==================== prg_mem_arbiter_flat
===== config.mk =====
export PLATFORM = sky130hd
export DESIGN_NAME = prg_mem_arbiter_flat
export DESIGN_NICKNAME = d
export VERILOG_FILES = /design/src/rtl/prg_mem_arbiter_if.sv /design/src/rtl/prg_mem_arbiter.sv /design/src/flat_wrapper.sv
export SDC_FILE = /design/constraint.sdc
export NUM_CORES = 1
export LEC_CHECK = 0
export ABC_AREA = 1
export CAP_MARGIN = 20
export CORE_MARGIN = 2
export CORE_UTILIZATION = 36
export CTS_CLUSTER_SIZE = 28
export DETAILED_ROUTE_END_ITERATION = 8
export PLACE_DENSITY = 0.84
export REMOVE_ABC_BUFFERS = 1
export SETUP_SLACK_MARGIN = 0.15
export SYNTH_ARGS = -nofsm -noshare
export SYNTH_HDL_FRONTEND = slang
export SYNTH_SLANG_ARGS = --single-unit

===== constraint.sdc =====
create_clock -name clk_i -period 3.5 [get_ports clk_i]
set_clock_uncertainty 0.1 [all_clocks]
set_input_delay 0.875 -clock clk_i [delete_from_list [all_inputs] [get_ports clk_i]]
set_output_delay 0.875 -clock clk_i [all_outputs]
set_load 0.02 [all_outputs]

===== src/rtl/prg_mem_arbiter_if.sv =====
// -----------------------------------------------------------------------------
// prg_mem_arbiter_if
//
// Purpose:
//   Line-oriented DDR2 user port between the PRG memory arbiter and the DDR2
//   controller wrapper. One outstanding request at a time: the requester holds
//   mem_req_o with stable address/data/mask until mem_ready_i, and read data
//   comes back later on mem_rvalid_i.
//
// Signals (direction given from the arbiter side, i.e. the master modport):
//   mem_req_o    out 1          request, held until accepted
//   mem_we_o     out 1          1 = write, 0 = read
//   mem_addr_o   out ADDR_W-4   line address (16-byte lines)
//   mem_wdata_o  out 128        write byte replicated over the line
//   mem_wmask_o  out 16         one-hot byte enable, 0 on reads
//   mem_ready_i  in  1          request accepted this cycle
//   mem_rvalid_i in  1          read line valid
//   mem_rdata_i  in  128        read line, byte k = bits [8k+7:8k]
//
// Modports:
//   master : the arbiter
//   slave  : the DDR2 controller wrapper
// -----------------------------------------------------------------------------
interface prg_mem_arbiter_if #(
    parameter int ADDR_W = 20
);
    logic              mem_req_o;
    logic              mem_we_o;
    logic [ADDR_W-5:0] mem_addr_o;
    logic [127:0]      mem_wdata_o;
    logic [15:0]       mem_wmask_o;
    logic              mem_ready_i;
    logic              mem_rvalid_i;
    logic [127:0]      mem_rdata_i;

    modport master (
        output mem_req_o,
        output mem_we_o,
        output mem_addr_o,
        output mem_wdata_o,
        output mem_wmask_o,
        input  mem_ready_i,
        input  mem_rvalid_i,
        input  mem_rdata_i
    );

    modport slave (
        input  mem_req_o,
        input  mem_we_o,
        input  mem_addr_o,
        input  mem_wdata_o,
        input  mem_wmask_o,
        output mem_ready_i,
        output mem_rvalid_i,
        output mem_rdata_i
    );
endinterface


===== src/rtl/prg_mem_arbiter.sv =====
// -----------------------------------------------------------------------------
// prg_mem_arbiter
//
// Purpose:
//   Shares the single line-oriented DDR2 user port of the cartridge between
//   the SD boot loader (byte writes) and the CPU PRG-ROM path (byte reads).
//   Each requester has a one-entry pending register; a small FSM serializes
//   them onto the memory port, with a pending read always winning over a
//   pending write at IDLE. An issued transaction is never preempted.
//   Runs entirely in the DDR2 controller user clock domain.
//
// Optional feature (compile-time macro PRG_MEM_LINE_CACHE_EN):
//   A one-line read cache. Every read line returned in RD_WAIT is captured;
//   a CPU read that hits the cached line while the arbiter is idle with no
//   read pending completes on the next cycle without a memory request.
//   Accepted boot writes to the cached line patch the cached byte.
//   Without the macro every read goes to memory and no cache logic exists.
//
// Parameters:
//   ADDR_W          byte address width (line address is ADDR_W-4 bits)
//
// Ports:
//   clk_i           DDR2 controller user clock
//   rst_i           asynchronous active-high reset
//   boot_done_i     boot image fully loaded; blocks new boot writes
//   boot_wr_i       boot write strobe, qualified by boot_ready_o
//   boot_addr_i     boot write byte address
//   boot_data_i     boot write byte
//   boot_ready_o    write holding register empty and boot_done_i low
//   cpu_rd_i        one-cycle CPU read request
//   cpu_addr_i      CPU read byte address, sampled with cpu_rd_i
//   cpu_rd_data_o   read byte, valid with cpu_rd_valid_o
//   cpu_rd_valid_o  one-cycle read completion pulse
//   busy_o          FSM not idle or a request pending
//   mem             DDR2 user port (prg_mem_arbiter_if.master)
// -----------------------------------------------------------------------------
module prg_mem_arbiter #(
    parameter int ADDR_W = 20
) (
    input  logic              clk_i,
    input  logic              rst_i,

    input  logic              boot_done_i,
    input  logic              boot_wr_i,
    input  logic [ADDR_W-1:0] boot_addr_i,
    input  logic [7:0]        boot_data_i,
    output logic              boot_ready_o,

    input  logic              cpu_rd_i,
    input  logic [ADDR_W-1:0] cpu_addr_i,
    output logic [7:0]        cpu_rd_data_o,
    output logic              cpu_rd_valid_o,

    output logic              busy_o,

    prg_mem_arbiter_if.master mem
);

    typedef enum logic [1:0] {
        ST_IDLE     = 2'd0,
        ST_WR_ISSUE = 2'd1,
        ST_RD_ISSUE = 2'd2,
        ST_RD_WAIT  = 2'd3
    } state_t;

    state_t            r_state;

    // Boot write holding register
    logic              r_wr_vld;
    logic [ADDR_W-1:0] r_wr_addr;
    logic [7:0]        r_wr_data;

    // CPU read pending register
    logic              r_rd_vld;
    logic [ADDR_W-1:0] r_rd_addr;

    // Registered outputs
    logic              r_boot_ready;
    logic [7:0]        r_cpu_rd_data;
    logic              r_cpu_rd_valid;
    logic              r_mem_req;
    logic              r_mem_we;
    logic [ADDR_W-5:0] r_mem_addr;
    logic [127:0]      r_mem_wdata;
    logic [15:0]       r_mem_wmask;

`ifdef PRG_MEM_LINE_CACHE_EN
    logic              r_c_vld;
    logic [ADDR_W-5:0] r_c_tag;
    logic [127:0]      r_c_data;
`endif

    logic              w_rd_issued;
    logic              w_hit;
    logic              w_wr_take;
    logic              w_rd_take;
    logic              w_wr_done;
    logic              w_wr_vld_nxt;
    logic [ADDR_W-1:0] w_rd_addr_nxt;

    // Once a read has left IDLE its address is committed to the memory port;
    // a stray re-request from the CPU is dropped from then on.
    assign w_rd_issued = (r_state == ST_RD_ISSUE) || (r_state == ST_RD_WAIT);

`ifdef PRG_MEM_LINE_CACHE_EN
    assign w_hit = cpu_rd_i && (r_state == ST_IDLE) && !r_rd_vld && r_c_vld &&
                   (cpu_addr_i[ADDR_W-1:4] == r_c_tag);
`else
    assign w_hit = 1'b0;
`endif

    assign w_wr_take = boot_wr_i && boot_ready_o;
    assign w_rd_take = cpu_rd_i && !w_rd_issued && !w_hit;
    assign w_wr_done = (r_state == ST_WR_ISSUE) && mem.mem_ready_i;

    // boot_ready_o is registered from the next state of the holding register
    // so it drops right after capture and rises right after acceptance.
    assign w_wr_vld_nxt = (r_wr_vld && !w_wr_done) || w_wr_take;

    // A request arriving in the same cycle IDLE picks up the pending read
    // replaces it, so the issued address must follow it here too.
    assign w_rd_addr_nxt = w_rd_take ? cpu_addr_i : r_rd_addr;

    assign boot_ready_o   = r_boot_ready && !boot_done_i;
    assign cpu_rd_data_o  = r_cpu_rd_data;
    assign cpu_rd_valid_o = r_cpu_rd_valid;
    assign busy_o         = (r_state != ST_IDLE) || r_rd_vld || r_wr_vld;

    assign mem.mem_req_o   = r_mem_req;
    assign mem.mem_we_o    = r_mem_we;
    assign mem.mem_addr_o  = r_mem_addr;
    assign mem.mem_wdata_o = r_mem_wdata;
    assign mem.mem_wmask_o = r_mem_wmask;

    always_ff @(posedge clk_i or posedge rst_i) begin
        if (rst_i) begin
            r_state        <= ST_IDLE;
            r_wr_vld       <= 1'b0;
            r_wr_addr      <= '0;
            r_wr_data      <= '0;
            r_rd_vld       <= 1'b0;
            r_rd_addr      <= '0;
            r_boot_ready   <= 1'b0;
            r_cpu_rd_data  <= '0;
            r_cpu_rd_valid <= 1'b0;
            r_mem_req      <= 1'b0;
            r_mem_we       <= 1'b0;
            r_mem_addr     <= '0;
            r_mem_wdata    <= '0;
            r_mem_wmask    <= '0;
`ifdef PRG_MEM_LINE_CACHE_EN
            r_c_vld        <= 1'b0;
            r_c_tag        <= '0;
            r_c_data       <= '0;
`endif
        end else begin
            r_cpu_rd_valid <= 1'b0;
            r_boot_ready   <= !w_wr_vld_nxt;

            if (w_wr_take) begin
                r_wr_vld  <= 1'b1;
                r_wr_addr <= boot_addr_i;
                r_wr_data <= boot_data_i;
            end

            if (w_rd_take) begin
                r_rd_vld  <= 1'b1;
                r_rd_addr <= cpu_addr_i;
            end

`ifdef PRG_MEM_LINE_CACHE_EN
            if (w_hit) begin
                r_cpu_rd_data  <= r_c_data[{cpu_addr_i[3:0], 3'b000} +: 8];
                r_cpu_rd_valid <= 1'b1;
            end
`endif

            case (r_state)
                ST_IDLE: begin
                    if (r_rd_vld) begin
                        r_state     <= ST_RD_ISSUE;
                        r_mem_req   <= 1'b1;
                        r_mem_we    <= 1'b0;
                        r_mem_addr  <= w_rd_addr_nxt[ADDR_W-1:4];
                        r_mem_wmask <= '0;
                    end else if (r_wr_vld) begin
                        r_state     <= ST_WR_ISSUE;
                        r_mem_req   <= 1'b1;
                        r_mem_we    <= 1'b1;
                        r_mem_addr  <= r_wr_addr[ADDR_W-1:4];
                        r_mem_wdata <= {16{r_wr_data}};
                        r_mem_wmask <= 16'h0001 << r_wr_addr[3:0];
                    end
                end

                ST_WR_ISSUE: begin
                    if (mem.mem_ready_i) begin
                        r_state     <= ST_IDLE;
                        r_mem_req   <= 1'b0;
                        r_mem_we    <= 1'b0;
                        r_mem_wmask <= '0;
                        r_wr_vld    <= 1'b0;
`ifdef PRG_MEM_LINE_CACHE_EN
                        // Keep the cached line coherent with accepted writes
                        if (r_c_vld && (r_wr_addr[ADDR_W-1:4] == r_c_tag)) begin
                            r_c_data[{r_wr_addr[3:0], 3'b000} +: 8] <= r_wr_data;
                        end
`endif
                    end
                end

                ST_RD_ISSUE: begin
                    if (mem.mem_ready_i) begin
                        r_state   <= ST_RD_WAIT;
                        r_mem_req <= 1'b0;
                    end
                end

                ST_RD_WAIT: begin
                    if (mem.mem_rvalid_i) begin
                        r_state        <= ST_IDLE;
                        r_cpu_rd_data  <= mem.mem_rdata_i[{r_rd_addr[3:0], 3'b000} +: 8];
                        r_cpu_rd_valid <= 1'b1;
                        r_rd_vld       <= 1'b0;
`ifdef PRG_MEM_LINE_CACHE_EN
                        r_c_vld        <= 1'b1;
                        r_c_tag        <= r_mem_addr;
                        r_c_data       <= mem.mem_rdata_i;
`endif
                    end
                end

                default: begin
                    r_state <= ST_IDLE;
                end
            endcase
        end
    end

endmodule


===== src/flat_wrapper.sv =====
// flat-port wrapper written by rule: the top's interface ports become plain ports
module prg_mem_arbiter_flat 
#(
    parameter int ADDR_W = 20
)
  (clk_i, rst_i, boot_done_i, boot_wr_i, boot_addr_i, boot_data_i, boot_ready_o, cpu_rd_i, cpu_addr_i, cpu_rd_data_o, cpu_rd_valid_o, busy_o, mem_mem_req_o, mem_mem_we_o, mem_mem_addr_o, mem_mem_wdata_o, mem_mem_wmask_o, mem_mem_ready_i, mem_mem_rvalid_i, mem_mem_rdata_i);
  prg_mem_arbiter_if #(.ADDR_W(ADDR_W)) mem_i ();
  input  logic clk_i;
  input  logic rst_i;
  input  logic boot_done_i;
  input  logic boot_wr_i;
  input  logic [ADDR_W-1:0] boot_addr_i;
  input  logic [7:0] boot_data_i;
  output logic boot_ready_o;
  input  logic cpu_rd_i;
  input  logic [ADDR_W-1:0] cpu_addr_i;
  output logic [7:0] cpu_rd_data_o;
  output logic cpu_rd_valid_o;
  output logic busy_o;
  output wire logic [$bits(mem_i.mem_req_o)-1:0] mem_mem_req_o;
  output wire logic [$bits(mem_i.mem_we_o)-1:0] mem_mem_we_o;
  output wire logic [$bits(mem_i.mem_addr_o)-1:0] mem_mem_addr_o;
  output wire logic [$bits(mem_i.mem_wdata_o)-1:0] mem_mem_wdata_o;
  output wire logic [$bits(mem_i.mem_wmask_o)-1:0] mem_mem_wmask_o;
  input wire logic [$bits(mem_i.mem_ready_i)-1:0] mem_mem_ready_i;
  input wire logic [$bits(mem_i.mem_rvalid_i)-1:0] mem_mem_rvalid_i;
  input wire logic [$bits(mem_i.mem_rdata_i)-1:0] mem_mem_rdata_i;
  assign mem_mem_req_o = mem_i.mem_req_o;
  assign mem_mem_we_o = mem_i.mem_we_o;
  assign mem_mem_addr_o = mem_i.mem_addr_o;
  assign mem_mem_wdata_o = mem_i.mem_wdata_o;
  assign mem_mem_wmask_o = mem_i.mem_wmask_o;
  assign mem_i.mem_ready_i = mem_mem_ready_i;
  assign mem_i.mem_rvalid_i = mem_mem_rvalid_i;
  assign mem_i.mem_rdata_i = mem_mem_rdata_i;
  prg_mem_arbiter #(.ADDR_W(ADDR_W)) u_core (.clk_i(clk_i), .rst_i(rst_i), .boot_done_i(boot_done_i), .boot_wr_i(boot_wr_i), .boot_addr_i(boot_addr_i), .boot_data_i(boot_data_i), .boot_ready_o(boot_ready_o), .cpu_rd_i(cpu_rd_i), .cpu_addr_i(cpu_addr_i), .cpu_rd_data_o(cpu_rd_data_o), .cpu_rd_valid_o(cpu_rd_valid_o), .busy_o(busy_o), .mem(mem_i));
endmodule

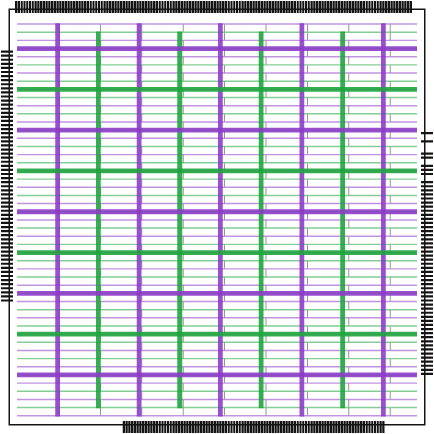
Fig. 1. Power grid (prg_mem_arbiter_flat).
Drawn at 3 px/um. Pins as bars on the die edge. Tap cells in grey.
Purple stands for VSS. Green stands for VDD.
356 signal pins sit on the boundary. 225 tap cells.

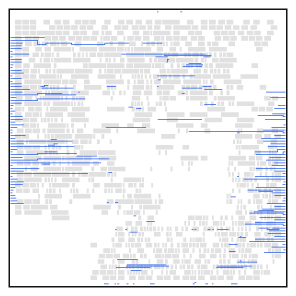
Fig. 2. Signal wires on met3 (prg_mem_arbiter_flat).
Drawn at 2 px/um.
The layer carries 1550 um of wire. 167 nets have wire on it.
global-route met3 utilization: 5.15%
DRT Wirelength: 19800 um
total number of vias: 6133

==> job_summary.md <==
## Synthesis and layout report

| Metric | Value |
|---|---|
| Register Area | `2600 um2` |
| Most instantiated library cell after synthesis | `nand2_1` |
| P&R area growth vs syn | `46.6%` |
| Busiest grt layer | `met2` |
| Top cell by count, worst path | `clkdlybuf4s50_1` |
| MI comb cells | `530` |
| Fin area | `9480 um2` |
| Nets@finish | `1242` |
| Row count | `48` |
| XOR/XNOR Fraction of Synth Area | `0%` |
| Top Metal Used | `met4` |
| Worst setup EP type | `primary output` |
| Drt pass-1 iters | `5` |
| Syn Inst Count | `847` |
| Sequential group power | `2.21 mW` |
| Global route total overflow | `0` |
| Yosys cell types | `24` |
| TritonCTS Buffers | `9` |
| CTS clk-pin slew, worst paths | `0.07 ns` |
| Area leader share | `40.3%` |
| Synthesized area per cell | `7.63 um2` |
| Most frequent cells in the layout | `clkdlybuf4s50_1, nand2_1, dfrtp_1, nand3_1, a21oi_1` |
| Core Util, Final | `54.4%` |
| Clk_buf instances | `10` |
| Regs by FF count | `u_core.r_rd_addr: 20 flops, u_core.r_wr_addr: 20 flops` |
| Hold_buf cts | `0` |
| Complex Gates by Area | `9.16%` |
| Worst hold endpoint | `u_core.cpu_rd_data_o[0]` |
| Met1 WL | `8030 um` |
| Internal power | `4.51 mW` |
| Hold Crit Class | `reg -> reg` |
| Signal buffers | `363` |
| Slew Limit Fails | `0` |
| Final Hold Violation Tally | `0` |
| Crit-path max FO | `2` |
| Initial DRC Count | `438` |
| Setup crit start | `boot_done_i` |
| Setup Viol. Count Final | `0` |
| Leading cell kind | `buffers` |
| Top cells by count, synth | `nand2_1, buf_4, dfrtp_1, nand3_1, a21oi_1` |
| Cell Pwr Density | `899 nW/um2` |
| Achievable Freq | `0.328 GHz` |
| CP required | `2.52 ns` |
| FF-to-FF setup slack | `1.40 ns` |
| Number of max-cap violations | `0` |
| Status | `finished, final reports clean` |
| Critical path class | `in -> out` |
| Area after DPL | `9180 um2` |
| Cell Chain, Critical Path | `clkdlybuf4s50_1 -> nor2_2 -> clkdlybuf4s50_1` |
| Leakage Power | `4.19 nW` |
| Vias in the first global route | `5826` |
| Flop count | `104` |
| YS chip area | `6460 um2` |
| Top-level I/O count | `356` |

==================== add8u_err_monitor
Fig. 3: add8u_err_monitor, signal wires on met3
Drawn at 2 px/um.
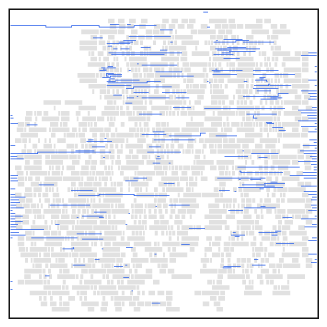
Fig. 4: add8u_err_monitor, routed metal, one colour a layer
Drawn at 2 px/um.
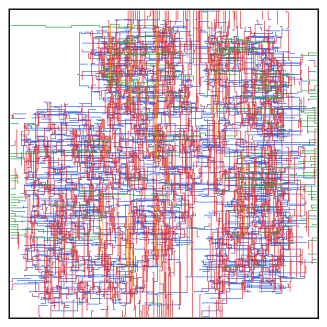
Fig. 5: add8u_err_monitor, the clock network
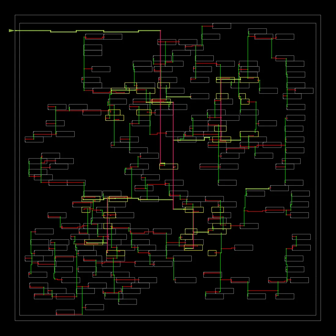
File: config.mk
export PLATFORM = sky130hd
export DESIGN_NAME = add8u_err_monitor
export DESIGN_NICKNAME = d
export VERILOG_FILES = /design/src/rtl/add8u_err_pkg.sv /design/src/rtl/add8u_err_accum.sv /design/src/rtl/add8u_err_monitor.sv
export SDC_FILE = /design/constraint.sdc
export NUM_CORES = 1
export LEC_CHECK = 0
export ABC_CLOCK_PERIOD_IN_PS = 6000
export CORE_MARGIN = 2
export CORE_UTILIZATION = 50
export DETAILED_ROUTE_END_ITERATION = 7
export GPL_ROUTABILITY_DRIVEN = 0
export PLACE_DENSITY = 0.77
export SETUP_SLACK_MARGIN = 0.5
export SYNTH_ARGS = -nofsm -noshare
export SYNTH_HDL_FRONTEND = slang
export SYNTH_SLANG_ARGS = --single-unit
File: constraint.sdc
create_clock -name clk -period 6 [get_ports clk]
set_clock_uncertainty 0.05 [all_clocks]
set_input_delay 0.6 -clock clk [delete_from_list [all_inputs] [get_ports clk]]
set_output_delay 0.6 -clock clk [all_outputs]
set_load 0.005 [all_outputs]
File: src/rtl/add8u_err_pkg.sv
// Shared widths, stage record and arithmetic helpers for the approximate-adder error monitor.
// The optional squared-error path is enabled by defining ADD8U_ERR_MONITOR_MSE_EN.
package add8u_err_pkg;

   localparam int unsigned W         = 8;
   localparam int unsigned CNT_W     = 32;
   localparam int unsigned ACC_W     = 40;
   localparam int unsigned SAT_MAX_W = 64;
   localparam int unsigned ABS_MAX_W = 16;

   typedef struct packed {
      logic         valid;
      logic [W-1:0] a;
      logic [W-1:0] b;
      logic [W:0]   exact;
      logic [W:0]   approx;
   } s1_rec_t;

   // Unsigned magnitude of x - y; callers narrow the result to W+1 bits.
   function automatic logic [ABS_MAX_W-1:0] abs_diff(input logic [ABS_MAX_W-1:0] x,
                                                     input logic [ABS_MAX_W-1:0] y);
      return (x >= y) ? (x - y) : (y - x);
   endfunction

   // Saturating add clamped to 'width' bits; returns {hit, value}.
   function automatic logic [SAT_MAX_W:0] sat_add(input logic [SAT_MAX_W-1:0] acc,
                                                  input logic [SAT_MAX_W-1:0] inc,
                                                  input int unsigned          width);
      logic [SAT_MAX_W:0] sum;
      logic [SAT_MAX_W:0] lim;
      sum = {1'b0, acc} + {1'b0, inc};
      lim = ((SAT_MAX_W+1)'(1) << width) - (SAT_MAX_W+1)'(1);
      if (sum > lim) begin
         return {1'b1, lim[SAT_MAX_W-1:0]};
      end
      return {1'b0, sum[SAT_MAX_W-1:0]};
   endfunction

endpackage

File: src/rtl/add8u_err_accum.sv
// Statistics register bank: saturating counters, absolute-error sum and first-occurrence WCE.
// Squared-error accumulator present only when ADD8U_ERR_MONITOR_MSE_EN is defined.
module add8u_err_accum #(
   parameter int unsigned W     = add8u_err_pkg::W,
   parameter int unsigned CNT_W = add8u_err_pkg::CNT_W,
   parameter int unsigned ACC_W = add8u_err_pkg::ACC_W
) (
   input  logic               i_clk,
   input  logic               i_rst,
   input  logic               i_clear,
   input  logic               i_valid,
   input  logic [W:0]         i_d,
   input  logic [W-1:0]       i_a,
   input  logic [W-1:0]       i_b,
`ifdef ADD8U_ERR_MONITOR_MSE_EN
   input  logic [2*W+1:0]     i_sq,
   output logic [ACC_W+W+1:0] o_sq_err_sum,
`endif
   output logic [CNT_W-1:0]   o_sample_cnt,
   output logic [CNT_W-1:0]   o_err_cnt,
   output logic [ACC_W-1:0]   o_abs_err_sum,
   output logic [W:0]         o_wce,
   output logic [W-1:0]       o_wce_a,
   output logic [W-1:0]       o_wce_b,
   output logic               o_sat_hit_c
);
   import add8u_err_pkg::*;

   localparam int unsigned SQ_W = ACC_W + W + 2;

   logic [CNT_W-1:0]   r_sample_cnt;
   logic [CNT_W-1:0]   r_err_cnt;
   logic [ACC_W-1:0]   r_abs_err_sum;
   logic [W:0]         r_wce;
   logic [W-1:0]       r_wce_a;
   logic [W-1:0]       r_wce_b;

   logic [SAT_MAX_W:0] w_smp_add;
   logic [SAT_MAX_W:0] w_err_add;
   logic [SAT_MAX_W:0] w_abs_add;
   logic               w_new_wce;
   logic               w_unused_hi;

`ifdef ADD8U_ERR_MONITOR_MSE_EN
   logic [SQ_W-1:0]    r_sq_err_sum;
   logic [SAT_MAX_W:0] w_sq_add;
   logic               w_unused_sq;

   always_comb begin
      w_sq_add    = sat_add(SAT_MAX_W'(r_sq_err_sum), SAT_MAX_W'(i_sq), SQ_W);
      w_unused_sq = ^w_sq_add[SAT_MAX_W-1:SQ_W];
   end
`endif

   // Candidate next values; an overflowing field clamps at all-ones and flags a hit.
   always_comb begin
      w_smp_add   = sat_add(SAT_MAX_W'(r_sample_cnt), SAT_MAX_W'(1), CNT_W);
      w_err_add   = sat_add(SAT_MAX_W'(r_err_cnt), SAT_MAX_W'(i_d != '0), CNT_W);
      w_abs_add   = sat_add(SAT_MAX_W'(r_abs_err_sum), SAT_MAX_W'(i_d), ACC_W);
      w_new_wce   = (i_d > r_wce);
      w_unused_hi = ^{w_smp_add[SAT_MAX_W-1:CNT_W], w_err_add[SAT_MAX_W-1:CNT_W],
                      w_abs_add[SAT_MAX_W-1:ACC_W]};
      o_sat_hit_c = i_valid & (w_smp_add[SAT_MAX_W] | w_err_add[SAT_MAX_W] |
                               w_abs_add[SAT_MAX_W]
`ifdef ADD8U_ERR_MONITOR_MSE_EN
                               | w_sq_add[SAT_MAX_W]
`endif
                              );
   end

   // Clear wins over a same-cycle update.
   always_ff @(posedge i_clk or posedge i_rst) begin
      if (i_rst) begin
         r_sample_cnt  <= '0;
         r_err_cnt     <= '0;
         r_abs_err_sum <= '0;
         r_wce         <= '0;
         r_wce_a       <= '0;
         r_wce_b       <= '0;
      end else if (i_clear) begin
         r_sample_cnt  <= '0;
         r_err_cnt     <= '0;
         r_abs_err_sum <= '0;
         r_wce         <= '0;
         r_wce_a       <= '0;
         r_wce_b       <= '0;
      end else if (i_valid) begin
         r_sample_cnt  <= CNT_W'(w_smp_add[SAT_MAX_W-1:0]);
         r_err_cnt     <= CNT_W'(w_err_add[SAT_MAX_W-1:0]);
         r_abs_err_sum <= ACC_W'(w_abs_add[SAT_MAX_W-1:0]);
         if (w_new_wce) begin
            r_wce   <= i_d;
            r_wce_a <= i_a;
            r_wce_b <= i_b;
         end
      end
   end

`ifdef ADD8U_ERR_MONITOR_MSE_EN
   always_ff @(posedge i_clk or posedge i_rst) begin
      if (i_rst) begin
         r_sq_err_sum <= '0;
      end else if (i_clear) begin
         r_sq_err_sum <= '0;
      end else if (i_valid) begin
         r_sq_err_sum <= SQ_W'(w_sq_add[SAT_MAX_W-1:0]);
      end
   end

   assign o_sq_err_sum = r_sq_err_sum;
`endif

   assign o_sample_cnt  = r_sample_cnt;
   assign o_err_cnt     = r_err_cnt;
   assign o_abs_err_sum = r_abs_err_sum;
   assign o_wce         = r_wce;
   assign o_wce_a       = r_wce_a;
   assign o_wce_b       = r_wce_b;

endmodule

File: src/rtl/add8u_err_monitor.sv
// Streaming error monitor for an 8-bit approximate adder: handshake, exact-sum stage, clear/sat control.
// ADD8U_ERR_MONITOR_MSE_EN adds a registered d*d stage and the sq_err_sum output.
module add8u_err_monitor #(
   parameter int unsigned W     = add8u_err_pkg::W,
   parameter int unsigned CNT_W = add8u_err_pkg::CNT_W,
   parameter int unsigned ACC_W = add8u_err_pkg::ACC_W
) (
   input  logic               clk,
   input  logic               rst,
   input  logic               clear,
   input  logic               in_valid,
   output logic               in_ready,
   input  logic [W-1:0]       in_a,
   input  logic [W-1:0]       in_b,
   input  logic [W:0]         in_approx,
   output logic [CNT_W-1:0]   sample_cnt,
   output logic [CNT_W-1:0]   err_cnt,
   output logic [ACC_W-1:0]   abs_err_sum,
`ifdef ADD8U_ERR_MONITOR_MSE_EN
   output logic [ACC_W+W+1:0] sq_err_sum,
`endif
   output logic [W:0]         wce,
   output logic [W-1:0]       wce_a,
   output logic [W-1:0]       wce_b,
   output logic               busy,
   output logic               sat
);
   import add8u_err_pkg::*;

   s1_rec_t      r_s1;
   logic         r_s2_valid;
   logic [W:0]   r_s2_d;
   logic [W-1:0] r_s2_a;
   logic [W-1:0] r_s2_b;
   logic         r_sat;

   logic         w_accept;
   logic [W:0]   w_exact;
   logic [W:0]   w_s1_d;
   logic         w_acc_valid;
   logic [W:0]   w_acc_d;
   logic [W-1:0] w_acc_a;
   logic [W-1:0] w_acc_b;
   logic         w_sat_hit;

   assign in_ready = ~clear & ~r_sat;
   assign w_accept = in_valid & in_ready;
   assign w_exact  = (W+1)'(in_a) + (W+1)'(in_b);
   assign w_s1_d   = (W+1)'(abs_diff(ABS_MAX_W'(r_s1.approx), ABS_MAX_W'(r_s1.exact)));

   // S1: capture operands with the exact W+1-bit sum.
   always_ff @(posedge clk or posedge rst) begin
      if (rst) begin
         r_s1 <= '0;
      end else if (clear) begin
         r_s1 <= '0;
      end else begin
         r_s1.valid <= w_accept;
         if (w_accept) begin
            r_s1.a      <= in_a;
            r_s1.b      <= in_b;
            r_s1.exact  <= w_exact;
            r_s1.approx <= in_approx;
         end
      end
   end

   // S2: error magnitude ready for the statistics bank.
   always_ff @(posedge clk or posedge rst) begin
      if (rst) begin
         r_s2_valid <= 1'b0;
         r_s2_d     <= '0;
         r_s2_a     <= '0;
         r_s2_b     <= '0;
      end else if (clear) begin
         r_s2_valid <= 1'b0;
         r_s2_d     <= '0;
         r_s2_a     <= '0;
         r_s2_b     <= '0;
      end else begin
         r_s2_valid <= r_s1.valid;
         if (r_s1.valid) begin
            r_s2_d <= w_s1_d;
            r_s2_a <= r_s1.a;
            r_s2_b <= r_s1.b;
         end
      end
   end

`ifdef ADD8U_ERR_MONITOR_MSE_EN
   logic           r_s3_valid;
   logic [W:0]     r_s3_d;
   logic [2*W+1:0] r_s3_sq;
   logic [W-1:0]   r_s3_a;
   logic [W-1:0]   r_s3_b;
   logic [2*W+1:0] w_s2_sq;

   assign w_s2_sq = (2*W+2)'(r_s2_d) * (2*W+2)'(r_s2_d);

   // S3: registered square so the multiplier does not share a cycle with the adders.
   always_ff @(posedge clk or posedge rst) begin
      if (rst) begin
         r_s3_valid <= 1'b0;
         r_s3_d     <= '0;
         r_s3_sq    <= '0;
         r_s3_a     <= '0;
         r_s3_b     <= '0;
      end else if (clear) begin
         r_s3_valid <= 1'b0;
         r_s3_d     <= '0;
         r_s3_sq    <= '0;
         r_s3_a     <= '0;
         r_s3_b     <= '0;
      end else begin
         r_s3_valid <= r_s2_valid;
         if (r_s2_valid) begin
            r_s3_d  <= r_s2_d;
            r_s3_sq <= w_s2_sq;
            r_s3_a  <= r_s2_a;
            r_s3_b  <= r_s2_b;
         end
      end
   end

   assign w_acc_valid = r_s3_valid;
   assign w_acc_d     = r_s3_d;
   assign w_acc_a     = r_s3_a;
   assign w_acc_b     = r_s3_b;
   assign busy        = r_s1.valid | r_s2_valid | r_s3_valid;
`else
   assign w_acc_valid = r_s2_valid;
   assign w_acc_d     = r_s2_d;
   assign w_acc_a     = r_s2_a;
   assign w_acc_b     = r_s2_b;
   assign busy        = r_s1.valid | r_s2_valid;
`endif

   add8u_err_accum #(
      .W     (W),
      .CNT_W (CNT_W),
      .ACC_W (ACC_W)
   ) u_accum (
      .i_clk         (clk),
      .i_rst         (rst),
      .i_clear       (clear),
      .i_valid       (w_acc_valid),
      .i_d           (w_acc_d),
      .i_a           (w_acc_a),
      .i_b           (w_acc_b),
`ifdef ADD8U_ERR_MONITOR_MSE_EN
      .i_sq          (r_s3_sq),
      .o_sq_err_sum  (sq_err_sum),
`endif
      .o_sample_cnt  (sample_cnt),
      .o_err_cnt     (err_cnt),
      .o_abs_err_sum (abs_err_sum),
      .o_wce         (wce),
      .o_wce_a       (wce_a),
      .o_wce_b       (wce_b),
      .o_sat_hit_c   (w_sat_hit)
   );

   // Sticky saturation flag; only clear or reset drops it.
   always_ff @(posedge clk or posedge rst) begin
      if (rst) begin
         r_sat <= 1'b0;
      end else if (clear) begin
         r_sat <= 1'b0;
      end else if (w_sat_hit) begin
         r_sat <= 1'b1;
      end
   end

   assign sat = r_sat;

endmodule

==> job_summary.md <==
## Synthesis and layout report

| Metric | Value |
|---|---|
| # H-tree levels | `4` |
| Clock net power | `1.20 mW` |
| Wire length on met2 | `14800 um` |
| Initial antenna violation count | `0` |
| Register share after synthesis | `42.6%` |
| Core footprint | `21900 um2` |
| Global route total overflow | `0` |
| MUX share of area | `3.09%` |
| Ys flop type | `dfrtp_1` |
| Status | `finished, final reports clean` |
| Critical path class | `reg -> reg` |
| Die Span X | `154 um` |
| P&R area growth vs syn | `21.3%` |
| Commonest Layout Cell | `dfrtp_1` |
| Crit-path max FO | `30` |
| Pre-CTS setup slack | `2.33 ns` |
| Per-cell routed wire length | `18.3 um` |
| Comb/total area | `43.4%` |
| Syn_nets | `1340` |
| HP Start | `r_s2_a[2]` |
| Fin Hold WS | `0.475 ns` |
| Fa+ha+maj area frac | `6.07%` |
| XOR/XNOR Fraction of Synth Area | `1.48%` |
| Slew headroom | `21.1%` |
| Total tool warning count | `38` |
| Pwr Total | `3.02 mW` |
| Leading cell kind | `logic gates` |
| Complex Gates by Area | `20.5%` |
| Most instantiated library cell after synthesis | `dfrtp_1` |
| CP Data Arrival Time | `3.98 ns` |
| Latency at later pin | `0.44 ns` |
| CP Buf/Inv Count | `1` |
| HPWL after detailed placement | `20900 um` |
## Picture notes: Fig. 3
The layer carries 1780 um of wire. The layer holds 5.8% of the routed length. The wires run mostly horizontal.
total number of vias: 10400
DRT Wirelength: 30400 um

## Picture notes: Fig. 4
Orange stands for M4, wire length 670 um. Red stands for M2, wire length 14800 um. Green stands for M3, wire length 1780 um. Blue stands for M1, wire length 13100 um.

## Picture notes: Fig. 5
TritonCTS Buffers: 17
CTS Sinks: 191
flop count: 191


==================== program_loader
Fig. 6: program_loader, routed metal, one colour a layer
Drawn at 2 px/um.
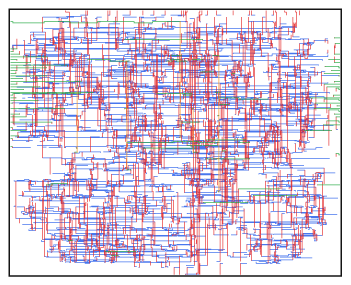
<file path="src/rtl/program_loader.sv">
// program_loader: boot/load engine for Single_Cycle_RISC.
// Consumes a 16-bit command stream (valid/ready), writes instruction/data
// words through the CPU external test ports, then pulses the CPU reset,
// releases it into normal mode and waits for done under a watchdog.
module program_loader #(
  parameter int CLR_CYCLES = 2,
  parameter int TIMEOUT    = 65535
) (
  input  logic        i_clk,
  input  logic        i_clr,
  input  logic        i_in_valid,
  output logic        o_in_ready,
  input  logic [15:0] i_in_data,
  output logic        o_test_normal,
  output logic        o_ext_instr_we,
  output logic [15:0] o_ext_instr_addr,
  output logic [15:0] o_ext_instr_data,
  output logic        o_ext_data_we,
  output logic [15:0] o_ext_data_addr,
  output logic [15:0] o_ext_data_data,
  output logic        o_cpu_clr,
  input  logic        i_cpu_done,
  output logic        o_busy,
  output logic        o_run_done,
  output logic        o_err
);

  typedef enum logic [2:0] {
    S_IDLE, S_GET_ADDR, S_GET_CNT, S_LOAD, S_CLR, S_RUN
  } state_t;

  localparam logic [15:0] CLR_M1 = 16'(CLR_CYCLES - 1);
  localparam logic [31:0] TO_M1  = 32'(TIMEOUT - 1);
  localparam logic        WDOG_EN = (TIMEOUT != 0);

  state_t      r_state, w_state_nxt;
  logic        r_tgt_data;     // 0 = instruction block, 1 = data block
  logic [15:0] r_addr;
  logic [15:0] r_cnt;
  logic [15:0] r_clr_cnt;
  logic [31:0] r_wdog;

  logic        r_test_normal, r_cpu_clr, r_run_done, r_err;
  logic        r_iwe, r_dwe;
  logic [15:0] r_iaddr, r_idata, r_daddr, r_ddata;

  logic w_accept, w_start_load, w_start_run, w_bad_cmd, w_write;
  logic w_clr_end, w_done_hit, w_wdog_hit, w_wdog_exp;

  // Handshake: words are only taken in the command/load states, never in reset
  always_comb begin
    o_in_ready = !i_clr && (r_state == S_IDLE || r_state == S_GET_ADDR ||
                            r_state == S_GET_CNT || r_state == S_LOAD);
    o_busy     = !i_clr && (r_state != S_IDLE);
    w_accept   = i_in_valid && o_in_ready;
    w_wdog_exp = WDOG_EN && (r_wdog == TO_M1);
  end

  // Next-state decode plus single-cycle event flags for the datapath
  always_comb begin
    w_state_nxt  = r_state;
    w_start_load = 1'b0;
    w_start_run  = 1'b0;
    w_bad_cmd    = 1'b0;
    w_write      = 1'b0;
    w_clr_end    = 1'b0;
    w_done_hit   = 1'b0;
    w_wdog_hit   = 1'b0;
    unique case (r_state)
      S_IDLE: begin
        if (w_accept) begin
          unique case (i_in_data[15:14])
            2'b00, 2'b01: begin
              w_start_load = 1'b1;
              w_state_nxt  = S_GET_ADDR;
            end
            2'b10: begin
              w_start_run = 1'b1;
              w_state_nxt = S_CLR;
            end
            default: w_bad_cmd = 1'b1;
          endcase
        end
      end
      S_GET_ADDR: if (w_accept) w_state_nxt = S_GET_CNT;
      S_GET_CNT: begin
        if (w_accept) w_state_nxt = (i_in_data == 16'd0) ? S_IDLE : S_LOAD;
      end
      S_LOAD: begin
        if (w_accept) begin
          w_write = 1'b1;
          if (r_cnt == 16'd1) w_state_nxt = S_IDLE;
        end
      end
      S_CLR: begin
        if (r_clr_cnt == CLR_M1) begin
          w_clr_end   = 1'b1;
          w_state_nxt = S_RUN;
        end
      end
      S_RUN: begin
        // done has priority over a simultaneous watchdog expiry
        if (i_cpu_done) begin
          w_done_hit  = 1'b1;
          w_state_nxt = S_IDLE;
        end else if (w_wdog_exp) begin
          w_wdog_hit  = 1'b1;
          w_state_nxt = S_IDLE;
        end
      end
      default: w_state_nxt = S_IDLE;
    endcase
  end

  // State register
  always_ff @(posedge i_clk) begin
    if (i_clr) r_state <= S_IDLE;
    else       r_state <= w_state_nxt;
  end

  // Block target, running address and remaining-word counter
  always_ff @(posedge i_clk) begin
    if (i_clr) begin
      r_tgt_data <= 1'b0;
      r_addr     <= 16'd0;
      r_cnt      <= 16'd0;
    end else begin
      if (w_start_load) r_tgt_data <= i_in_data[14];
      if (r_state == S_GET_ADDR && w_accept) r_addr <= i_in_data;
      else if (w_write)                      r_addr <= r_addr + 16'd1;
      if (r_state == S_GET_CNT && w_accept)  r_cnt <= i_in_data;
      else if (w_write)                      r_cnt <= r_cnt - 16'd1;
    end
  end

  // Registered memory write ports; strobes are one cycle, addr/data hold
  always_ff @(posedge i_clk) begin
    if (i_clr) begin
      r_iwe   <= 1'b0;
      r_dwe   <= 1'b0;
      r_iaddr <= 16'd0;
      r_idata <= 16'd0;
      r_daddr <= 16'd0;
      r_ddata <= 16'd0;
    end else begin
      r_iwe <= w_write && !r_tgt_data;
      r_dwe <= w_write &&  r_tgt_data;
      if (w_write && !r_tgt_data) begin
        r_iaddr <= r_addr;
        r_idata <= i_in_data;
      end
      if (w_write && r_tgt_data) begin
        r_daddr <= r_addr;
        r_ddata <= i_in_data;
      end
    end
  end

  // CPU mode/reset control, CLR-phase and watchdog counters, sticky status
  always_ff @(posedge i_clk) begin
    if (i_clr) begin
      r_test_normal <= 1'b0;
      r_cpu_clr     <= 1'b0;
      r_clr_cnt     <= 16'd0;
      r_wdog        <= 32'd0;
      r_run_done    <= 1'b0;
      r_err         <= 1'b0;
    end else begin
      if (w_start_load)     r_test_normal <= 1'b1;
      else if (w_start_run) r_test_normal <= 1'b0;

      if (w_start_run)    r_cpu_clr <= 1'b1;
      else if (w_clr_end) r_cpu_clr <= 1'b0;

      if (w_start_run)            r_clr_cnt <= 16'd0;
      else if (r_state == S_CLR)  r_clr_cnt <= r_clr_cnt + 16'd1;

      if (w_clr_end)              r_wdog <= 32'd0;
      else if (r_state == S_RUN)  r_wdog <= r_wdog + 32'd1;

      if (w_start_load || w_start_run) r_run_done <= 1'b0;
      else if (w_done_hit)             r_run_done <= 1'b1;

      if (w_bad_cmd || w_wdog_hit) r_err <= 1'b1;
    end
  end

  assign o_test_normal    = r_test_normal;
  assign o_ext_instr_we   = r_iwe;
  assign o_ext_instr_addr = r_iaddr;
  assign o_ext_instr_data = r_idata;
  assign o_ext_data_we    = r_dwe;
  assign o_ext_data_addr  = r_daddr;
  assign o_ext_data_data  = r_ddata;
  assign o_cpu_clr        = r_cpu_clr;
  assign o_run_done       = r_run_done;
  assign o_err            = r_err;

endmodule

</file>
<file path="config.mk">
export PLATFORM = sky130hd
export DESIGN_NAME = program_loader
export DESIGN_NICKNAME = d
export VERILOG_FILES = /design/src/rtl/program_loader.sv
export SDC_FILE = /design/constraint.sdc
export NUM_CORES = 1
export LEC_CHECK = 0
export ABC_AREA = 1
export CELL_PAD_IN_SITES_DETAIL_PLACEMENT = 0
export CELL_PAD_IN_SITES_GLOBAL_PLACEMENT = 1
export CORE_ASPECT_RATIO = 0.8
export CORE_MARGIN = 1
export CORE_UTILIZATION = 35
export CTS_CLUSTER_DIAMETER = 100
export DETAILED_ROUTE_END_ITERATION = 8
export PLACE_DENSITY_LB_ADDON = 0.1
export SKIP_CTS_REPAIR_TIMING = 1
export SLEW_MARGIN = 20
export SYNTH_ARGS = -nofsm -noshare
export SYNTH_HDL_FRONTEND = slang
export SYNTH_SLANG_ARGS = --single-unit
</file>
<file path="constraint.sdc">
create_clock -name i_clk -period 3 [get_ports i_clk]
set_input_delay 0.6 -clock i_clk [delete_from_list [all_inputs] [get_ports i_clk]]
set_output_delay 0.6 -clock i_clk [all_outputs]
set_load 0.005 [all_outputs]
</file>
==> job_summary.md <==
## Synthesis and layout report

| Metric | Value |
|---|---|
| Slew headroom | `63.2%` |
| Comb/total area | `40.3%` |
| # H-tree levels | `4` |
| Worst-case clock buffer depth | `2` |
| HPWL after detailed placement | `15900 um` |
| Failing checks | `DRC` |
| Post-synth top area cell | `dfxtp_1` |
| Area after DPL | `8670 um2` |
| First-pass GRT wire length | `35000 um` |
| Syn_nets | `1105` |
| Largest Register | `r_wdog` |
| CTS Sinks | `154` |
| Final Hold Violation Tally | `0` |
| Proportion of layout cells with a drive suffix above 1 | `7.95%` |
| Register Area | `3080 um2` |
| Simple-Gate Fraction of Synth Area | `31.4%` |
| Status | `finished, violations left` |
| DRC violations left | `12` |
| Sequential group power | `2.10 mW` |
| Clock net power | `2.43 mW` |
| Leading cell kind | `logic gates` |
| Fa+ha+maj area frac | `1.17%` |
| Area leader share | `41.3%` |
| Core footprint | `20800 um2` |
| Number of max-cap violations | `0` |
| Non-clk invs | `107` |
| Per-cell routed wire length | `15.1 um` |
| Worst hold endpoint | `o_test_normal` |
About Fig. 6:
Green stands for M3, wire length 987 um. Orange stands for M4, wire length 235 um. Red stands for M2, wire length 8550 um. Blue stands for M1, wire length 12200 um.


==================== fetch_unit
Fig. 7: fetch_unit, M2 wires
Drawn at 2 px/um.
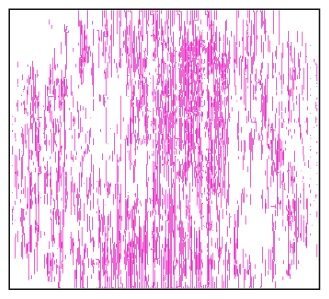
Fig. 8: fetch_unit, the clock network
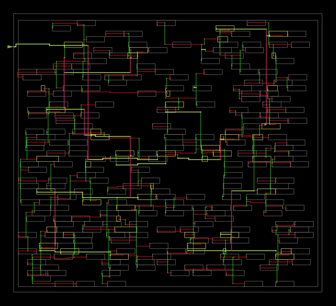
`config.mk`:
```
export PLATFORM = sky130hd
export DESIGN_NAME = fetch_unit
export DESIGN_NICKNAME = d
export VERILOG_FILES = /design/src/rtl/fetch_unit.sv
export SDC_FILE = /design/constraint.sdc
export NUM_CORES = 1
export LEC_CHECK = 0
export CORE_ASPECT_RATIO = 0.9
export CORE_MARGIN = 2
export CORE_UTILIZATION = 54
export DETAILED_ROUTE_END_ITERATION = 12
export PLACE_DENSITY = 0.86
export SLEW_MARGIN = 5
export SYNTH_ARGS = -nofsm -noshare
export SYNTH_HDL_FRONTEND = slang
export SYNTH_SLANG_ARGS = --single-unit
```
`constraint.sdc`:
```
create_clock -name clk -period 14.5 [get_ports clk]
set_input_delay 3.625 -clock clk [delete_from_list [all_inputs] [get_ports clk]]
set_output_delay 3.625 -clock clk [all_outputs]
set_load 0.03 [all_outputs]
```
`src/rtl/fetch_unit.sv`:
```
// Instruction fetch stage: PC register, predictor-steered next PC and a
// 2-entry decoupling FIFO between fetch and decode. Slot 0 is always the head.
module fetch_unit #(
  parameter logic [31:0] RESET_PC = 32'h0000_0000
) (
  input  logic        clk,
  input  logic        rst,
  output logic [31:0] bpPc,
  input  logic        bpHit,
  input  logic [31:0] bpTarget,
  output logic [31:0] imemAddr,
  input  logic [31:0] imemRdata,
  input  logic        redirect,
  input  logic [31:0] redirectPc,
  output logic        ifValid,
  input  logic        ifReady,
  output logic [31:0] ifInstr,
  output logic [31:0] ifPc,
  output logic        ifPredTaken,
  output logic [31:0] ifPredTarget
);

  // Entry layout: {pc, instr, predTaken, predTarget}
  localparam int EW = 97;

  logic [31:0]   pc_q, pc_d;
  logic [1:0]    count_q, count_d;
  logic [EW-1:0] slot0_q, slot0_d;
  logic [EW-1:0] slot1_q, slot1_d;
  logic          deq, fetch_en, enq;
  logic [31:0]   next_pc;
  logic [EW-1:0] new_ent;

  assign bpPc     = pc_q;
  assign imemAddr = pc_q;
  assign ifValid  = (count_q != 2'd0);
  assign {ifPc, ifInstr, ifPredTaken, ifPredTarget} = slot0_q;

  assign deq      = ifValid && ifReady;
  assign fetch_en = (count_q != 2'd2) || deq;
  assign enq      = fetch_en && !redirect;
  assign next_pc  = bpHit ? {bpTarget[31:2], 2'b00} : pc_q + 32'd4;
  assign new_ent  = {pc_q, imemRdata, bpHit, bpTarget};

  always_comb begin
    pc_d    = pc_q;
    count_d = count_q;
    slot0_d = slot0_q;
    slot1_d = slot1_q;
    if (redirect) begin
      // Flush wins over everything; a same-cycle dequeue is still consumed.
      count_d = 2'd0;
      pc_d    = {redirectPc[31:2], 2'b00};
    end else begin
      if (enq) pc_d = next_pc;
      case ({enq, deq})
        2'b10: begin
          if (count_q == 2'd0) slot0_d = new_ent;
          else                 slot1_d = new_ent;
          count_d = count_q + 2'd1;
        end
        2'b01: begin
          slot0_d = slot1_q;
          count_d = count_q - 2'd1;
        end
        2'b11: begin
          if (count_q == 2'd1) begin
            slot0_d = new_ent;
          end else begin
            slot0_d = slot1_q;
            slot1_d = new_ent;
          end
        end
        default: ;
      endcase
    end
  end

  always_ff @(posedge clk or posedge rst) begin
    if (rst) begin
      pc_q    <= RESET_PC;
      count_q <= 2'd0;
      slot0_q <= '0;
      slot1_q <= '0;
    end else begin
      pc_q    <= pc_d;
      count_q <= count_d;
      slot0_q <= slot0_d;
      slot1_q <= slot1_d;
    end
  end

endmodule

```
==> job_summary.md <==
## Synthesis and layout report

| Metric | Value |
|---|---|
| Status | `finished, final reports clean` |
| HPWL after detailed placement | `19500 um` |
| Busiest grt layer | `met2` |
| Hold Crit Class | `reg -> reg` |
| Global-route met3 utilization | `7.13%` |
| Drt pass-1 iters | `5` |
| CP Depth | `7` |
| Total tool warning count | `32` |
| Dominant combinational family | `multiplexers` |
| Core footprint | `20000 um2` |
| Register Area | `5580 um2` |
| Largest net degree at the start of global routing | `107` |
| FF-to-FF setup slack | `11.46 ns` |
| Worst setup EP type | `flip-flop` |
| Yosys cell types | `68` |
| Number of max-cap violations | `0` |
| Post-synth EDFFs | `0` |
| Data buffer area share | `18.7%` |
| Achievable Freq | `0.158 GHz` |
| R2R cell count | `7` |
| Max reg flops | `96` |
| Total number of vias | `8636` |
| Post-CTS resize count | `0` |
| Hold_buf cts | `0` |
| Crit-path max FO | `64` |
| Non-filler cells, final | `1471` |
| Vias in the first global route | `8639` |
| Pwr top | `combinational cells` |
| Clock share of power | `19.8%` |
| Register share after synthesis | `50.8%` |
| Number of diodes | `0` |
| Post-synth top area cell | `dfrtp_1` |
| YS chip area | `11000 um2` |
| Pre-CTS setup slack | `7.73 ns` |
| Unrepaired setup endpoints after global routing | `no` |
| Row count | `49` |
| Root Driver | `clkbuf_16` |
| Worst-case clock buffer depth | `3` |
| Post-route ant nets | `0` |
| Critical path's top delay family | `buffers and inverters` |
| Syn Inst Count | `1016` |
| Final min period | `6.34 ns` |
| Largest stage delay, worst path | `0.84 ns` |
| Setup crit start | `redirect` |
| P&R area growth vs syn | `29.1%` |
| MI comb area | `4720 um2` |
| # H-tree levels | `1` |
| Pre-Place Util | `55.0%` |
## Picture notes: Fig. 7
1135 nets have wire on it. The longest straight run is 59.8 um. The layer holds 45% of the routed length. The wires run mostly vertical.
met2 Use GR: 41.4%
DRT Wirelength: 29300 um

## Picture notes: Fig. 8
clk_skew: 0.00846 ns
Clock net power: 0.647 mW
clk_buf instances: 36
TritonCTS Buffers: 24


==================== fpu_adder_flat
Fig. 9: fpu_adder_flat, signal wires on met3
Drawn at 1 px/um.
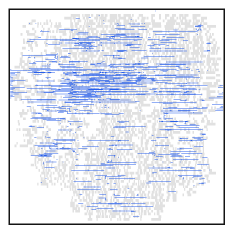
Fig. 10: fpu_adder_flat, power grid
Drawn at 2 px/um. Pins as bars on the die edge. Tap cells in grey.
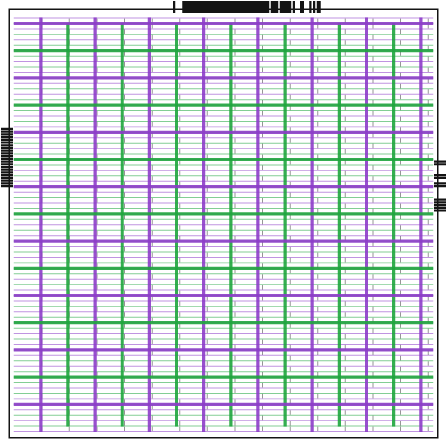
Fig. 11: fpu_adder_flat, the clock network
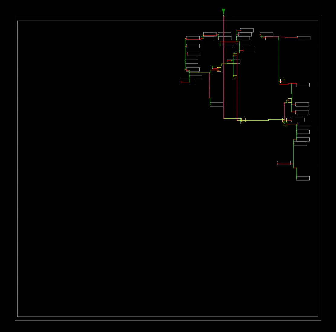
**config.mk**
```make
export PLATFORM = sky130hd
export DESIGN_NAME = fpu_adder_flat
export DESIGN_NICKNAME = d
export VERILOG_FILES = /design/src/rtl/fpu_adder_if.sv /design/src/rtl/fpu_adder.sv /design/src/flat_wrapper.sv
export SDC_FILE = /design/constraint.sdc
export NUM_CORES = 1
export LEC_CHECK = 0
export CAP_MARGIN = 40
export CELL_PAD_IN_SITES_DETAIL_PLACEMENT = 1
export CELL_PAD_IN_SITES_GLOBAL_PLACEMENT = 1
export CORE_MARGIN = 1.5
export CORE_UTILIZATION = 30
export CTS_BUF_LIST = sky130_fd_sc_hd__clkbuf_4
export DETAILED_ROUTE_END_ITERATION = 8
export GPL_TIMING_DRIVEN = 0
export PLACE_DENSITY = 0.72
export SETUP_SLACK_MARGIN = 0.05
export SLEW_MARGIN = 15
export SYNTH_ARGS = -nofsm -noshare
export SYNTH_HDL_FRONTEND = slang
export SYNTH_SLANG_ARGS = --single-unit
export TNS_END_PERCENT = 100
```
**constraint.sdc**
```tcl
create_clock -name clk -period 0.8 [get_ports clk]
set_input_delay 0.16 -clock clk [delete_from_list [all_inputs] [get_ports clk]]
set_output_delay 0.16 -clock clk [all_outputs]
set_load 0.01 [all_outputs]
```
**src/rtl/fpu_adder_if.sv**
```systemverilog
// Operand/result bundle for the binary32 adder. The flags field exists only when
// FPU_FLAGS_EN is defined; F3 behaves the same in both builds.
interface fpu_adder_if;
  logic [31:0] F1;
  logic [31:0] F2;
  logic [31:0] F3;
`ifdef FPU_FLAGS_EN
  logic [4:0]  flags;
  modport master (output F1, output F2, input F3, input flags);
  modport slave  (input F1, input F2, output F3, output flags);
`else
  modport master (output F1, output F2, input F3);
  modport slave  (input F1, input F2, output F3);
`endif
endinterface

```
**src/rtl/fpu_adder.sv**
```systemverilog
// Single-precision IEEE-754 adder, round-to-nearest-even, one-cycle registered result.
// Optional FPU_FLAGS_EN adds a registered {invalid, overflow, underflow, inexact, zero} port.
module fpu_adder (
  input  logic       clk,
  input  logic       rst_n,
  fpu_adder_if.slave bus
);

  localparam logic [31:0] QNAN = 32'h7FC0_0000;

  // No handshake: F1/F2 are sampled on every rising edge and F3 is valid one edge later.

  function automatic logic [4:0] lzc27(input logic [26:0] v);
    logic [4:0] n;
    logic       found;
    n     = 5'd0;
    found = 1'b0;
    for (int i = 26; i >= 0; i--) begin
      if (!found && v[i]) begin
        n     = 5'(26 - i);
        found = 1'b1;
      end
    end
    return n;
  endfunction

  logic        w_sa, w_sb;
  logic [7:0]  w_ea, w_eb;
  logic [22:0] w_fa, w_fb;
  logic        w_a_nan, w_b_nan, w_a_inf, w_b_inf, w_a_zero, w_b_zero;
  logic        w_special;

  assign w_sa     = bus.F1[31];
  assign w_sb     = bus.F2[31];
  assign w_ea     = bus.F1[30:23];
  assign w_eb     = bus.F2[30:23];
  assign w_fa     = bus.F1[22:0];
  assign w_fb     = bus.F2[22:0];
  assign w_a_nan  = (w_ea == 8'hFF) && (w_fa != 23'd0);
  assign w_b_nan  = (w_eb == 8'hFF) && (w_fb != 23'd0);
  assign w_a_inf  = (w_ea == 8'hFF) && (w_fa == 23'd0);
  assign w_b_inf  = (w_eb == 8'hFF) && (w_fb == 23'd0);
  assign w_a_zero = (w_ea == 8'd0);
  assign w_b_zero = (w_eb == 8'd0);
  assign w_special = w_a_nan | w_b_nan | w_a_inf | w_b_inf | w_a_zero | w_b_zero;

  logic        w_a_big;
  logic        w_sbig;
  logic [7:0]  w_ebig, w_esml, w_diff;
  logic [23:0] w_sig_big, w_sig_sml;
  logic [49:0] w_ext;
  logic        w_sticky;
  logic [26:0] w_op_big, w_op_sml;
  logic [27:0] w_sum;

  assign w_a_big   = {w_ea, w_fa} >= {w_eb, w_fb};
  assign w_sbig    = w_a_big ? w_sa : w_sb;
  assign w_ebig    = w_a_big ? w_ea : w_eb;
  assign w_esml    = w_a_big ? w_eb : w_ea;
  assign w_sig_big = {1'b1, (w_a_big ? w_fa : w_fb)};
  assign w_sig_sml = {1'b1, (w_a_big ? w_fb : w_fa)};
  assign w_diff    = w_ebig - w_esml;

  // Smaller significand sits above 26 zero bits; after the shift [49:24] holds sig+guard+round
  // and everything below collapses into sticky. Shifts of 26+ leave only sticky set.
  assign w_ext     = (w_diff < 8'd26) ? ({w_sig_sml, 26'd0} >> w_diff) : 50'd0;
  assign w_sticky  = (w_diff >= 8'd26) | (|w_ext[23:0]);
  assign w_op_big  = {w_sig_big, 3'b000};
  assign w_op_sml  = {w_ext[49:24], w_sticky};
  assign w_sum     = (w_sa == w_sb) ? ({1'b0, w_op_big} + {1'b0, w_op_sml})
                                    : ({1'b0, w_op_big} - {1'b0, w_op_sml});

  logic [4:0]        w_lz;
  logic [26:0]       w_norm;
  logic              w_rup;
  logic [24:0]       w_rnd;
  logic signed [9:0] w_e_pre, w_e_fin;
  logic [22:0]       w_frac;
  logic              w_nonzero;
  logic              w_ovf, w_unf;

  assign w_lz      = lzc27(w_sum[26:0]);
  // Carry-out folds the dropped bit into sticky; otherwise left-justify on the leading one.
  assign w_norm    = w_sum[27] ? {w_sum[27:2], |w_sum[1:0]} : (w_sum[26:0] << w_lz);
  assign w_rup     = w_norm[2] & (w_norm[1] | w_norm[0] | w_norm[3]);
  assign w_rnd     = {1'b0, w_norm[26:3]} + {24'd0, w_rup};
  assign w_e_pre   = w_sum[27] ? ($signed({2'b00, w_ebig}) + 10'sd1)
                               : ($signed({2'b00, w_ebig}) - $signed({5'd0, w_lz}));
  assign w_e_fin   = w_e_pre + $signed({9'd0, w_rnd[24]});
  assign w_frac    = w_rnd[24] ? w_rnd[23:1] : w_rnd[22:0];
  assign w_nonzero = (w_sum != 28'd0);
  assign w_ovf     = !w_special && w_nonzero && (w_e_fin >= 10'sd255);
  assign w_unf     = !w_special && w_nonzero && (w_e_fin <= 10'sd0);

  logic [31:0] w_res;

  always_comb begin
    w_res = {w_sbig, w_e_fin[7:0], w_frac};
    if (w_a_nan || w_b_nan) begin
      w_res = QNAN;
    end else if (w_a_inf && w_b_inf && (w_sa != w_sb)) begin
      w_res = QNAN;
    end else if (w_a_inf) begin
      w_res = bus.F1;
    end else if (w_b_inf) begin
      w_res = bus.F2;
    end else if (w_a_zero && w_b_zero) begin
      w_res = {w_sa & w_sb, 31'd0};
    end else if (w_a_zero) begin
      w_res = bus.F2;
    end else if (w_b_zero) begin
      w_res = bus.F1;
    end else if (!w_nonzero) begin
      w_res = 32'h0000_0000;
    end else if (w_ovf) begin
      w_res = {w_sbig, 8'hFF, 23'd0};
    end else if (w_unf) begin
      w_res = {w_sbig, 31'd0};
    end
  end

  logic [31:0] r_f3;

  always_ff @(posedge clk or negedge rst_n) begin
    if (!rst_n) begin
      r_f3 <= 32'd0;
    end else begin
      r_f3 <= w_res;
    end
  end

  assign bus.F3 = r_f3;

`ifdef FPU_FLAGS_EN
  logic       w_inv, w_inx;
  logic [4:0] w_flags;
  logic [4:0] r_flags;

  assign w_inv   = w_a_nan | w_b_nan | (w_a_inf & w_b_inf & (w_sa != w_sb));
  assign w_inx   = w_ovf | w_unf | (!w_special && w_nonzero && (|w_norm[2:0]));
  assign w_flags = {w_inv, w_ovf, w_unf, w_inx, (w_res[30:0] == 31'd0)};

  always_ff @(posedge clk or negedge rst_n) begin
    if (!rst_n) begin
      r_flags <= 5'd0;
    end else begin
      r_flags <= w_flags;
    end
  end

  assign bus.flags = r_flags;
`endif

endmodule

```
**src/flat_wrapper.sv**
```systemverilog
// flat-port wrapper written by rule: the top's interface ports become plain ports
module fpu_adder_flat 
  (clk, rst_n, bus_F1, bus_F2, bus_F3);
  fpu_adder_if bus_i ();
  input  logic clk;
  input  logic rst_n;
  input wire logic [$bits(bus_i.F1)-1:0] bus_F1;
  input wire logic [$bits(bus_i.F2)-1:0] bus_F2;
  output wire logic [$bits(bus_i.F3)-1:0] bus_F3;
  assign bus_i.F1 = bus_F1;
  assign bus_i.F2 = bus_F2;
  assign bus_F3 = bus_i.F3;
  fpu_adder u_core (.clk(clk), .rst_n(rst_n), .bus(bus_i));
endmodule
```
==> job_summary.md <==
## Synthesis and layout report

| Metric | Value |
|---|---|
| Worst setup path end | `u_core.bus.F3[17]` |
| YS chip area | `13300 um2` |
| Global route total overflow | `0` |
| Pre-CTS setup slack | `-16.51 ns` |
| Comb power | `38.7 mW` |
| Ys flop type | `dfrtp_1` |
| Setup TNS | `-382.14 ns` |
| Met1 WL | `34200 um` |
| Register share after synthesis | `6.03%` |
| Data buffer area share | `19.3%` |
| Initial DRC Count | `1990` |
| Setup Viol. Count Final | `64` |
| Mapped cell area | `13300 um2` |
| Number of diodes | `1` |
| # H-tree levels | `2` |
| Worst Max-Slew Pin Slew | `0.970 ns` |
| Slowest CP cell | `mux4_2` |
| CP Buf/Inv Count | `17` |
| Placer congestion estimate | `1.04` |
| Internal power | `18.3 mW` |
| Area after DPL | `15500 um2` |
| Area leader share | `8.38%` |
| CP Data Arrival Time | `13.03 ns` |
| Non-clk invs | `116` |
| Sequential cell area share | `4.12%` |
| Failing checks | `hold timing, setup timing` |
| CP required | `1.04 ns` |
| Per-cell routed wire length | `30.5 um` |
| Clock share of power | `2.5%` |
| Async set or reset register ratio after synthesis | `100%` |
| Slew headroom | `34.5%` |
| Final worst slack | `-11.99 ns` |
| Achievable Freq | `0.0782 GHz` |
| Vert. Die Dim | `213 um` |
| Post-synth top area cell | `ha_1` |
| Post-CTS setup repair buffer count | `132` |
| Setup crit start kind | `input pin` |
| Fin crit share | `1600%` |
| CTS clk-pin slew, worst paths | `0.14 ns` |
| Signal buffers | `419` |
| Sequential group power | `2.77 mW` |
| Fillcell total | `5353` |
| Fin area | `19400 um2` |
| Setup crit start | `bus_F2[25]` |
| Fin Hold WS | `-0.177 ns` |
| Complex Gates by Area | `34.7%` |
| Syn_nets | `2116` |
| VDD IR max | `0.966 mV` |
| Proportion of layout cells with a drive suffix above 1 | `34.4%` |
| Yosys Warn Count | `0` |
| Switching Share | `57.0%` |
| Comb/total area | `69.8%` |
| Critical path class | `in -> reg` |
| Pre-Place Util | `30.6%` |
| Final min period | `12.79 ns` |
| Well Taps | `585` |
| Final Hold Violation Tally | `32` |
| Status | `finished, violations left` |
| Core footprint | `43400 um2` |
| Number of port buffers | `96` |
| Chip area | `45600 um2` |
Notes on Fig. 9 above:
The layer carries 6800 um of wire. The longest straight run is 91.1 um. 393 nets have wire on it. The layer holds 7.8% of the routed length. The wires run mostly horizontal.

Notes on Fig. 10 above:
Green stands for VDD. Purple stands for VSS.
98 signal pins sit on the boundary. 585 tap cells.

Notes on Fig. 11 above:
clk_buf instances: 5
CTS Sinks: 32
Clock net power: 1.08 mW


==================== systolic_host_seq
Fig. 12: systolic_host_seq, power grid
Drawn at 3 px/um. Pins as bars on the die edge. Tap cells in grey.
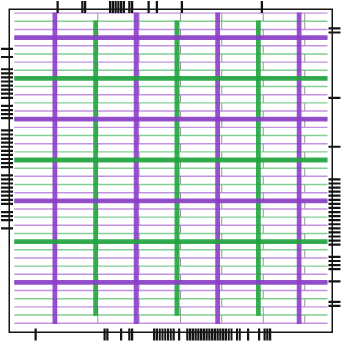
<file path="src/rtl/systolic_host_seq.sv">
// Sole ibus master for the systolic array: loads A/B operands, kicks the run,
// polls for completion and streams the result words out through a 2-entry skid buffer.
module systolic_host_seq #(
   parameter logic [15:0] A_BASE   = 16'h0000,
   parameter logic [15:0] B_BASE   = 16'h0100,
   parameter logic [15:0] S_BASE   = 16'h0200,
   parameter logic [15:0] CTRL_ADR = 16'h0300,
   parameter logic [15:0] STAT_ADR = 16'h0301,
   parameter int          N_A      = 8,
   parameter int          N_B      = 8,
   parameter int          N_S      = 4,
   parameter int          POLL_MAX = 1023
) (
   input  logic        clk,
   input  logic        rst_n,
   input  logic        cmd_valid,
   output logic        cmd_ready,
   input  logic [7:0]  cmd_cntr,
   input  logic        din_valid,
   output logic        din_ready,
   input  logic [15:0] din,
   output logic        dout_valid,
   input  logic        dout_ready,
   output logic [15:0] dout,
   output logic        dout_last,
   output logic        busy,
   output logic        done,
   output logic        timeout_err,
   output logic        ren,
   output logic [15:0] ibus_radr,
   input  logic [15:0] ibus_rdata,
   output logic        wen,
   output logic [15:0] ibus_wadr,
   output logic [15:0] ibus_wdata
);

   localparam logic [8:0]  A_LAST    = 9'(N_A - 1);
   localparam logic [8:0]  B_LAST    = 9'(N_B - 1);
   localparam logic [8:0]  S_CNT     = 9'(N_S);
   localparam logic [8:0]  S_LAST    = 9'(N_S - 1);
   localparam logic [15:0] POLL_LAST = 16'(POLL_MAX - 1);

   typedef enum logic [2:0] {IDLE, LOADA, LOADB, KICK, POLL, WAITP, RDS} state_t;

   state_t      state, state_nxt;
   logic [8:0]  idx, idx_nxt;
   logic [7:0]  cntr;
   logic [15:0] poll_cnt, poll_nxt;
   logic        rd_pend;
   logic [15:0] sbuf [2];
   logic        wr_ptr, rd_ptr;
   logic [1:0]  occ;
   logic [8:0]  out_cnt;
   logic        wen_nxt, ren_nxt, done_nxt, tout_set, cmd_accept;
   logic [15:0] wadr_nxt, wdata_nxt, radr_nxt;
   logic        din_fire, pop, push, can_issue;
   logic [2:0]  in_use;

   assign cmd_ready  = (state == IDLE);
   assign busy       = (state != IDLE);
   assign din_ready  = (state == LOADA) || (state == LOADB);
   assign din_fire   = din_valid && din_ready;
   assign cmd_accept = cmd_valid && cmd_ready;
   assign dout_valid = (occ != 2'd0);
   assign dout       = sbuf[rd_ptr];
   assign dout_last  = dout_valid && (out_cnt == S_LAST);
   assign pop        = dout_valid && dout_ready;
   assign push       = (state == RDS) && rd_pend;

   // Buffer slots already claimed: stored words plus reads still on the bus.
   assign in_use    = {1'b0, occ} + {2'b0, ren} + {2'b0, rd_pend} - {2'b0, pop};
   assign can_issue = (state == RDS) && (idx < S_CNT) && (in_use < 3'd2);

   always_comb begin
      state_nxt = state;
      idx_nxt   = idx;
      poll_nxt  = poll_cnt;
      wen_nxt   = 1'b0;
      wadr_nxt  = ibus_wadr;
      wdata_nxt = ibus_wdata;
      ren_nxt   = 1'b0;
      radr_nxt  = ibus_radr;
      done_nxt  = 1'b0;
      tout_set  = 1'b0;
      unique case (state)
         IDLE: begin
            if (cmd_valid) begin
               idx_nxt   = 9'd0;
               poll_nxt  = 16'd0;
               state_nxt = LOADA;
            end
         end
         LOADA: begin
            if (din_fire) begin
               wen_nxt   = 1'b1;
               wadr_nxt  = A_BASE + {7'd0, idx};
               wdata_nxt = din;
               if (idx == A_LAST) begin
                  idx_nxt   = 9'd0;
                  state_nxt = LOADB;
               end else begin
                  idx_nxt = idx + 9'd1;
               end
            end
         end
         LOADB: begin
            if (din_fire) begin
               wen_nxt   = 1'b1;
               wadr_nxt  = B_BASE + {7'd0, idx};
               wdata_nxt = din;
               if (idx == B_LAST) begin
                  idx_nxt   = 9'd0;
                  state_nxt = KICK;
               end else begin
                  idx_nxt = idx + 9'd1;
               end
            end
         end
         KICK: begin
            wen_nxt   = 1'b1;
            wadr_nxt  = CTRL_ADR;
            wdata_nxt = {7'd0, 1'b1, cntr};
            state_nxt = POLL;
         end
         POLL: begin
            ren_nxt   = 1'b1;
            radr_nxt  = STAT_ADR;
            state_nxt = WAITP;
         end
         // Status data arrives the cycle after ren, which is when rd_pend is high.
         WAITP: begin
            if (rd_pend) begin
               if (ibus_rdata[0]) begin
                  idx_nxt   = 9'd0;
                  state_nxt = RDS;
               end else if (poll_cnt == POLL_LAST) begin
                  tout_set  = 1'b1;
                  done_nxt  = 1'b1;
                  state_nxt = IDLE;
               end else begin
                  poll_nxt  = poll_cnt + 16'd1;
                  state_nxt = POLL;
               end
            end
         end
         RDS: begin
            if (can_issue) begin
               ren_nxt  = 1'b1;
               radr_nxt = S_BASE + {7'd0, idx};
               idx_nxt  = idx + 9'd1;
            end else if (idx == S_CNT && occ == 2'd0 && !ren && !rd_pend) begin
               done_nxt  = 1'b1;
               state_nxt = IDLE;
            end
         end
         default: state_nxt = IDLE;
      endcase
   end

   always_ff @(posedge clk or negedge rst_n) begin
      if (!rst_n) begin
         state       <= IDLE;
         idx         <= 9'd0;
         cntr        <= 8'd0;
         poll_cnt    <= 16'd0;
         rd_pend     <= 1'b0;
         wen         <= 1'b0;
         ibus_wadr   <= 16'd0;
         ibus_wdata  <= 16'd0;
         ren         <= 1'b0;
         ibus_radr   <= 16'd0;
         done        <= 1'b0;
         timeout_err <= 1'b0;
         sbuf[0]     <= 16'd0;
         sbuf[1]     <= 16'd0;
         wr_ptr      <= 1'b0;
         rd_ptr      <= 1'b0;
         occ         <= 2'd0;
         out_cnt     <= 9'd0;
      end else begin
         state      <= state_nxt;
         idx        <= idx_nxt;
         poll_cnt   <= poll_nxt;
         rd_pend    <= ren;
         wen        <= wen_nxt;
         ibus_wadr  <= wadr_nxt;
         ibus_wdata <= wdata_nxt;
         ren        <= ren_nxt;
         ibus_radr  <= radr_nxt;
         done       <= done_nxt;
         if (cmd_accept) begin
            cntr        <= cmd_cntr;
            timeout_err <= 1'b0;
            out_cnt     <= 9'd0;
         end else begin
            if (tout_set) timeout_err <= 1'b1;
            if (pop)      out_cnt     <= out_cnt + 9'd1;
         end
         if (push) begin
            sbuf[wr_ptr] <= ibus_rdata;
            wr_ptr       <= ~wr_ptr;
         end
         if (pop) rd_ptr <= ~rd_ptr;
         occ <= occ + {1'b0, push} - {1'b0, pop};
      end
   end

endmodule

</file>
<file path="config.mk">
export PLATFORM = sky130hd
export DESIGN_NAME = systolic_host_seq
export DESIGN_NICKNAME = d
export VERILOG_FILES = /design/src/rtl/systolic_host_seq.sv
export SDC_FILE = /design/constraint.sdc
export NUM_CORES = 1
export LEC_CHECK = 0
export CORE_UTILIZATION = 52
export CTS_CLUSTER_SIZE = 24
export DETAILED_ROUTE_END_ITERATION = 8
export PLACE_DENSITY = 0.84
export SLEW_MARGIN = 5
export SYNTH_ARGS = -nofsm -noshare
export SYNTH_HDL_FRONTEND = slang
export SYNTH_SLANG_ARGS = --single-unit
</file>
<file path="constraint.sdc">
create_clock -name clk -period 4.3 [get_ports clk]
set_input_delay 0.86 -clock clk [delete_from_list [all_inputs] [get_ports clk]]
set_output_delay 0.86 -clock clk [all_outputs]
set_load 0.02 [all_outputs]
</file>
==> job_summary.md <==
## Synthesis and layout report

| Metric | Value |
|---|---|
| Initial antenna violation count | `0` |
| CTS tree | `yes` |
| Met1 WL | `5600 um` |
| CTS Sinks | `122` |
| Clk_buf instances | `23` |
| Area after DPL | `6880 um2` |
| Dominant combinational family | `simple AND/OR/NAND/NOR gates` |
| Pwr top | `combinational cells` |
| Fa+ha+maj area frac | `2.31%` |
| Met2 Use GR | `40.2%` |
| Commonest Layout Cell | `dfrtp_1` |
| GRT met1 Usage | `31.0%` |
| MI comb cells | `379` |
| Pre-CTS setup slack | `0.436 ns` |
| Signal buffers | `110` |
| Fin Hold WS | `0.389 ns` |
| Synthesized area per cell | `10.4 um2` |
| Syn Inst Count | `551` |
| Critical path class | `in -> reg` |
| Largest stage delay, worst path | `0.45 ns` |
| Complex Gates by Area | `9.78%` |
| Top cells by count, synth | `dfrtp_1, nand2_1, mux2_2, o21ai_0, nand3_1` |
| Global-route met3 utilization | `7.23%` |
| Setup Viol. Count Final | `0` |
| Non-filler cells, final | `808` |
| Worst-case clock buffer depth | `2` |
| CP Data Arrival Time | `3.84 ns` |
| Fin crit share | `78.9%` |
| Pwr Total | `5.16 mW` |
| Critical path's top delay family | `adder cells` |
| Most frequent cells in the layout | `dfrtp_1, clkdlybuf4s50_1, nand2_1, mux2_2, o21ai_0` |
| R2R cell count | `12` |
| TritonCTS Buffers | `17` |
| Worst Max-Slew Pin Slew | `1.12 ns` |
| Per-cell routed wire length | `16.4 um` |
| Ys flop type | `dfrtp_1` |
| DRT Wirelength | `13200 um` |
| Leakage Power | `3.26 nW` |
| Reg2Reg Launch Point | `occ[1]` |
| DRC violations left | `0` |
| Worst setup EP type | `flip-flop` |
| Data buffer area share | `14.8%` |
| Pre-Place Util | `53.2%` |
| Post-route ant nets | `0` |
| Hold Crit Class | `in -> async` |
| Yosys Warn Count | `0` |
| Busiest grt layer | `met2` |
| Internal power | `3.29 mW` |
| Top Metal Used | `met4` |
| Cell Chain, Critical Path | `clkdlybuf4s50_1 -> o21a_1 -> ha_1 -> inv_1 -> ha_1 -> a21o_1 -> fa_1 -> xor2_1 -> a41o_1 -> nand4_1 -> buf_4 -> nor4_1 -> mux2i_1` |
| Status | `finished, final reports clean` |
| XOR/XNOR Fraction of Synth Area | `2.29%` |
| Sequential Power Share | `35.5%` |
| CP Buf/Inv Count | `3` |
| Initial DRC Count | `289` |
| Comb/total area | `33.1%` |
| Achievable Freq | `0.295 GHz` |
| Flop count | `122` |
| Sequential group power | `1.83 mW` |
| MI comb area | `2460 um2` |
| Fillcell total | `788` |
| Most instantiated library cell after synthesis | `dfrtp_1` |
| Post-synth EDFFs | `0` |
| Largest net degree at the start of global routing | `66` |
| Register Area | `3050 um2` |
Notes on Fig. 12 above:
Green stands for VDD. Purple stands for VSS.
7 straps on met5. The core has 38 rows. 39 met1 rails follow the rows. 7 straps on met4.


==================== three_sort_arbiter
Fig. 13: three_sort_arbiter, M2 wires
Drawn at 2 px/um.
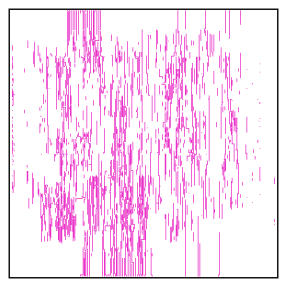
$ cat src/rtl/three_sort_pkg.sv
// Shared constants and the in-flight tag type for the three_sort arbiter slice.
package three_sort_pkg;

    localparam int DEF_NUM_REQ  = 4;
    localparam int DEF_W        = 8;
    localparam int DEF_SORT_LAT = 2;
    // Wide enough for the largest supported requester count (8).
    localparam int ID_W         = 3;

    typedef struct packed {
        logic            valid;
        logic [ID_W-1:0] id;
    } tag_t;

endpackage

$ cat src/rtl/rr_arbiter.sv
// Combinational round-robin arbiter: one-hot grant to the first request at or above ptr, wrapping.
module rr_arbiter #(
    parameter int N = 4
) (
    input  logic [N-1:0]         req,
    input  logic [$clog2(N)-1:0] ptr,
    output logic [N-1:0]         gnt
);

    localparam int PW = $clog2(N);

    logic [PW-1:0] idx_s;
    logic          found_s;
    logic          hit_s;

    // Scan upward from ptr; the first valid requester takes the grant.
    always_comb begin
        gnt     = '0;
        found_s = 1'b0;
        idx_s   = '0;
        hit_s   = 1'b0;
        for (int k = 0; k < N; k++) begin
            idx_s      = PW'((int'(ptr) + k) % N);
            hit_s      = !found_s && req[idx_s];
            gnt[idx_s] = hit_s;
            found_s    = found_s | hit_s;
        end
    end

endmodule

$ cat src/rtl/three_sort.sv
// Two-stage unsigned three-operand sorter: L_out >= M_out >= S_out, two cycles after A/B/C_in.
module three_sort
    import three_sort_pkg::*;
#(
    parameter int W = DEF_W
) (
    input  logic         clk,
    input  logic         rst_n,
    input  logic [W-1:0] A_in,
    input  logic [W-1:0] B_in,
    input  logic [W-1:0] C_in,
    output logic [W-1:0] L_out,
    output logic [W-1:0] M_out,
    output logic [W-1:0] S_out
);

    logic [W-1:0] hi_q, lo_q, c_q;
    logic [W-1:0] l_q, m_q, s_q;
    logic [W-1:0] l_d, m_d, s_d;

    // Stage 1: order the A/B pair, carry C alongside.
    always_ff @(posedge clk or negedge rst_n) begin
        if (!rst_n) begin
            hi_q <= '0;
            lo_q <= '0;
            c_q  <= '0;
        end else begin
            hi_q <= (A_in >= B_in) ? A_in : B_in;
            lo_q <= (A_in >= B_in) ? B_in : A_in;
            c_q  <= C_in;
        end
    end

    // Stage 2 logic: insert C into the ordered pair.
    always_comb begin
        l_d = hi_q;
        m_d = lo_q;
        s_d = c_q;
        if (c_q >= hi_q) begin
            l_d = c_q;
            m_d = hi_q;
            s_d = lo_q;
        end else if (c_q >= lo_q) begin
            l_d = hi_q;
            m_d = c_q;
            s_d = lo_q;
        end else begin
            l_d = hi_q;
            m_d = lo_q;
            s_d = c_q;
        end
    end

    // Stage 2 register.
    always_ff @(posedge clk or negedge rst_n) begin
        if (!rst_n) begin
            l_q <= '0;
            m_q <= '0;
            s_q <= '0;
        end else begin
            l_q <= l_d;
            m_q <= m_d;
            s_q <= s_d;
        end
    end

    assign L_out = l_q;
    assign M_out = m_q;
    assign S_out = s_q;

endmodule

$ cat src/rtl/three_sort_arbiter.sv
// Round-robin sharing of one staged three_sort among NUM_REQ requesters, with tag tracking.
// Optional THREE_SORT_ARB_CHECK_EN adds a sticky order_err output checking result ordering.
module three_sort_arbiter
    import three_sort_pkg::*;
#(
    parameter int NUM_REQ  = DEF_NUM_REQ,
    parameter int W        = DEF_W,
    parameter int SORT_LAT = DEF_SORT_LAT
) (
    input  logic                             clk,
    input  logic                             rst_n,
    input  logic [NUM_REQ-1:0]               req_valid,
    input  logic [NUM_REQ*W-1:0]             req_a,
    input  logic [NUM_REQ*W-1:0]             req_b,
    input  logic [NUM_REQ*W-1:0]             req_c,
    output logic [NUM_REQ-1:0]               req_ready,
    output logic                             out_valid,
    output logic [$clog2(NUM_REQ)-1:0]       out_id,
    output logic [W-1:0]                     out_l,
    output logic [W-1:0]                     out_m,
    output logic [W-1:0]                     out_s,
    output logic [$clog2(SORT_LAT+3)-1:0]    inflight
`ifdef THREE_SORT_ARB_CHECK_EN
    ,
    output logic                             order_err
`endif
);

    localparam int OUT_ID_W = $clog2(NUM_REQ);
    localparam int CNT_W    = $clog2(SORT_LAT + 3);

    logic [OUT_ID_W-1:0] ptr_q, ptr_d;
    logic [NUM_REQ-1:0]  gnt_s;
    logic                xfer_s;
    logic [OUT_ID_W-1:0] win_id_s;
    logic [W-1:0]        a_q, b_q, c_q;
    logic [W-1:0]        sort_l_s, sort_m_s, sort_s_s;
    tag_t                tag_d;
    tag_t                tag_q [SORT_LAT+1];
    logic                out_valid_q;
    logic [OUT_ID_W-1:0] out_id_q;
    logic [W-1:0]        out_l_q, out_m_q, out_s_q;
    logic [CNT_W-1:0]    inflight_q, inflight_d;
    logic                unused_tag_s;

    rr_arbiter #(.N(NUM_REQ)) u_arb (
        .req (req_valid),
        .ptr (ptr_q),
        .gnt (gnt_s)
    );

    // Grants are suppressed while reset is held so nothing handshakes into a cleared pipe.
    assign req_ready = rst_n ? gnt_s : '0;
    assign xfer_s    = |(req_valid & gnt_s);

    // Encode the one-hot grant into the winner's id.
    always_comb begin
        win_id_s = '0;
        for (int i = 0; i < NUM_REQ; i++) begin
            win_id_s = win_id_s | (gnt_s[i] ? OUT_ID_W'(i) : '0);
        end
    end

    // Pointer advances past the winner, wrapping at NUM_REQ.
    always_comb begin
        ptr_d = ptr_q;
        if (xfer_s) begin
            if (win_id_s == OUT_ID_W'(NUM_REQ - 1)) begin
                ptr_d = '0;
            end else begin
                ptr_d = win_id_s + OUT_ID_W'(1);
            end
        end else begin
            ptr_d = ptr_q;
        end
    end

    assign tag_d = '{valid: xfer_s, id: ID_W'(win_id_s)};

    // Pointer and issue registers; issue data holds on a bubble.
    always_ff @(posedge clk or negedge rst_n) begin
        if (!rst_n) begin
            ptr_q <= '0;
            a_q   <= '0;
            b_q   <= '0;
            c_q   <= '0;
        end else begin
            ptr_q <= ptr_d;
            if (xfer_s) begin
                a_q <= req_a[int'(win_id_s)*W +: W];
                b_q <= req_b[int'(win_id_s)*W +: W];
                c_q <= req_c[int'(win_id_s)*W +: W];
            end
        end
    end

    three_sort #(.W(W)) u_sort (
        .clk   (clk),
        .rst_n (rst_n),
        .A_in  (a_q),
        .B_in  (b_q),
        .C_in  (c_q),
        .L_out (sort_l_s),
        .M_out (sort_m_s),
        .S_out (sort_s_s)
    );

    // Tag pipeline; stage SORT_LAT lines up with the sorter outputs.
    always_ff @(posedge clk or negedge rst_n) begin
        if (!rst_n) begin
            for (int k = 0; k <= SORT_LAT; k++) begin
                tag_q[k] <= '0;
            end
        end else begin
            tag_q[0] <= tag_d;
            for (int k = 1; k <= SORT_LAT; k++) begin
                tag_q[k] <= tag_q[k-1];
            end
        end
    end

    // Upper tag id bits are spare when NUM_REQ needs fewer than ID_W bits.
    assign unused_tag_s = ^tag_q[SORT_LAT].id;

    // Output register loads only on a valid tag, otherwise holds the last result.
    always_ff @(posedge clk or negedge rst_n) begin
        if (!rst_n) begin
            out_valid_q <= 1'b0;
            out_id_q    <= '0;
            out_l_q     <= '0;
            out_m_q     <= '0;
            out_s_q     <= '0;
        end else begin
            out_valid_q <= tag_q[SORT_LAT].valid;
            if (tag_q[SORT_LAT].valid) begin
                out_id_q <= tag_q[SORT_LAT].id[OUT_ID_W-1:0];
                out_l_q  <= sort_l_s;
                out_m_q  <= sort_m_s;
                out_s_q  <= sort_s_s;
            end
        end
    end

    // In-flight count: +1 on accept, -1 on result, hold when both or neither.
    always_comb begin
        case ({xfer_s, out_valid_q})
            2'b10:   inflight_d = inflight_q + CNT_W'(1);
            2'b01:   inflight_d = inflight_q - CNT_W'(1);
            default: inflight_d = inflight_q;
        endcase
    end

    // In-flight counter register.
    always_ff @(posedge clk or negedge rst_n) begin
        if (!rst_n) begin
            inflight_q <= '0;
        end else begin
            inflight_q <= inflight_d;
        end
    end

    assign out_valid = out_valid_q;
    assign out_id    = out_id_q;
    assign out_l     = out_l_q;
    assign out_m     = out_m_q;
    assign out_s     = out_s_q;
    assign inflight  = inflight_q;

`ifdef THREE_SORT_ARB_CHECK_EN
    logic order_err_q;

    // Sticky flag on any presented result that is not descending.
    always_ff @(posedge clk or negedge rst_n) begin
        if (!rst_n) begin
            order_err_q <= 1'b0;
        end else begin
            order_err_q <= order_err_q |
                           (out_valid_q && !((out_l_q >= out_m_q) && (out_m_q >= out_s_q)));
        end
    end

    assign order_err = order_err_q;
`endif

endmodule

$ cat config.mk
export PLATFORM = sky130hd
export DESIGN_NAME = three_sort_arbiter
export DESIGN_NICKNAME = d
export VERILOG_FILES = /design/src/rtl/three_sort_pkg.sv /design/src/rtl/rr_arbiter.sv /design/src/rtl/three_sort.sv /design/src/rtl/three_sort_arbiter.sv
export SDC_FILE = /design/constraint.sdc
export NUM_CORES = 1
export LEC_CHECK = 0
export CAP_MARGIN = 15
export CORE_MARGIN = 8
export CORE_UTILIZATION = 45
export CTS_CLUSTER_SIZE = 10
export DETAILED_ROUTE_END_ITERATION = 16
export PLACE_DENSITY_LB_ADDON = 0.3
export SYNTH_ARGS = -nofsm -noshare
export SYNTH_HDL_FRONTEND = slang
export SYNTH_HIERARCHICAL = 1
export SYNTH_SLANG_ARGS = --single-unit
$ cat constraint.sdc
create_clock -name clk -period 5 [get_ports clk]
set_input_delay 0.5 -clock clk [delete_from_list [all_inputs] [get_ports clk]]
set_output_delay 0.5 -clock clk [all_outputs]
set_load 0.1 [all_outputs]
==> job_summary.md <==
## Synthesis and layout report

| Metric | Value |
|---|---|
| DRT Wirelength | `13800 um` |
| Core Util, Final | `61.0%` |
| Unrepaired setup endpoints after global routing | `no` |
| Comb/total area | `37.2%` |
| Worst Max-Slew Pin Slew | `1.00 ns` |
| TritonCTS Buffers | `17` |
| MI comb cells | `358` |
| Final worst slack | `0.720 ns` |
| Area leader share | `45.5%` |
| Flop count | `113` |
| Number of port buffers | `135` |
| Proportion of layout cells with a drive suffix above 1 | `20.1%` |
| Signal buffers | `143` |
| Ys flop type | `dfrtp_1` |
| Fin area | `8330 um2` |
| Setup Viol. Count Final | `0` |
| Wire length on met2 | `6800 um` |
| Fa+ha+maj area frac | `6.77%` |
| Layout clock area frac | `7.93%` |
| Final Hold Violation Tally | `0` |
| Row count | `43` |
| CP Depth | `15` |
| R2R cell count | `15` |
| Critical path class | `reg -> reg` |
| Crit-path max FO | `20` |
| Dominant combinational family | `multiplexers` |
| Max reg flops | `9` |
| Root Driver | `clkbuf_16` |
| Status | `finished, final reports clean` |
| Initial antenna violation count | `0` |
| Worst setup path end | `inflight[2]` |
| Nets@finish | `800` |
| Largest stage delay, worst path | `0.59 ns` |
| CTS tree | `yes` |
| Well Taps | `180` |
| Clk_skew | `0.00624 ns` |
| Largest net degree at the start of global routing | `60` |
| Fin Hold WS | `0.142 ns` |
| Largest Register | `tag_q` |
| Post-CTS resize count | `0` |
| Hold_buf cts | `0` |
| Simple-Gate Fraction of Synth Area | `10.9%` |
| Post-route ant nets | `0` |
| Fillcell total | `1096` |
| Leading cell kind | `logic gates` |
| Vias in the first global route | `4950` |
| Yosys Instances | `534` |
| Core footprint | `13700 um2` |
About Fig. 13:
656 nets have wire on it. The wires run mostly vertical. The layer holds 49% of the routed length.
met2 Use GR: 26.7%
total number of vias: 4519


==================== mult_iterative
===== config.mk =====
export PLATFORM = sky130hd
export DESIGN_NAME = mult_iterative
export DESIGN_NICKNAME = d
export VERILOG_FILES = /design/src/rtl/mult_iterative.sv
export SDC_FILE = /design/constraint.sdc
export NUM_CORES = 1
export LEC_CHECK = 0
export CORE_MARGIN = 3
export CORE_UTILIZATION = 60
export DETAILED_ROUTE_END_ITERATION = 12
export GPL_ROUTABILITY_DRIVEN = 0
export MAX_ROUTING_LAYER = met4
export PLACE_DENSITY = 0.82
export SLEW_MARGIN = 0
export SYNTH_ARGS = -nofsm -noshare
export SYNTH_HDL_FRONTEND = slang
export SYNTH_SLANG_ARGS = --single-unit

===== constraint.sdc =====
create_clock -name clk -period 6.2 [get_ports clk]
set_input_delay 1.24 -clock clk [delete_from_list [all_inputs] [get_ports clk]]
set_output_delay 1.24 -clock clk [all_outputs]
set_load 0.01 [all_outputs]

===== src/rtl/mult_iterative.sv =====
// mult_iterative: multi-cycle signed/unsigned HI/LO shift-add multiplier, BPC bits per cycle; define MULT_ACC_EN for MADD/MSUB
module mult_iterative #(
  parameter int WIDTH = 32,
  parameter int BPC   = 2
) (
  input  logic             clk,
  input  logic             rst_n,
  input  logic             i_start,
  input  logic             i_flush,
  input  logic [WIDTH-1:0] i_opr1,
  input  logic [WIDTH-1:0] i_opr2,
  input  logic             is_unsigned,
`ifdef MULT_ACC_EN
  input  logic [1:0]       i_acc_op,
`endif
  output logic             o_ready,
  output logic             o_busy,
  output logic             o_valid,
  output logic [WIDTH-1:0] o_hi_result,
  output logic [WIDTH-1:0] o_lo_result
);
  localparam int N  = WIDTH / BPC;
  localparam int CW = $clog2(N + 1);
  localparam int W2 = 2 * WIDTH;
  typedef enum logic [1:0] {IDLE, CALC, FIX, DONE} state_t;
  state_t           r_state, w_state_nxt;
  logic [W2-1:0]    r_acc, r_mcand, w_pp, w_mag, w_res;
  logic [WIDTH-1:0] r_mplier, w_abs1, w_abs2;
  logic [CW-1:0]    r_cnt;
  logic             r_neg, w_last, w_accept;
`ifdef MULT_ACC_EN
  logic [1:0]       r_acc_op;
`endif
  // Magnitudes in the unsigned view, so -2^(W-1) maps to 2^(W-1) without overflow
  assign w_abs1   = (!is_unsigned && i_opr1[WIDTH-1]) ? -i_opr1 : i_opr1;
  assign w_abs2   = (!is_unsigned && i_opr2[WIDTH-1]) ? -i_opr2 : i_opr2;
  assign w_accept = (r_state == IDLE) && i_start && !i_flush;
  // The multiplicand is pre-shifted each cycle, which equals shifting by cnt*BPC
  assign w_pp     = r_mcand * W2'(r_mplier[BPC-1:0]);
  assign w_last   = r_cnt == CW'(N - 1);
  assign w_mag    = r_neg ? -r_acc : r_acc;
`ifdef MULT_ACC_EN
  assign w_res    = (r_acc_op == 2'b01) ? {o_hi_result, o_lo_result} + w_mag :
                    (r_acc_op == 2'b10) ? {o_hi_result, o_lo_result} - w_mag : w_mag;
`else
  assign w_res    = w_mag;
`endif
  assign o_ready  = r_state == IDLE;
  assign o_busy   = r_state != IDLE;
  assign o_valid  = r_state == DONE;
  // State register
  always_ff @(posedge clk or negedge rst_n)
    if (!rst_n) r_state <= IDLE;
    else        r_state <= w_state_nxt;
  // Next state; flush always returns to IDLE and beats a simultaneous start
  always_comb begin
    w_state_nxt = r_state;
    case (r_state)
      IDLE:    w_state_nxt = i_start ? CALC : IDLE;
      CALC:    w_state_nxt = w_last ? FIX : CALC;
      FIX:     w_state_nxt = DONE;
      default: w_state_nxt = IDLE;
    endcase
    if (i_flush) w_state_nxt = IDLE;
  end
  // Operand capture, shift-add iteration and result write on FIX->DONE
  always_ff @(posedge clk or negedge rst_n)
    if (!rst_n) begin
      r_acc       <= '0;
      r_mcand     <= '0;
      r_mplier    <= '0;
      r_cnt       <= '0;
      r_neg       <= 1'b0;
`ifdef MULT_ACC_EN
      r_acc_op    <= 2'b00;
`endif
      o_hi_result <= '0;
      o_lo_result <= '0;
    end else begin
      if (w_accept) begin
        r_acc    <= '0;
        r_mcand  <= W2'(w_abs1);
        r_mplier <= w_abs2;
        r_cnt    <= '0;
        r_neg    <= !is_unsigned && (i_opr1[WIDTH-1] ^ i_opr2[WIDTH-1]);
`ifdef MULT_ACC_EN
        r_acc_op <= i_acc_op;
`endif
      end else if (r_state == CALC) begin
        r_acc    <= r_acc + w_pp;
        r_mcand  <= r_mcand << BPC;
        r_mplier <= r_mplier >> BPC;
        r_cnt    <= r_cnt + 1'b1;
      end
      if (r_state == FIX && !i_flush) {o_hi_result, o_lo_result} <= w_res;
    end
endmodule


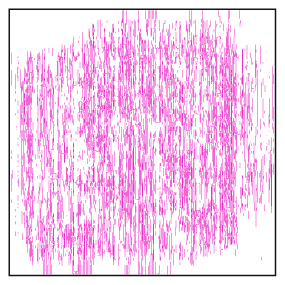
Fig. 14. M2 wires (mult_iterative).
Drawn at 1.5 px/um.
The longest straight run is 57.1 um. 2009 nets have wire on it.
total number of vias: 15700
DRT Wirelength: 45400 um
met2 Use GR: 48.8%

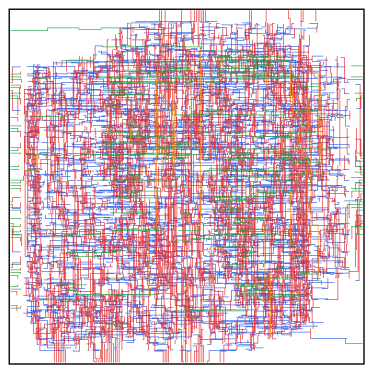
Fig. 15. Routed metal, one colour a layer (mult_iterative).
Drawn at 2 px/um.
Blue stands for M1, wire length 18600 um. Red stands for M2, wire length 21.7 mm. Green stands for M3, wire length 3820 um. Orange stands for M4, wire length 1240 um.

==> job_summary.md <==
## Synthesis and layout report

| Metric | Value |
|---|---|
| Signal buffers | `151` |
| Yosys Instances | `2163` |
| Data buffer area share | `7.58%` |
| CP Buf/Inv Count | `1` |
| Well Taps | `378` |
| Slowest CP cell | `dfrtp_2` |
| Cell Pwr Density | `342 nW/um2` |
| Regs by FF count | `r_acc: 64 flops, r_mcand: 64 flops` |
| Status | `finished, final reports clean` |
| # H-tree levels | `1` |
| Latency at later pin | `0.54 ns` |
| Final Hold Violation Tally | `0` |
| Worst setup EP type | `flip-flop` |
| HP Start | `o_lo_result[12]` |
| Total tool warning count | `30` |
| Largest net degree at the start of global routing | `132` |
| Setup crit start kind | `flip-flop` |
| MI comb cells | `1600` |
| Pre-CTS setup slack | `1.20 ns` |
| Sequential cell area share | `29.3%` |
| Comb power | `3.15 mW` |
| Register Area | `5810 um2` |
| CP required | `6.68 ns` |
| Setup TNS | `0 ns` |
| Final worst slack | `1.06 ns` |
| Leakage Power | `8.92 nW` |
| DR WL met3 | `3820 um` |
| Sequential Power Share | `31.9%` |
| Hold Crit Class | `reg -> reg` |
| Commonest Layout Cell | `nand2_1` |
| Clk_buf instances | `32` |
| Clock net power | `1.48 mW` |
| Worst setup path end | `r_acc[56]` |
| CTS Sinks | `232` |
| Switching Share | `43.5%` |
| Setup crit start | `r_mplier[1]` |
| Most frequent cells in the layout | `nand2_1, o21ai_0, dfrtp_1, inv_1, clkdlybuf4s50_1` |
| Switch Pwr | `2.95 mW` |
| FF-to-FF setup slack | `1.06 ns` |
| R2R cell count | `15` |
| GRT Overall Usage | `29.9%` |
| Pwr top | `combinational cells` |
| Per-cell routed wire length | `17.3 um` |
| XOR/XNOR Fraction of Synth Area | `9.18%` |
| Drt via density | `6.01` |
| Async set or reset register ratio after synthesis | `100%` |
| Yosys cell types | `63` |
| Busiest grt layer | `met2` |
| Yosys Warn Count | `0` |
| Slew headroom | `17.4%` |
| Comb power frac | `46.4%` |
| Global route total overflow | `0` |
| Dominant combinational family | `AND-OR/OR-AND gates` |
| Syn Inst Count | `2163` |
| MUX share of area | `0.115%` |
| Synthesized area per cell | `8.07 um2` |
| Non-filler cells, final | `2615` |
| P&R area growth vs syn | `13.5%` |
| Vias in the first global route | `15000` |
| Worst-case clock buffer depth | `3` |
| Number of port buffers | `135` |
| Leading cell kind | `logic gates` |
| Achievable Freq | `0.195 GHz` |
| Critical path's top delay family | `AND-OR/OR-AND gates` |
| Row count | `61` |
| CP Data Arrival Time | `5.62 ns` |

==================== seg7_scan_driver
Fig. 16: seg7_scan_driver, routed metal, one colour a layer
Drawn at 4 px/um.
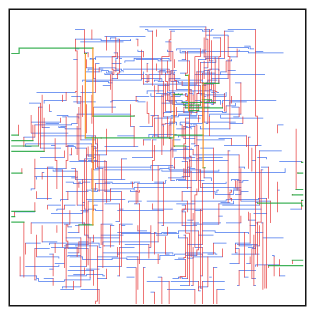
Fig. 17: seg7_scan_driver, signal wires on met3
Drawn at 4 px/um.
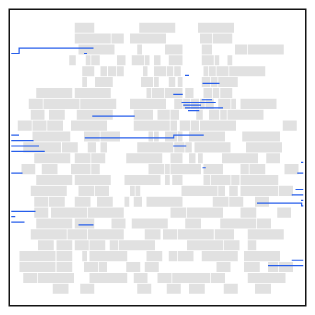
Fig. 18: seg7_scan_driver, the clock network
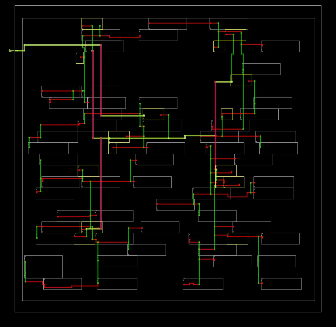
$ cat config.mk
export PLATFORM = sky130hd
export DESIGN_NAME = seg7_scan_driver
export DESIGN_NICKNAME = d
export VERILOG_FILES = /design/src/rtl/seg7_scan_driver.sv
export SDC_FILE = /design/constraint.sdc
export NUM_CORES = 1
export LEC_CHECK = 0
export CAP_MARGIN = 20
export CELL_PAD_IN_SITES_DETAIL_PLACEMENT = 0
export CELL_PAD_IN_SITES_GLOBAL_PLACEMENT = 1
export CORE_MARGIN = 1.5
export CORE_UTILIZATION = 47
export CTS_BUF_LIST = sky130_fd_sc_hd__clkbuf_2 sky130_fd_sc_hd__clkbuf_4 sky130_fd_sc_hd__clkbuf_8
export DETAILED_ROUTE_END_ITERATION = 8
export GPL_TIMING_DRIVEN = 0
export PLACE_DENSITY = 0.8
export SKIP_CTS_REPAIR_TIMING = 1
export SKIP_LAST_GASP = 1
export SLEW_MARGIN = 20
export SYNTH_ARGS = -nofsm -noshare
export SYNTH_HDL_FRONTEND = slang
export SYNTH_SLANG_ARGS = --single-unit
$ cat constraint.sdc
create_clock -name clk -period 2.9 [get_ports clk]
set_clock_uncertainty 0.1 [all_clocks]
set_input_delay 0.58 -clock clk [delete_from_list [all_inputs] [get_ports clk]]
set_output_delay 0.58 -clock clk [all_outputs]
set_load 0.05 [all_outputs]
$ cat src/rtl/seg7_scan_driver.sv
// Two-digit (NUM_DIGITS) seven-segment scan driver: double-buffered frame sink, multiplexed anode scan with blanking.
// Latency: accepted frame shown from the next frame boundary (worst case one frame period + 1 cycle); outputs registered 1 cycle after FSM state.
// Backpressure: s_ready = !pending; one frame buffered in the shadow register, s_ready returns the cycle after the boundary that consumes it.
//
// Ports:
//   clk, rstn       - clock, asynchronous active-low reset
//   s_valid/s_ready - frame handshake; s_data carries per-digit 7-bit codes (index 0 = LS digit, bit order gfedcba)
//   an              - active-low digit enables, at most one low at any time
//   seg             - segment lines, inverted when SEG_ACTIVE_LOW = 1
//   frame_tick      - one-cycle pulse following each frame boundary
// Optional build macro: SEG7_DECODE_EN - decode binary digit values into segment patterns when loading the display.
module seg7_scan_driver #(
    parameter int NUM_DIGITS     = 2,
    parameter int REFRESH_CYCLES = 50000,
    parameter int BLANK_CYCLES   = 16,
    parameter bit SEG_ACTIVE_LOW = 1'b1
) (
    input  logic                         clk,
    input  logic                         rstn,
    input  logic                         s_valid,
    output logic                         s_ready,
    input  logic [NUM_DIGITS-1:0][6:0]   s_data,
    output logic [NUM_DIGITS-1:0]        an,
    output logic [6:0]                   seg,
    output logic                         frame_tick
);

    localparam int MAXC = (REFRESH_CYCLES > BLANK_CYCLES) ? REFRESH_CYCLES : BLANK_CYCLES;
    localparam int CW   = (MAXC > 1) ? $clog2(MAXC) : 1;
    localparam int DW   = (NUM_DIGITS > 1) ? $clog2(NUM_DIGITS) : 1;

    localparam logic [CW-1:0] REF_LAST = CW'(REFRESH_CYCLES - 1);
    localparam logic [CW-1:0] BLK_LAST = CW'(BLANK_CYCLES - 1);
    localparam logic [DW-1:0] DIG_LAST = DW'(NUM_DIGITS - 1);
    // XOR mask: turns a lit-high pattern into the pin polarity; also the "all off" value.
    localparam logic [6:0]    SEG_OFF  = SEG_ACTIVE_LOW ? 7'h7f : 7'h00;

    typedef enum logic {
        ST_SCAN  = 1'b0,
        ST_BLANK = 1'b1
    } state_e;

    state_e                       state_q, state_d;
    logic [DW-1:0]                digit_q, digit_d;
    logic [CW-1:0]                cnt_q, cnt_d;
    logic [NUM_DIGITS-1:0][6:0]   shadow_q, shadow_d;
    logic [NUM_DIGITS-1:0][6:0]   disp_q, disp_d;
    logic                         pending_q, pending_d;
    logic [NUM_DIGITS-1:0]        an_q, an_d;
    logic [6:0]                   seg_q, seg_d;
    logic                         tick_q, tick_d;
    logic                         boundary;
    logic                         xfer;

`ifdef SEG7_DECODE_EN
    // Binary digit value to gfedcba pattern (lit = 1); anything outside 0..9 shows a dash.
    function automatic logic [6:0] decode_digit(input logic [6:0] v);
        logic [6:0] r;
        r = 7'b1000000;
        if (v[6:4] == 3'b000) begin
            case (v[3:0])
                4'd0:    r = 7'b0111111;
                4'd1:    r = 7'b0000110;
                4'd2:    r = 7'b1011011;
                4'd3:    r = 7'b1001111;
                4'd4:    r = 7'b1100110;
                4'd5:    r = 7'b1101101;
                4'd6:    r = 7'b1111101;
                4'd7:    r = 7'b0000111;
                4'd8:    r = 7'b1111111;
                4'd9:    r = 7'b1101111;
                default: r = 7'b1000000;
            endcase
        end
        return r;
    endfunction

    function automatic logic [NUM_DIGITS-1:0][6:0] load_frame(input logic [NUM_DIGITS-1:0][6:0] f);
        logic [NUM_DIGITS-1:0][6:0] r;
        r = '0;
        for (int i = 0; i < NUM_DIGITS; i++) begin
            r[i] = decode_digit(f[i]);
        end
        return r;
    endfunction
`else
    // Raw build: fields are already segment patterns.
    function automatic logic [NUM_DIGITS-1:0][6:0] load_frame(input logic [NUM_DIGITS-1:0][6:0] f);
        return f;
    endfunction
`endif

    // Shadow is full exactly while pending; no separate ready flop needed.
    assign s_ready    = ~pending_q;
    assign an         = an_q;
    assign seg        = seg_q;
    assign frame_tick = tick_q;

    assign xfer     = s_valid & ~pending_q;
    // Last cycle of the blanking gap after the final digit.
    assign boundary = (state_q == ST_BLANK) && (cnt_q == BLK_LAST) && (digit_q == DIG_LAST);

    always_ff @(posedge clk or negedge rstn) begin
        if (!rstn) begin
            state_q   <= ST_SCAN;
            digit_q   <= '0;
            cnt_q     <= '0;
            shadow_q  <= '0;
            disp_q    <= '0;
            pending_q <= 1'b0;
            an_q      <= '1;
            seg_q     <= SEG_OFF;
            tick_q    <= 1'b0;
        end else begin
            state_q   <= state_d;
            digit_q   <= digit_d;
            cnt_q     <= cnt_d;
            shadow_q  <= shadow_d;
            disp_q    <= disp_d;
            pending_q <= pending_d;
            an_q      <= an_d;
            seg_q     <= seg_d;
            tick_q    <= tick_d;
        end
    end

    always_comb begin
        state_d   = state_q;
        digit_d   = digit_q;
        cnt_d     = cnt_q;
        shadow_d  = shadow_q;
        disp_d    = disp_q;
        pending_d = pending_q;
        an_d      = '1;
        seg_d     = SEG_OFF;
        tick_d    = boundary;

        // Scan sequencing; an/seg reflect the current state one cycle later.
        case (state_q)
            ST_SCAN: begin
                an_d[digit_q] = 1'b0;
                seg_d         = disp_q[digit_q] ^ SEG_OFF;
                if (cnt_q == REF_LAST) begin
                    state_d = ST_BLANK;
                    cnt_d   = '0;
                end else begin
                    cnt_d = cnt_q + CW'(1);
                end
            end
            ST_BLANK: begin
                if (cnt_q == BLK_LAST) begin
                    state_d = ST_SCAN;
                    cnt_d   = '0;
                    digit_d = (digit_q == DIG_LAST) ? '0 : digit_q + DW'(1);
                end else begin
                    cnt_d = cnt_q + CW'(1);
                end
            end
            default: begin
                state_d = ST_SCAN;
                cnt_d   = '0;
                digit_d = '0;
            end
        endcase

        // A handshake and a consuming boundary never coincide: ready is low while pending.
        if (xfer) begin
            shadow_d  = s_data;
            pending_d = 1'b1;
        end
        if (boundary && pending_q) begin
            disp_d    = load_frame(shadow_q);
            pending_d = 1'b0;
        end
    end

endmodule
==> job_summary.md <==
## Synthesis and layout report

| Metric | Value |
|---|---|
| Proportion of layout cells with a drive suffix above 1 | `27.4%` |
| Initial antenna violation count | `0` |
| Drt via density | `5.00` |
| Vias in the first global route | `1433` |
| Global-route met3 utilization | `4.12%` |
| Status | `finished, final reports clean` |
| Worst-case clock buffer depth | `2` |
| Setup TNS | `0 ns` |
| FF-to-FF setup slack | `0.54 ns` |
| Fillcell total | `387` |
| Post-synth top area cell | `dfrtp_1` |
| Worst setup path end | `s_ready` |
| Most frequent cells in the layout | `dfrtp_1, clkdlybuf4s50_1, mux2_2, nor2_1, clkbuf_8` |
| CTS clk-pin slew, worst paths | `0.07 ns` |
| Final Hold Violation Tally | `0` |
| Fin crit share | `81.5%` |
| Initial DRC Count | `125` |
## Picture notes: Fig. 16
Red stands for M2, wire length 1890 um. Blue stands for M1, wire length 1940 um. Green stands for M3, wire length 164 um. Orange stands for M4, wire length 103 um.
GRT Overall Usage: 17.9%
per-cell routed wire length: 14.3 um
DRT Wirelength: 4100 um
total number of vias: 1429

## Picture notes: Fig. 17
The wires run mostly horizontal. 24 nets have wire on it.

## Picture notes: Fig. 18
clk_buf instances: 11
CTS Sinks: 57
Clock net power: 0.656 mW
Latency at later pin: 0.33 ns
TritonCTS Buffers: 9


==================== piso_serial_tx
Fig. 19: piso_serial_tx, signal wires on met3
Drawn at 6 px/um.
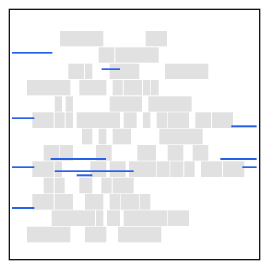
### src/rtl/piso_serial_tx.sv
// piso_serial_tx
//   Parallel-in serial-out transmitter. Takes a WIDTH-bit word on a
//   valid/ready handshake and sends it as a framed serial stream:
//   start (0), data bits, optional even-parity bit, stop (1).
//
// Parameters
//   WIDTH     : data word width, 1..16
//   MSB_FIRST : 0 = q[0] sent first, 1 = q[WIDTH-1] sent first
//
// Build option
//   PISO_PARITY_EN : when defined, a parity bit (XOR of the data bits)
//                    is sent between the last data bit and the stop bit.
//
// Ports
//   clk     : clock, rising edge
//   rst     : synchronous active-low reset
//   q       : parallel word, sampled on the accept edge only
//   q_valid : word on q is available
//   q_ready : transmitter can take a word (combinational, 0 in reset)
//   sout    : serial line, idles high (registered)
//   sout_en : high while sout carries a frame bit (registered)
//   busy    : high from start bit through stop bit (registered)
//   done    : one-cycle pulse during the stop bit (registered)
//
// state    | meaning
// ---------+-----------------------------------------------
// S_IDLE   | line idle high, ready for a word
// S_START  | start bit (0) on the line
// S_DATA   | data bits, one per cycle, cnt = bit index
// S_PARITY | even-parity bit (PISO_PARITY_EN only)
// S_STOP   | stop bit (1); a new word may be accepted here

module piso_serial_tx #(
  parameter int WIDTH     = 3,
  parameter bit MSB_FIRST = 1'b0
) (
  input  logic             clk,
  input  logic             rst,
  input  logic [WIDTH-1:0] q,
  input  logic             q_valid,
  output logic             q_ready,
  output logic             sout,
  output logic             sout_en,
  output logic             busy,
  output logic             done
);

  localparam int CW = $clog2(WIDTH + 1);
  localparam logic [CW-1:0] CNT_LAST = CW'(WIDTH - 1);

  localparam logic [2:0] S_IDLE   = 3'd0;
  localparam logic [2:0] S_START  = 3'd1;
  localparam logic [2:0] S_DATA   = 3'd2;
`ifdef PISO_PARITY_EN
  localparam logic [2:0] S_PARITY = 3'd3;
`endif
  localparam logic [2:0] S_STOP   = 3'd4;

  logic [2:0]       state;
  logic [WIDTH-1:0] shreg;
  logic [CW-1:0]    cnt;
  logic             accept;
  logic             next_bit;
  logic [WIDTH-1:0] shreg_shifted;
`ifdef PISO_PARITY_EN
  logic             par;
`endif

  // Gated by rst so a word can never be handshaked during reset.
  assign q_ready = rst && ((state == S_IDLE) || (state == S_STOP));
  assign accept  = q_valid && q_ready;

  // The bit to emit is always at one end of the shift register; the
  // register shifts toward that end each time a data bit goes out.
  assign next_bit      = MSB_FIRST ? shreg[WIDTH-1] : shreg[0];
  assign shreg_shifted = MSB_FIRST ? (shreg << 1) : (shreg >> 1);

  always_ff @(posedge clk) begin
    if (!rst) begin
      state   <= S_IDLE;
      shreg   <= '0;
      cnt     <= '0;
      sout    <= 1'b1;
      sout_en <= 1'b0;
      busy    <= 1'b0;
      done    <= 1'b0;
`ifdef PISO_PARITY_EN
      par     <= 1'b0;
`endif
    end else if (accept) begin
      // Accept is only possible in IDLE or STOP; both restart a frame.
      state   <= S_START;
      shreg   <= q;
      cnt     <= '0;
      sout    <= 1'b0;
      sout_en <= 1'b1;
      busy    <= 1'b1;
      done    <= 1'b0;
`ifdef PISO_PARITY_EN
      par     <= ^q;
`endif
    end else begin
      case (state)
        S_IDLE: begin
          sout    <= 1'b1;
          sout_en <= 1'b0;
          busy    <= 1'b0;
          done    <= 1'b0;
        end
        S_START: begin
          state <= S_DATA;
          sout  <= next_bit;
          shreg <= shreg_shifted;
        end
        S_DATA: begin
          if (cnt == CNT_LAST) begin
`ifdef PISO_PARITY_EN
            state <= S_PARITY;
            sout  <= par;
`else
            state <= S_STOP;
            sout  <= 1'b1;
            done  <= 1'b1;
`endif
          end else begin
            cnt   <= cnt + CW'(1);
            sout  <= next_bit;
            shreg <= shreg_shifted;
          end
        end
`ifdef PISO_PARITY_EN
        S_PARITY: begin
          state <= S_STOP;
          sout  <= 1'b1;
          done  <= 1'b1;
        end
`endif
        S_STOP: begin
          state   <= S_IDLE;
          sout    <= 1'b1;
          sout_en <= 1'b0;
          busy    <= 1'b0;
          done    <= 1'b0;
        end
        default: begin
          state   <= S_IDLE;
          sout    <= 1'b1;
          sout_en <= 1'b0;
          busy    <= 1'b0;
          done    <= 1'b0;
        end
      endcase
    end
  end

endmodule

### config.mk
export PLATFORM = sky130hd
export DESIGN_NAME = piso_serial_tx
export DESIGN_NICKNAME = d
export VERILOG_FILES = /design/src/rtl/piso_serial_tx.sv
export SDC_FILE = /design/constraint.sdc
export NUM_CORES = 1
export LEC_CHECK = 0
export CELL_PAD_IN_SITES_DETAIL_PLACEMENT = 0
export CELL_PAD_IN_SITES_GLOBAL_PLACEMENT = 1
export CORE_MARGIN = 2
export CORE_UTILIZATION = 38
export CTS_CLUSTER_SIZE = 25
export DETAILED_ROUTE_END_ITERATION = 7
export PLACE_DENSITY = 0.9
export SYNTH_ARGS = -nofsm -noshare
export SYNTH_HDL_FRONTEND = slang
export SYNTH_SLANG_ARGS = --single-unit
### constraint.sdc
create_clock -name clk -period 4.7 [get_ports clk]
set_input_delay 0.94 -clock clk [delete_from_list [all_inputs] [get_ports clk]]
set_output_delay 0.94 -clock clk [all_outputs]
set_load 0.03 [all_outputs]
==> job_summary.md <==
## Synthesis and layout report

| Metric | Value |
|---|---|
| Status | `finished, final reports clean` |
| Top cell by count, worst path | `clkdlybuf4s50_1` |
| Number of port buffers | `10` |
| Complex Gates by Area | `16.4%` |
| Largest net degree at the start of global routing | `13` |
| Critical path class | `in -> out` |
| Yosys cell types | `28` |
| Post-CTS setup repair buffer count | `0` |
| Nets@finish | `75` |
| Sequential group power | `0.104 mW` |
| Area leader share | `41.2%` |
| VDD IR max | `0.172 mV` |
| Pwr Total | `0.205 mW` |
| Initial DRC Count | `15` |
| Pre-Place Util | `41.1%` |
| Cell Chain, Critical Path | `clkdlybuf4s50_1 -> nor3b_1 -> clkdlybuf4s50_1` |
| DP Cell Count | `78` |
| Switch Pwr | `0.0555 mW` |
| Final min period | `3.43 ns` |
| Leakage Power | `0.217 nW` |
| Fin area | `648 um2` |
| Area contributors post-synth | `dfxtp_1, a21oi_2, nand2_1` |
| Critical path's top delay family | `buffers and inverters` |
| # H-tree levels | `1` |
| Initial antenna violation count | `0` |
| MI comb area | `279 um2` |
| Commonest Layout Cell | `dfxtp_1` |
| Top Metal Used | `met4` |
| Clock net power | `0.0646 mW` |
| Clk_skew | `0.00291 ns` |
| Met2 Use GR | `17.2%` |
| Layout clock area frac | `4.05%` |
| Yosys Warn Count | `0` |
| Busiest grt layer | `met2` |
| Synthesized area per cell | `9.37 um2` |
| Leading cell kind | `logic gates` |
| Pwr top | `sequential cells` |
| Worst setup EP type | `primary output` |
| Mapped cell area | `534 um2` |
| Non-filler cells, final | `82` |
| Non-clk invs | `1` |
| Slowest CP cell | `clkdlybuf4s50_1` |
| Regs by FF count | `shreg: 3 flops, state: 3 flops, cnt: 2 flops` |
| Proportion of layout cells with a drive suffix above 1 | `13.4%` |
| CP Buf/Inv Count | `2` |
| Setup TNS | `0 ns` |
| Top-level I/O count | `11` |
| Vias in the first global route | `380` |
| Core Util, Final | `49.8%` |
| Hold Crit Class | `reg -> reg` |
| Final worst slack | `1.27 ns` |
| Total tool warning count | `26` |
| Sequential cell area share | `34.0%` |
| Register share after synthesis | `41.2%` |
| Placer congestion estimate | `0.740` |
| Vert. Die Dim | `41.5 um` |
| Per-cell routed wire length | `12.2 um` |
| Dominant combinational family | `simple AND/OR/NAND/NOR gates` |
| Clk_buf instances | `4` |
| Fa+ha+maj area frac | `2.34%` |
| Met1 WL | `479 um` |
| Wire length on met2 | `446 um` |
| Ys flop type | `dfxtp_1` |
| Most frequent cells in the layout | `dfxtp_1, clkdlybuf4s50_1, nand2_1, nor3_1` |
| Flop count | `11` |
| Chip area | `1720 um2` |
| Well Taps | `15` |
| Achievable Freq | `0.292 GHz` |
| Drt pass-1 iters | `4` |
| Syn Inst Count | `57` |
## Picture notes: Fig. 19
The wires run mostly horizontal. The longest straight run is 12.9 um. The layer carries 55.4 um of wire. The layer holds 5.6% of the routed length.
global-route met3 utilization: 2.61%
DRT Wirelength: 999 um
total number of vias: 437


==================== regfile_spill_engine
Fig. 20: regfile_spill_engine, power grid
Drawn at 4 px/um. Pins as bars on the die edge. Tap cells in grey.
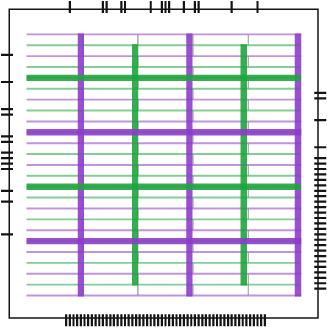
Fig. 21: regfile_spill_engine, signal wires on met3
Drawn at 4 px/um.
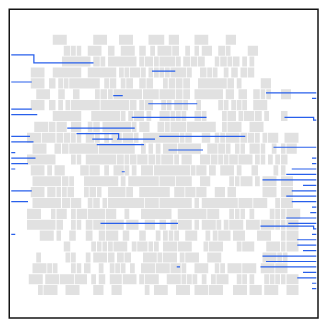
Fig. 22: regfile_spill_engine, routed metal, one colour a layer
Drawn at 4 px/um.
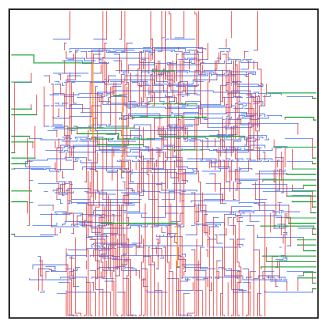
==> src/rtl/regfile_spill_engine.sv <==
// Spill/fill sequencer: moves r1..rNUM_GPR (and optionally cr1..cr7) between the
// register file and data RAM port 2, one word per cycle.
module regfile_spill_engine #(
  parameter int NUM_GPR = 7,
  parameter int SAVE_CR = 1
) (
  input  logic        clk,
  input  logic        reset,
  input  logic        start,
  input  logic        dir,
  input  logic [15:0] base,
  output logic        busy,
  output logic        done,
  output logic [3:0]  rf_rabus,
  input  logic [15:0] rf_rdbus,
  output logic [3:0]  rf_wabus,
  output logic [15:0] rf_wdbus,
  output logic [15:0] mem_abus,
  output logic [15:0] mem_dbus_o,
  output logic        mem_we,
  input  logic [15:0] mem_dbus_i
);

  localparam int         N    = NUM_GPR + 7 * SAVE_CR;
  localparam logic [3:0] LAST = 4'(N - 1);

  typedef enum logic [1:0] {IDLE, XFER, DONE} state_t;

  state_t      state;
  logic [3:0]  idx;
  logic        dir_q;
  logic [15:0] base_q;

  // General registers first, then the control bank; r0/cr0 are skipped.
  function automatic logic [3:0] reg_of(input logic [3:0] i);
    logic [3:0] r;
    if (i < 4'(NUM_GPR)) r = {1'b0, 3'(i + 4'd1)};
    else                 r = {1'b1, 3'(i - 4'(NUM_GPR) + 4'd1)};
    return r;
  endfunction

  always_ff @(posedge clk) begin
    if (reset) begin
      state  <= IDLE;
      idx    <= '0;
      dir_q  <= 1'b0;
      base_q <= '0;
      busy   <= 1'b0;
      done   <= 1'b0;
    end else begin
      case (state)
        IDLE: begin
          busy <= 1'b0;
          done <= 1'b0;
          if (start) begin
            dir_q  <= dir;
            base_q <= base;
            idx    <= '0;
            busy   <= 1'b1;
            state  <= XFER;
          end
        end
        XFER: begin
          idx <= idx + 4'd1;
          if (idx == LAST) begin
            busy  <= 1'b0;
            done  <= 1'b1;
            state <= DONE;
          end
        end
        DONE: begin
          done  <= 1'b0;
          state <= IDLE;
        end
        default: begin
          busy  <= 1'b0;
          done  <= 1'b0;
          state <= IDLE;
        end
      endcase
    end
  end

  // Write strobes are masked by reset so an aborted transfer never writes.
  always_comb begin
    rf_rabus   = 4'h0;
    rf_wabus   = 4'h0;
    rf_wdbus   = 16'h0;
    mem_abus   = 16'h0;
    mem_dbus_o = 16'h0;
    mem_we     = 1'b0;
    if (state == XFER) begin
      mem_abus = base_q + {12'd0, idx};
      if (!dir_q) begin
        rf_rabus   = reg_of(idx);
        mem_dbus_o = rf_rdbus;
        mem_we     = ~reset;
      end else begin
        rf_wabus = reset ? 4'h0 : reg_of(idx);
        rf_wdbus = mem_dbus_i;
      end
    end
  end

endmodule

==> config.mk <==
export PLATFORM = sky130hd
export DESIGN_NAME = regfile_spill_engine
export DESIGN_NICKNAME = d
export VERILOG_FILES = /design/src/rtl/regfile_spill_engine.sv
export SDC_FILE = /design/constraint.sdc
export NUM_CORES = 1
export LEC_CHECK = 0
export ABC_AREA = 1
export CAP_MARGIN = 0
export CORE_MARGIN = 4
export CORE_UTILIZATION = 39
export CTS_BUF_LIST = sky130_fd_sc_hd__clkbuf_4
export CTS_CLUSTER_SIZE = 14
export DETAILED_ROUTE_END_ITERATION = 12
export MAX_ROUTING_LAYER = met4
export PLACE_DENSITY_LB_ADDON = 0.15
export SKIP_LAST_GASP = 1
export SYNTH_ARGS = -nofsm -noshare
export SYNTH_HDL_FRONTEND = slang
export SYNTH_SLANG_ARGS = --single-unit
==> constraint.sdc <==
create_clock -name clk -period 2.7 [get_ports clk]
set_clock_uncertainty 0.2 [all_clocks]
set_input_delay 0.675 -clock clk [delete_from_list [all_inputs] [get_ports clk]]
set_output_delay 0.675 -clock clk [all_outputs]
set_load 0.02 [all_outputs]
==> job_summary.md <==
## Synthesis and layout report

| Metric | Value |
|---|---|
| Critical path class | `reg -> out` |
| GRT Overall Usage | `20.5%` |
| Worst-case clock buffer depth | `2` |
| Sequential group power | `0.421 mW` |
| Failing checks | `setup timing` |
| Internal power | `0.634 mW` |
| Setup crit start kind | `flip-flop` |
| Fin Hold WS | `0.256 ns` |
| Setup Viol. Count Final | `7` |
| Row count | `24` |
| Status | `finished, violations left` |
| Setup crit start | `idx[0]` |
| Final worst slack | `-0.234 ns` |
| Number of port buffers | `110` |
| Root Driver | `clkbuf_4` |
| Per-cell routed wire length | `12.7 um` |
| Hold_buf cts | `0` |
| Crit-path max FO | `4` |
Notes on Fig. 20 above:
Green stands for VDD. Purple stands for VSS.
52 tap cells. 111 signal pins sit on the boundary. The core has 24 rows.
core footprint: 4470 um2
Die Span X: 76.8 um
VDD IR max: 0.374 mV
Vert. Die Dim: 76.8 um

Notes on Fig. 21 above:
The wires run mostly horizontal. The longest straight run is 21.2 um. 52 nets have wire on it.
DRT Wirelength: 6350 um
global-route met3 utilization: 3.63%

Notes on Fig. 22 above:
Green stands for M3, wire length 381 um. Orange stands for M4, wire length 49.0 um. Blue stands for M1, wire length 2650 um. Red stands for M2, wire length 3270 um.


==================== pipe_ctrl
==> src/rtl/pipe_ctrl.sv <==
// Pipeline hazard/halt controller: load-use stalls, branch flushes and a
// halt sequence that drains the pipe for DRAIN_CYC cycles before parking.
module pipe_ctrl #(
  parameter int unsigned DRAIN_CYC = 4,
  parameter logic [5:0]  HALT_OP   = 6'b010001
) (
  input  logic        clk,
  input  logic        rst,
  input  logic        start,
  input  logic [5:0]  if_opcode,
  input  logic [4:0]  id_rs,
  input  logic [4:0]  id_rt,
  input  logic        id_uses_rt,
  input  logic [4:0]  ex_rd,
  input  logic        ex_is_load,
  input  logic        br_taken,
  output logic        pc_hold,
  output logic        if_id_hold,
  output logic        id_ex_bubble,
  output logic        flush_if_id,
  output logic        halted,
  output logic [15:0] stall_cnt
);

  typedef enum logic [1:0] {S_IDLE, S_RUN, S_DRAIN, S_HALTED} state_t;

  localparam logic [3:0] DRAIN_INIT = 4'(DRAIN_CYC);

  state_t      state_q, state_d;
  logic [3:0]  drain_q, drain_d;
  logic [15:0] stall_cnt_q, stall_cnt_d;
  logic        halted_q, halted_d;
  logic        lu_hazard;

  // r0 is hardwired zero, so a load targeting it never creates a dependency
  assign lu_hazard = ex_is_load && (ex_rd != 5'd0) &&
                     ((ex_rd == id_rs) || (id_uses_rt && (ex_rd == id_rt)));

  always_comb begin
    state_d      = state_q;
    drain_d      = drain_q;
    stall_cnt_d  = stall_cnt_q;
    pc_hold      = 1'b0;
    if_id_hold   = 1'b0;
    id_ex_bubble = 1'b0;
    flush_if_id  = 1'b0;
    case (state_q)
      S_IDLE: begin
        pc_hold = 1'b1;
        if (start) state_d = S_RUN;
      end
      S_RUN: begin
        if (br_taken) begin
          flush_if_id  = 1'b1;
          id_ex_bubble = 1'b1;
        end else if (lu_hazard) begin
          pc_hold      = 1'b1;
          if_id_hold   = 1'b1;
          id_ex_bubble = 1'b1;
          if (stall_cnt_q != 16'hFFFF) stall_cnt_d = stall_cnt_q + 16'd1;
        end else if (if_opcode == HALT_OP) begin
          drain_d = DRAIN_INIT;
          state_d = S_DRAIN;
        end
      end
      S_DRAIN: begin
        // A taken branch means the halt was fetched on the wrong path
        if (br_taken) begin
          flush_if_id  = 1'b1;
          id_ex_bubble = 1'b1;
          drain_d      = 4'd0;
          state_d      = S_RUN;
        end else begin
          pc_hold     = 1'b1;
          flush_if_id = 1'b1;
          drain_d     = drain_q - 4'd1;
          if (drain_q == 4'd1) state_d = S_HALTED;
        end
      end
      S_HALTED: begin
        pc_hold     = 1'b1;
        flush_if_id = 1'b1;
      end
      default: state_d = S_IDLE;
    endcase
    halted_d = (state_d == S_HALTED);
  end

  always_ff @(posedge clk) begin
    if (rst) begin
      state_q     <= S_IDLE;
      drain_q     <= 4'd0;
      stall_cnt_q <= 16'd0;
      halted_q    <= 1'b0;
    end else begin
      state_q     <= state_d;
      drain_q     <= drain_d;
      stall_cnt_q <= stall_cnt_d;
      halted_q    <= halted_d;
    end
  end

  assign halted    = halted_q;
  assign stall_cnt = stall_cnt_q;

endmodule
==> config.mk <==
export PLATFORM = sky130hd
export DESIGN_NAME = pipe_ctrl
export DESIGN_NICKNAME = d
export VERILOG_FILES = /design/src/rtl/pipe_ctrl.sv
export SDC_FILE = /design/constraint.sdc
export NUM_CORES = 1
export LEC_CHECK = 0
export ABC_AREA = 1
export CAP_MARGIN = 20
export CORE_MARGIN = 2
export CORE_UTILIZATION = 48
export CTS_CLUSTER_DIAMETER = 150
export DETAILED_ROUTE_END_ITERATION = 8
export PLACE_DENSITY = 0.79
export SLEW_MARGIN = 20
export SYNTH_ARGS = -nofsm -noshare
export SYNTH_HDL_FRONTEND = slang
export SYNTH_SLANG_ARGS = --single-unit
==> constraint.sdc <==
create_clock -name clk -period 1.9 [get_ports clk]
set_input_delay 0.38 -clock clk [delete_from_list [all_inputs] [get_ports clk]]
set_output_delay 0.38 -clock clk [all_outputs]
set_load 0.05 [all_outputs]
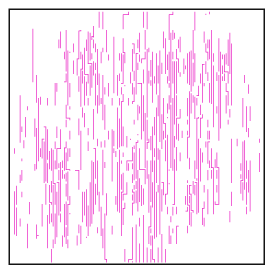
Fig. 23. M2 wires (pipe_ctrl).
Drawn at 4 px/um.
The longest straight run is 22.8 um. 317 nets have wire on it.
total number of vias: 1961
met2 Use GR: 40.5%
DRT Wirelength: 4590 um

==> job_summary.md <==
## Synthesis and layout report

| Metric | Value |
|---|---|
| Worst hold endpoint | `stall_cnt[1]` |
| Hold Crit Class | `reg -> reg` |
| Status | `finished, final reports clean` |
| HPWL after detailed placement | `3430 um` |
| DRC violations left | `0` |
| Reg2Reg Launch Point | `state_q[0]` |
| Post-route ant nets | `0` |
| Initial antenna violation count | `0` |
| Fin crit share | `100%` |
| First-pass GRT wire length | `7580 um` |
| DR WL met3 | `178 um` |
| Flop count | `23` |
| Drt pass-1 iters | `4` |
| Sequential group power | `0.488 mW` |
| Largest stage delay, worst path | `0.38 ns` |
| XOR/XNOR Fraction of Synth Area | `7.76%` |
| Nets@finish | `380` |
| Post-synth top area cell | `dfxtp_1` |
| Post-synth EDFFs | `0` |
| Mapped cell area | `1690 um2` |
| Slew Limit Fails | `0` |
| Ys flop type | `dfxtp_1` |
| Latency at later pin | `0.32 ns` |
| GRT met1 Usage | `29.0%` |
| CTS Sinks | `23` |
| Total tool warning count | `33` |
| Most instantiated library cell after synthesis | `nand2_1` |
| Top-level I/O count | `48` |
| Worst setup path end | `pc_hold` |
| Non-clk invs | `40` |
| Top cells by count, synth | `nand2_1, inv_1, nor2_1, dfxtp_1, a21oi_1` |
| Post-CTS setup repair buffer count | `7` |
| Final min period | `1.90 ns` |
| Dominant combinational family | `simple AND/OR/NAND/NOR gates` |
| Core Util, Final | `75.5%` |
| Clk_skew | `0.00686 ns` |
| Switch Pwr | `0.286 mW` |
| Die Span X | `63.4 um` |
| Comb power frac | `26.9%` |
| CP Data Arrival Time | `1.52 ns` |
| Comb/total area | `44.8%` |
| Non-filler cells, final | `391` |
| GRT Overall Usage | `23.0%` |
| Crit-path max FO | `4` |


## Gallery

The clock network.
panel A
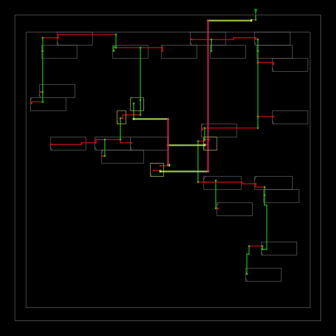
panel B
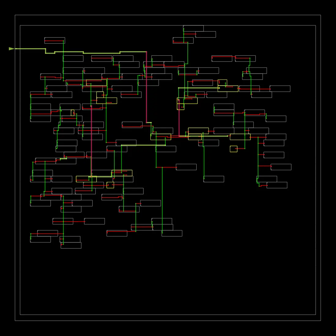
panel C
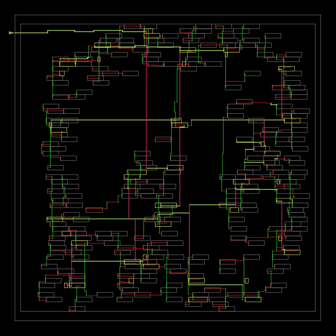
panel D
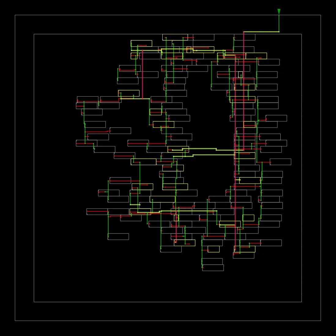
panel E
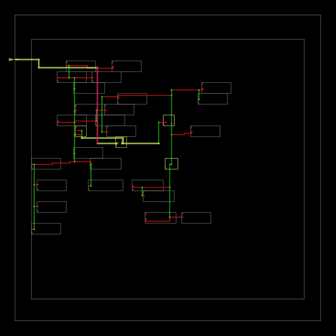
panel F
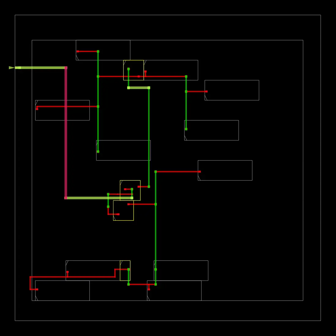
| picture | from |
|---|---|
| panel A | pipe_ctrl |
| panel C | mult_iterative |
| panel F | piso_serial_tx |
| panel B | prg_mem_arbiter_flat |
| panel D | three_sort_arbiter |
| panel E | regfile_spill_engine |
The one with the fewest sequential cells is panel F.


## Gallery

Power grid.
(a)
Drawn at 4 px/um. Pins as bars on the die edge. Tap cells in grey.
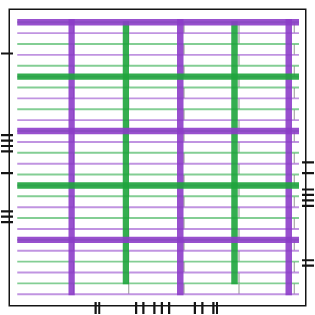
(b)
Drawn at 10 px/um. Pins as bars on the die edge. Tap cells in grey.
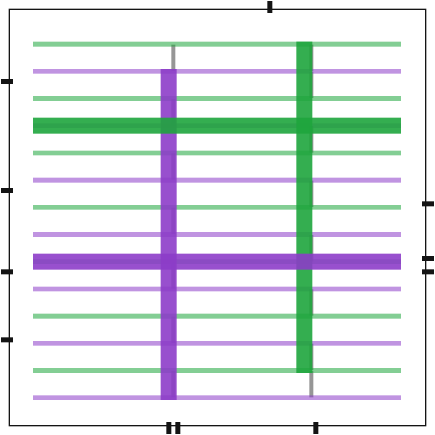
(c)
Drawn at 6 px/um. Pins as bars on the die edge. Tap cells in grey.
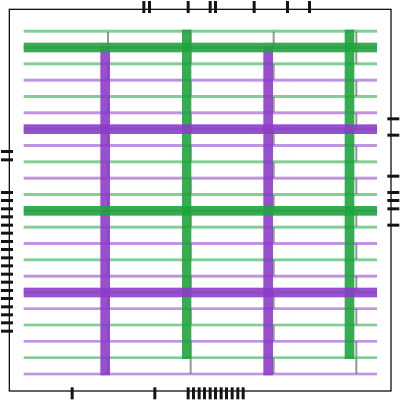
(d)
Drawn at 2 px/um. Pins as bars on the die edge. Tap cells in grey.
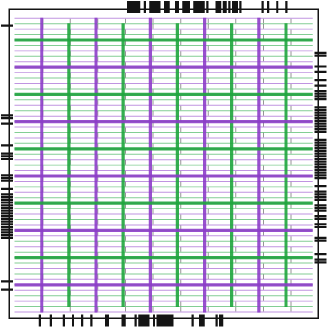
(e)
Drawn at 2 px/um. Pins as bars on the die edge. Tap cells in grey.
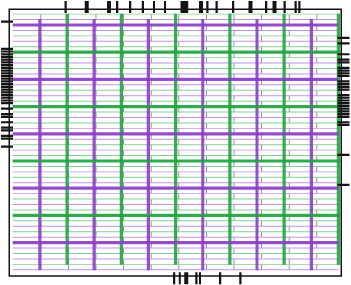
(f)
Drawn at 2 px/um. Pins as bars on the die edge. Tap cells in grey.
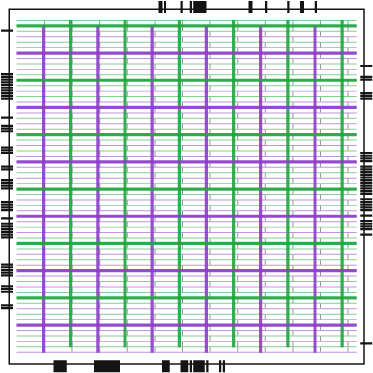
pipe_ctrl: (c)
mult_iterative: (f)
seg7_scan_driver: (a)
program_loader: (e)
piso_serial_tx: (b)
add8u_err_monitor: (d)
The one with the largest die is (f).
The one with the most pins is (d).

Key to (e):
Green stands for VDD. Purple stands for VSS.
The core has 47 rows. 12 straps on met4.

Power and IR drop assume default switching activity.
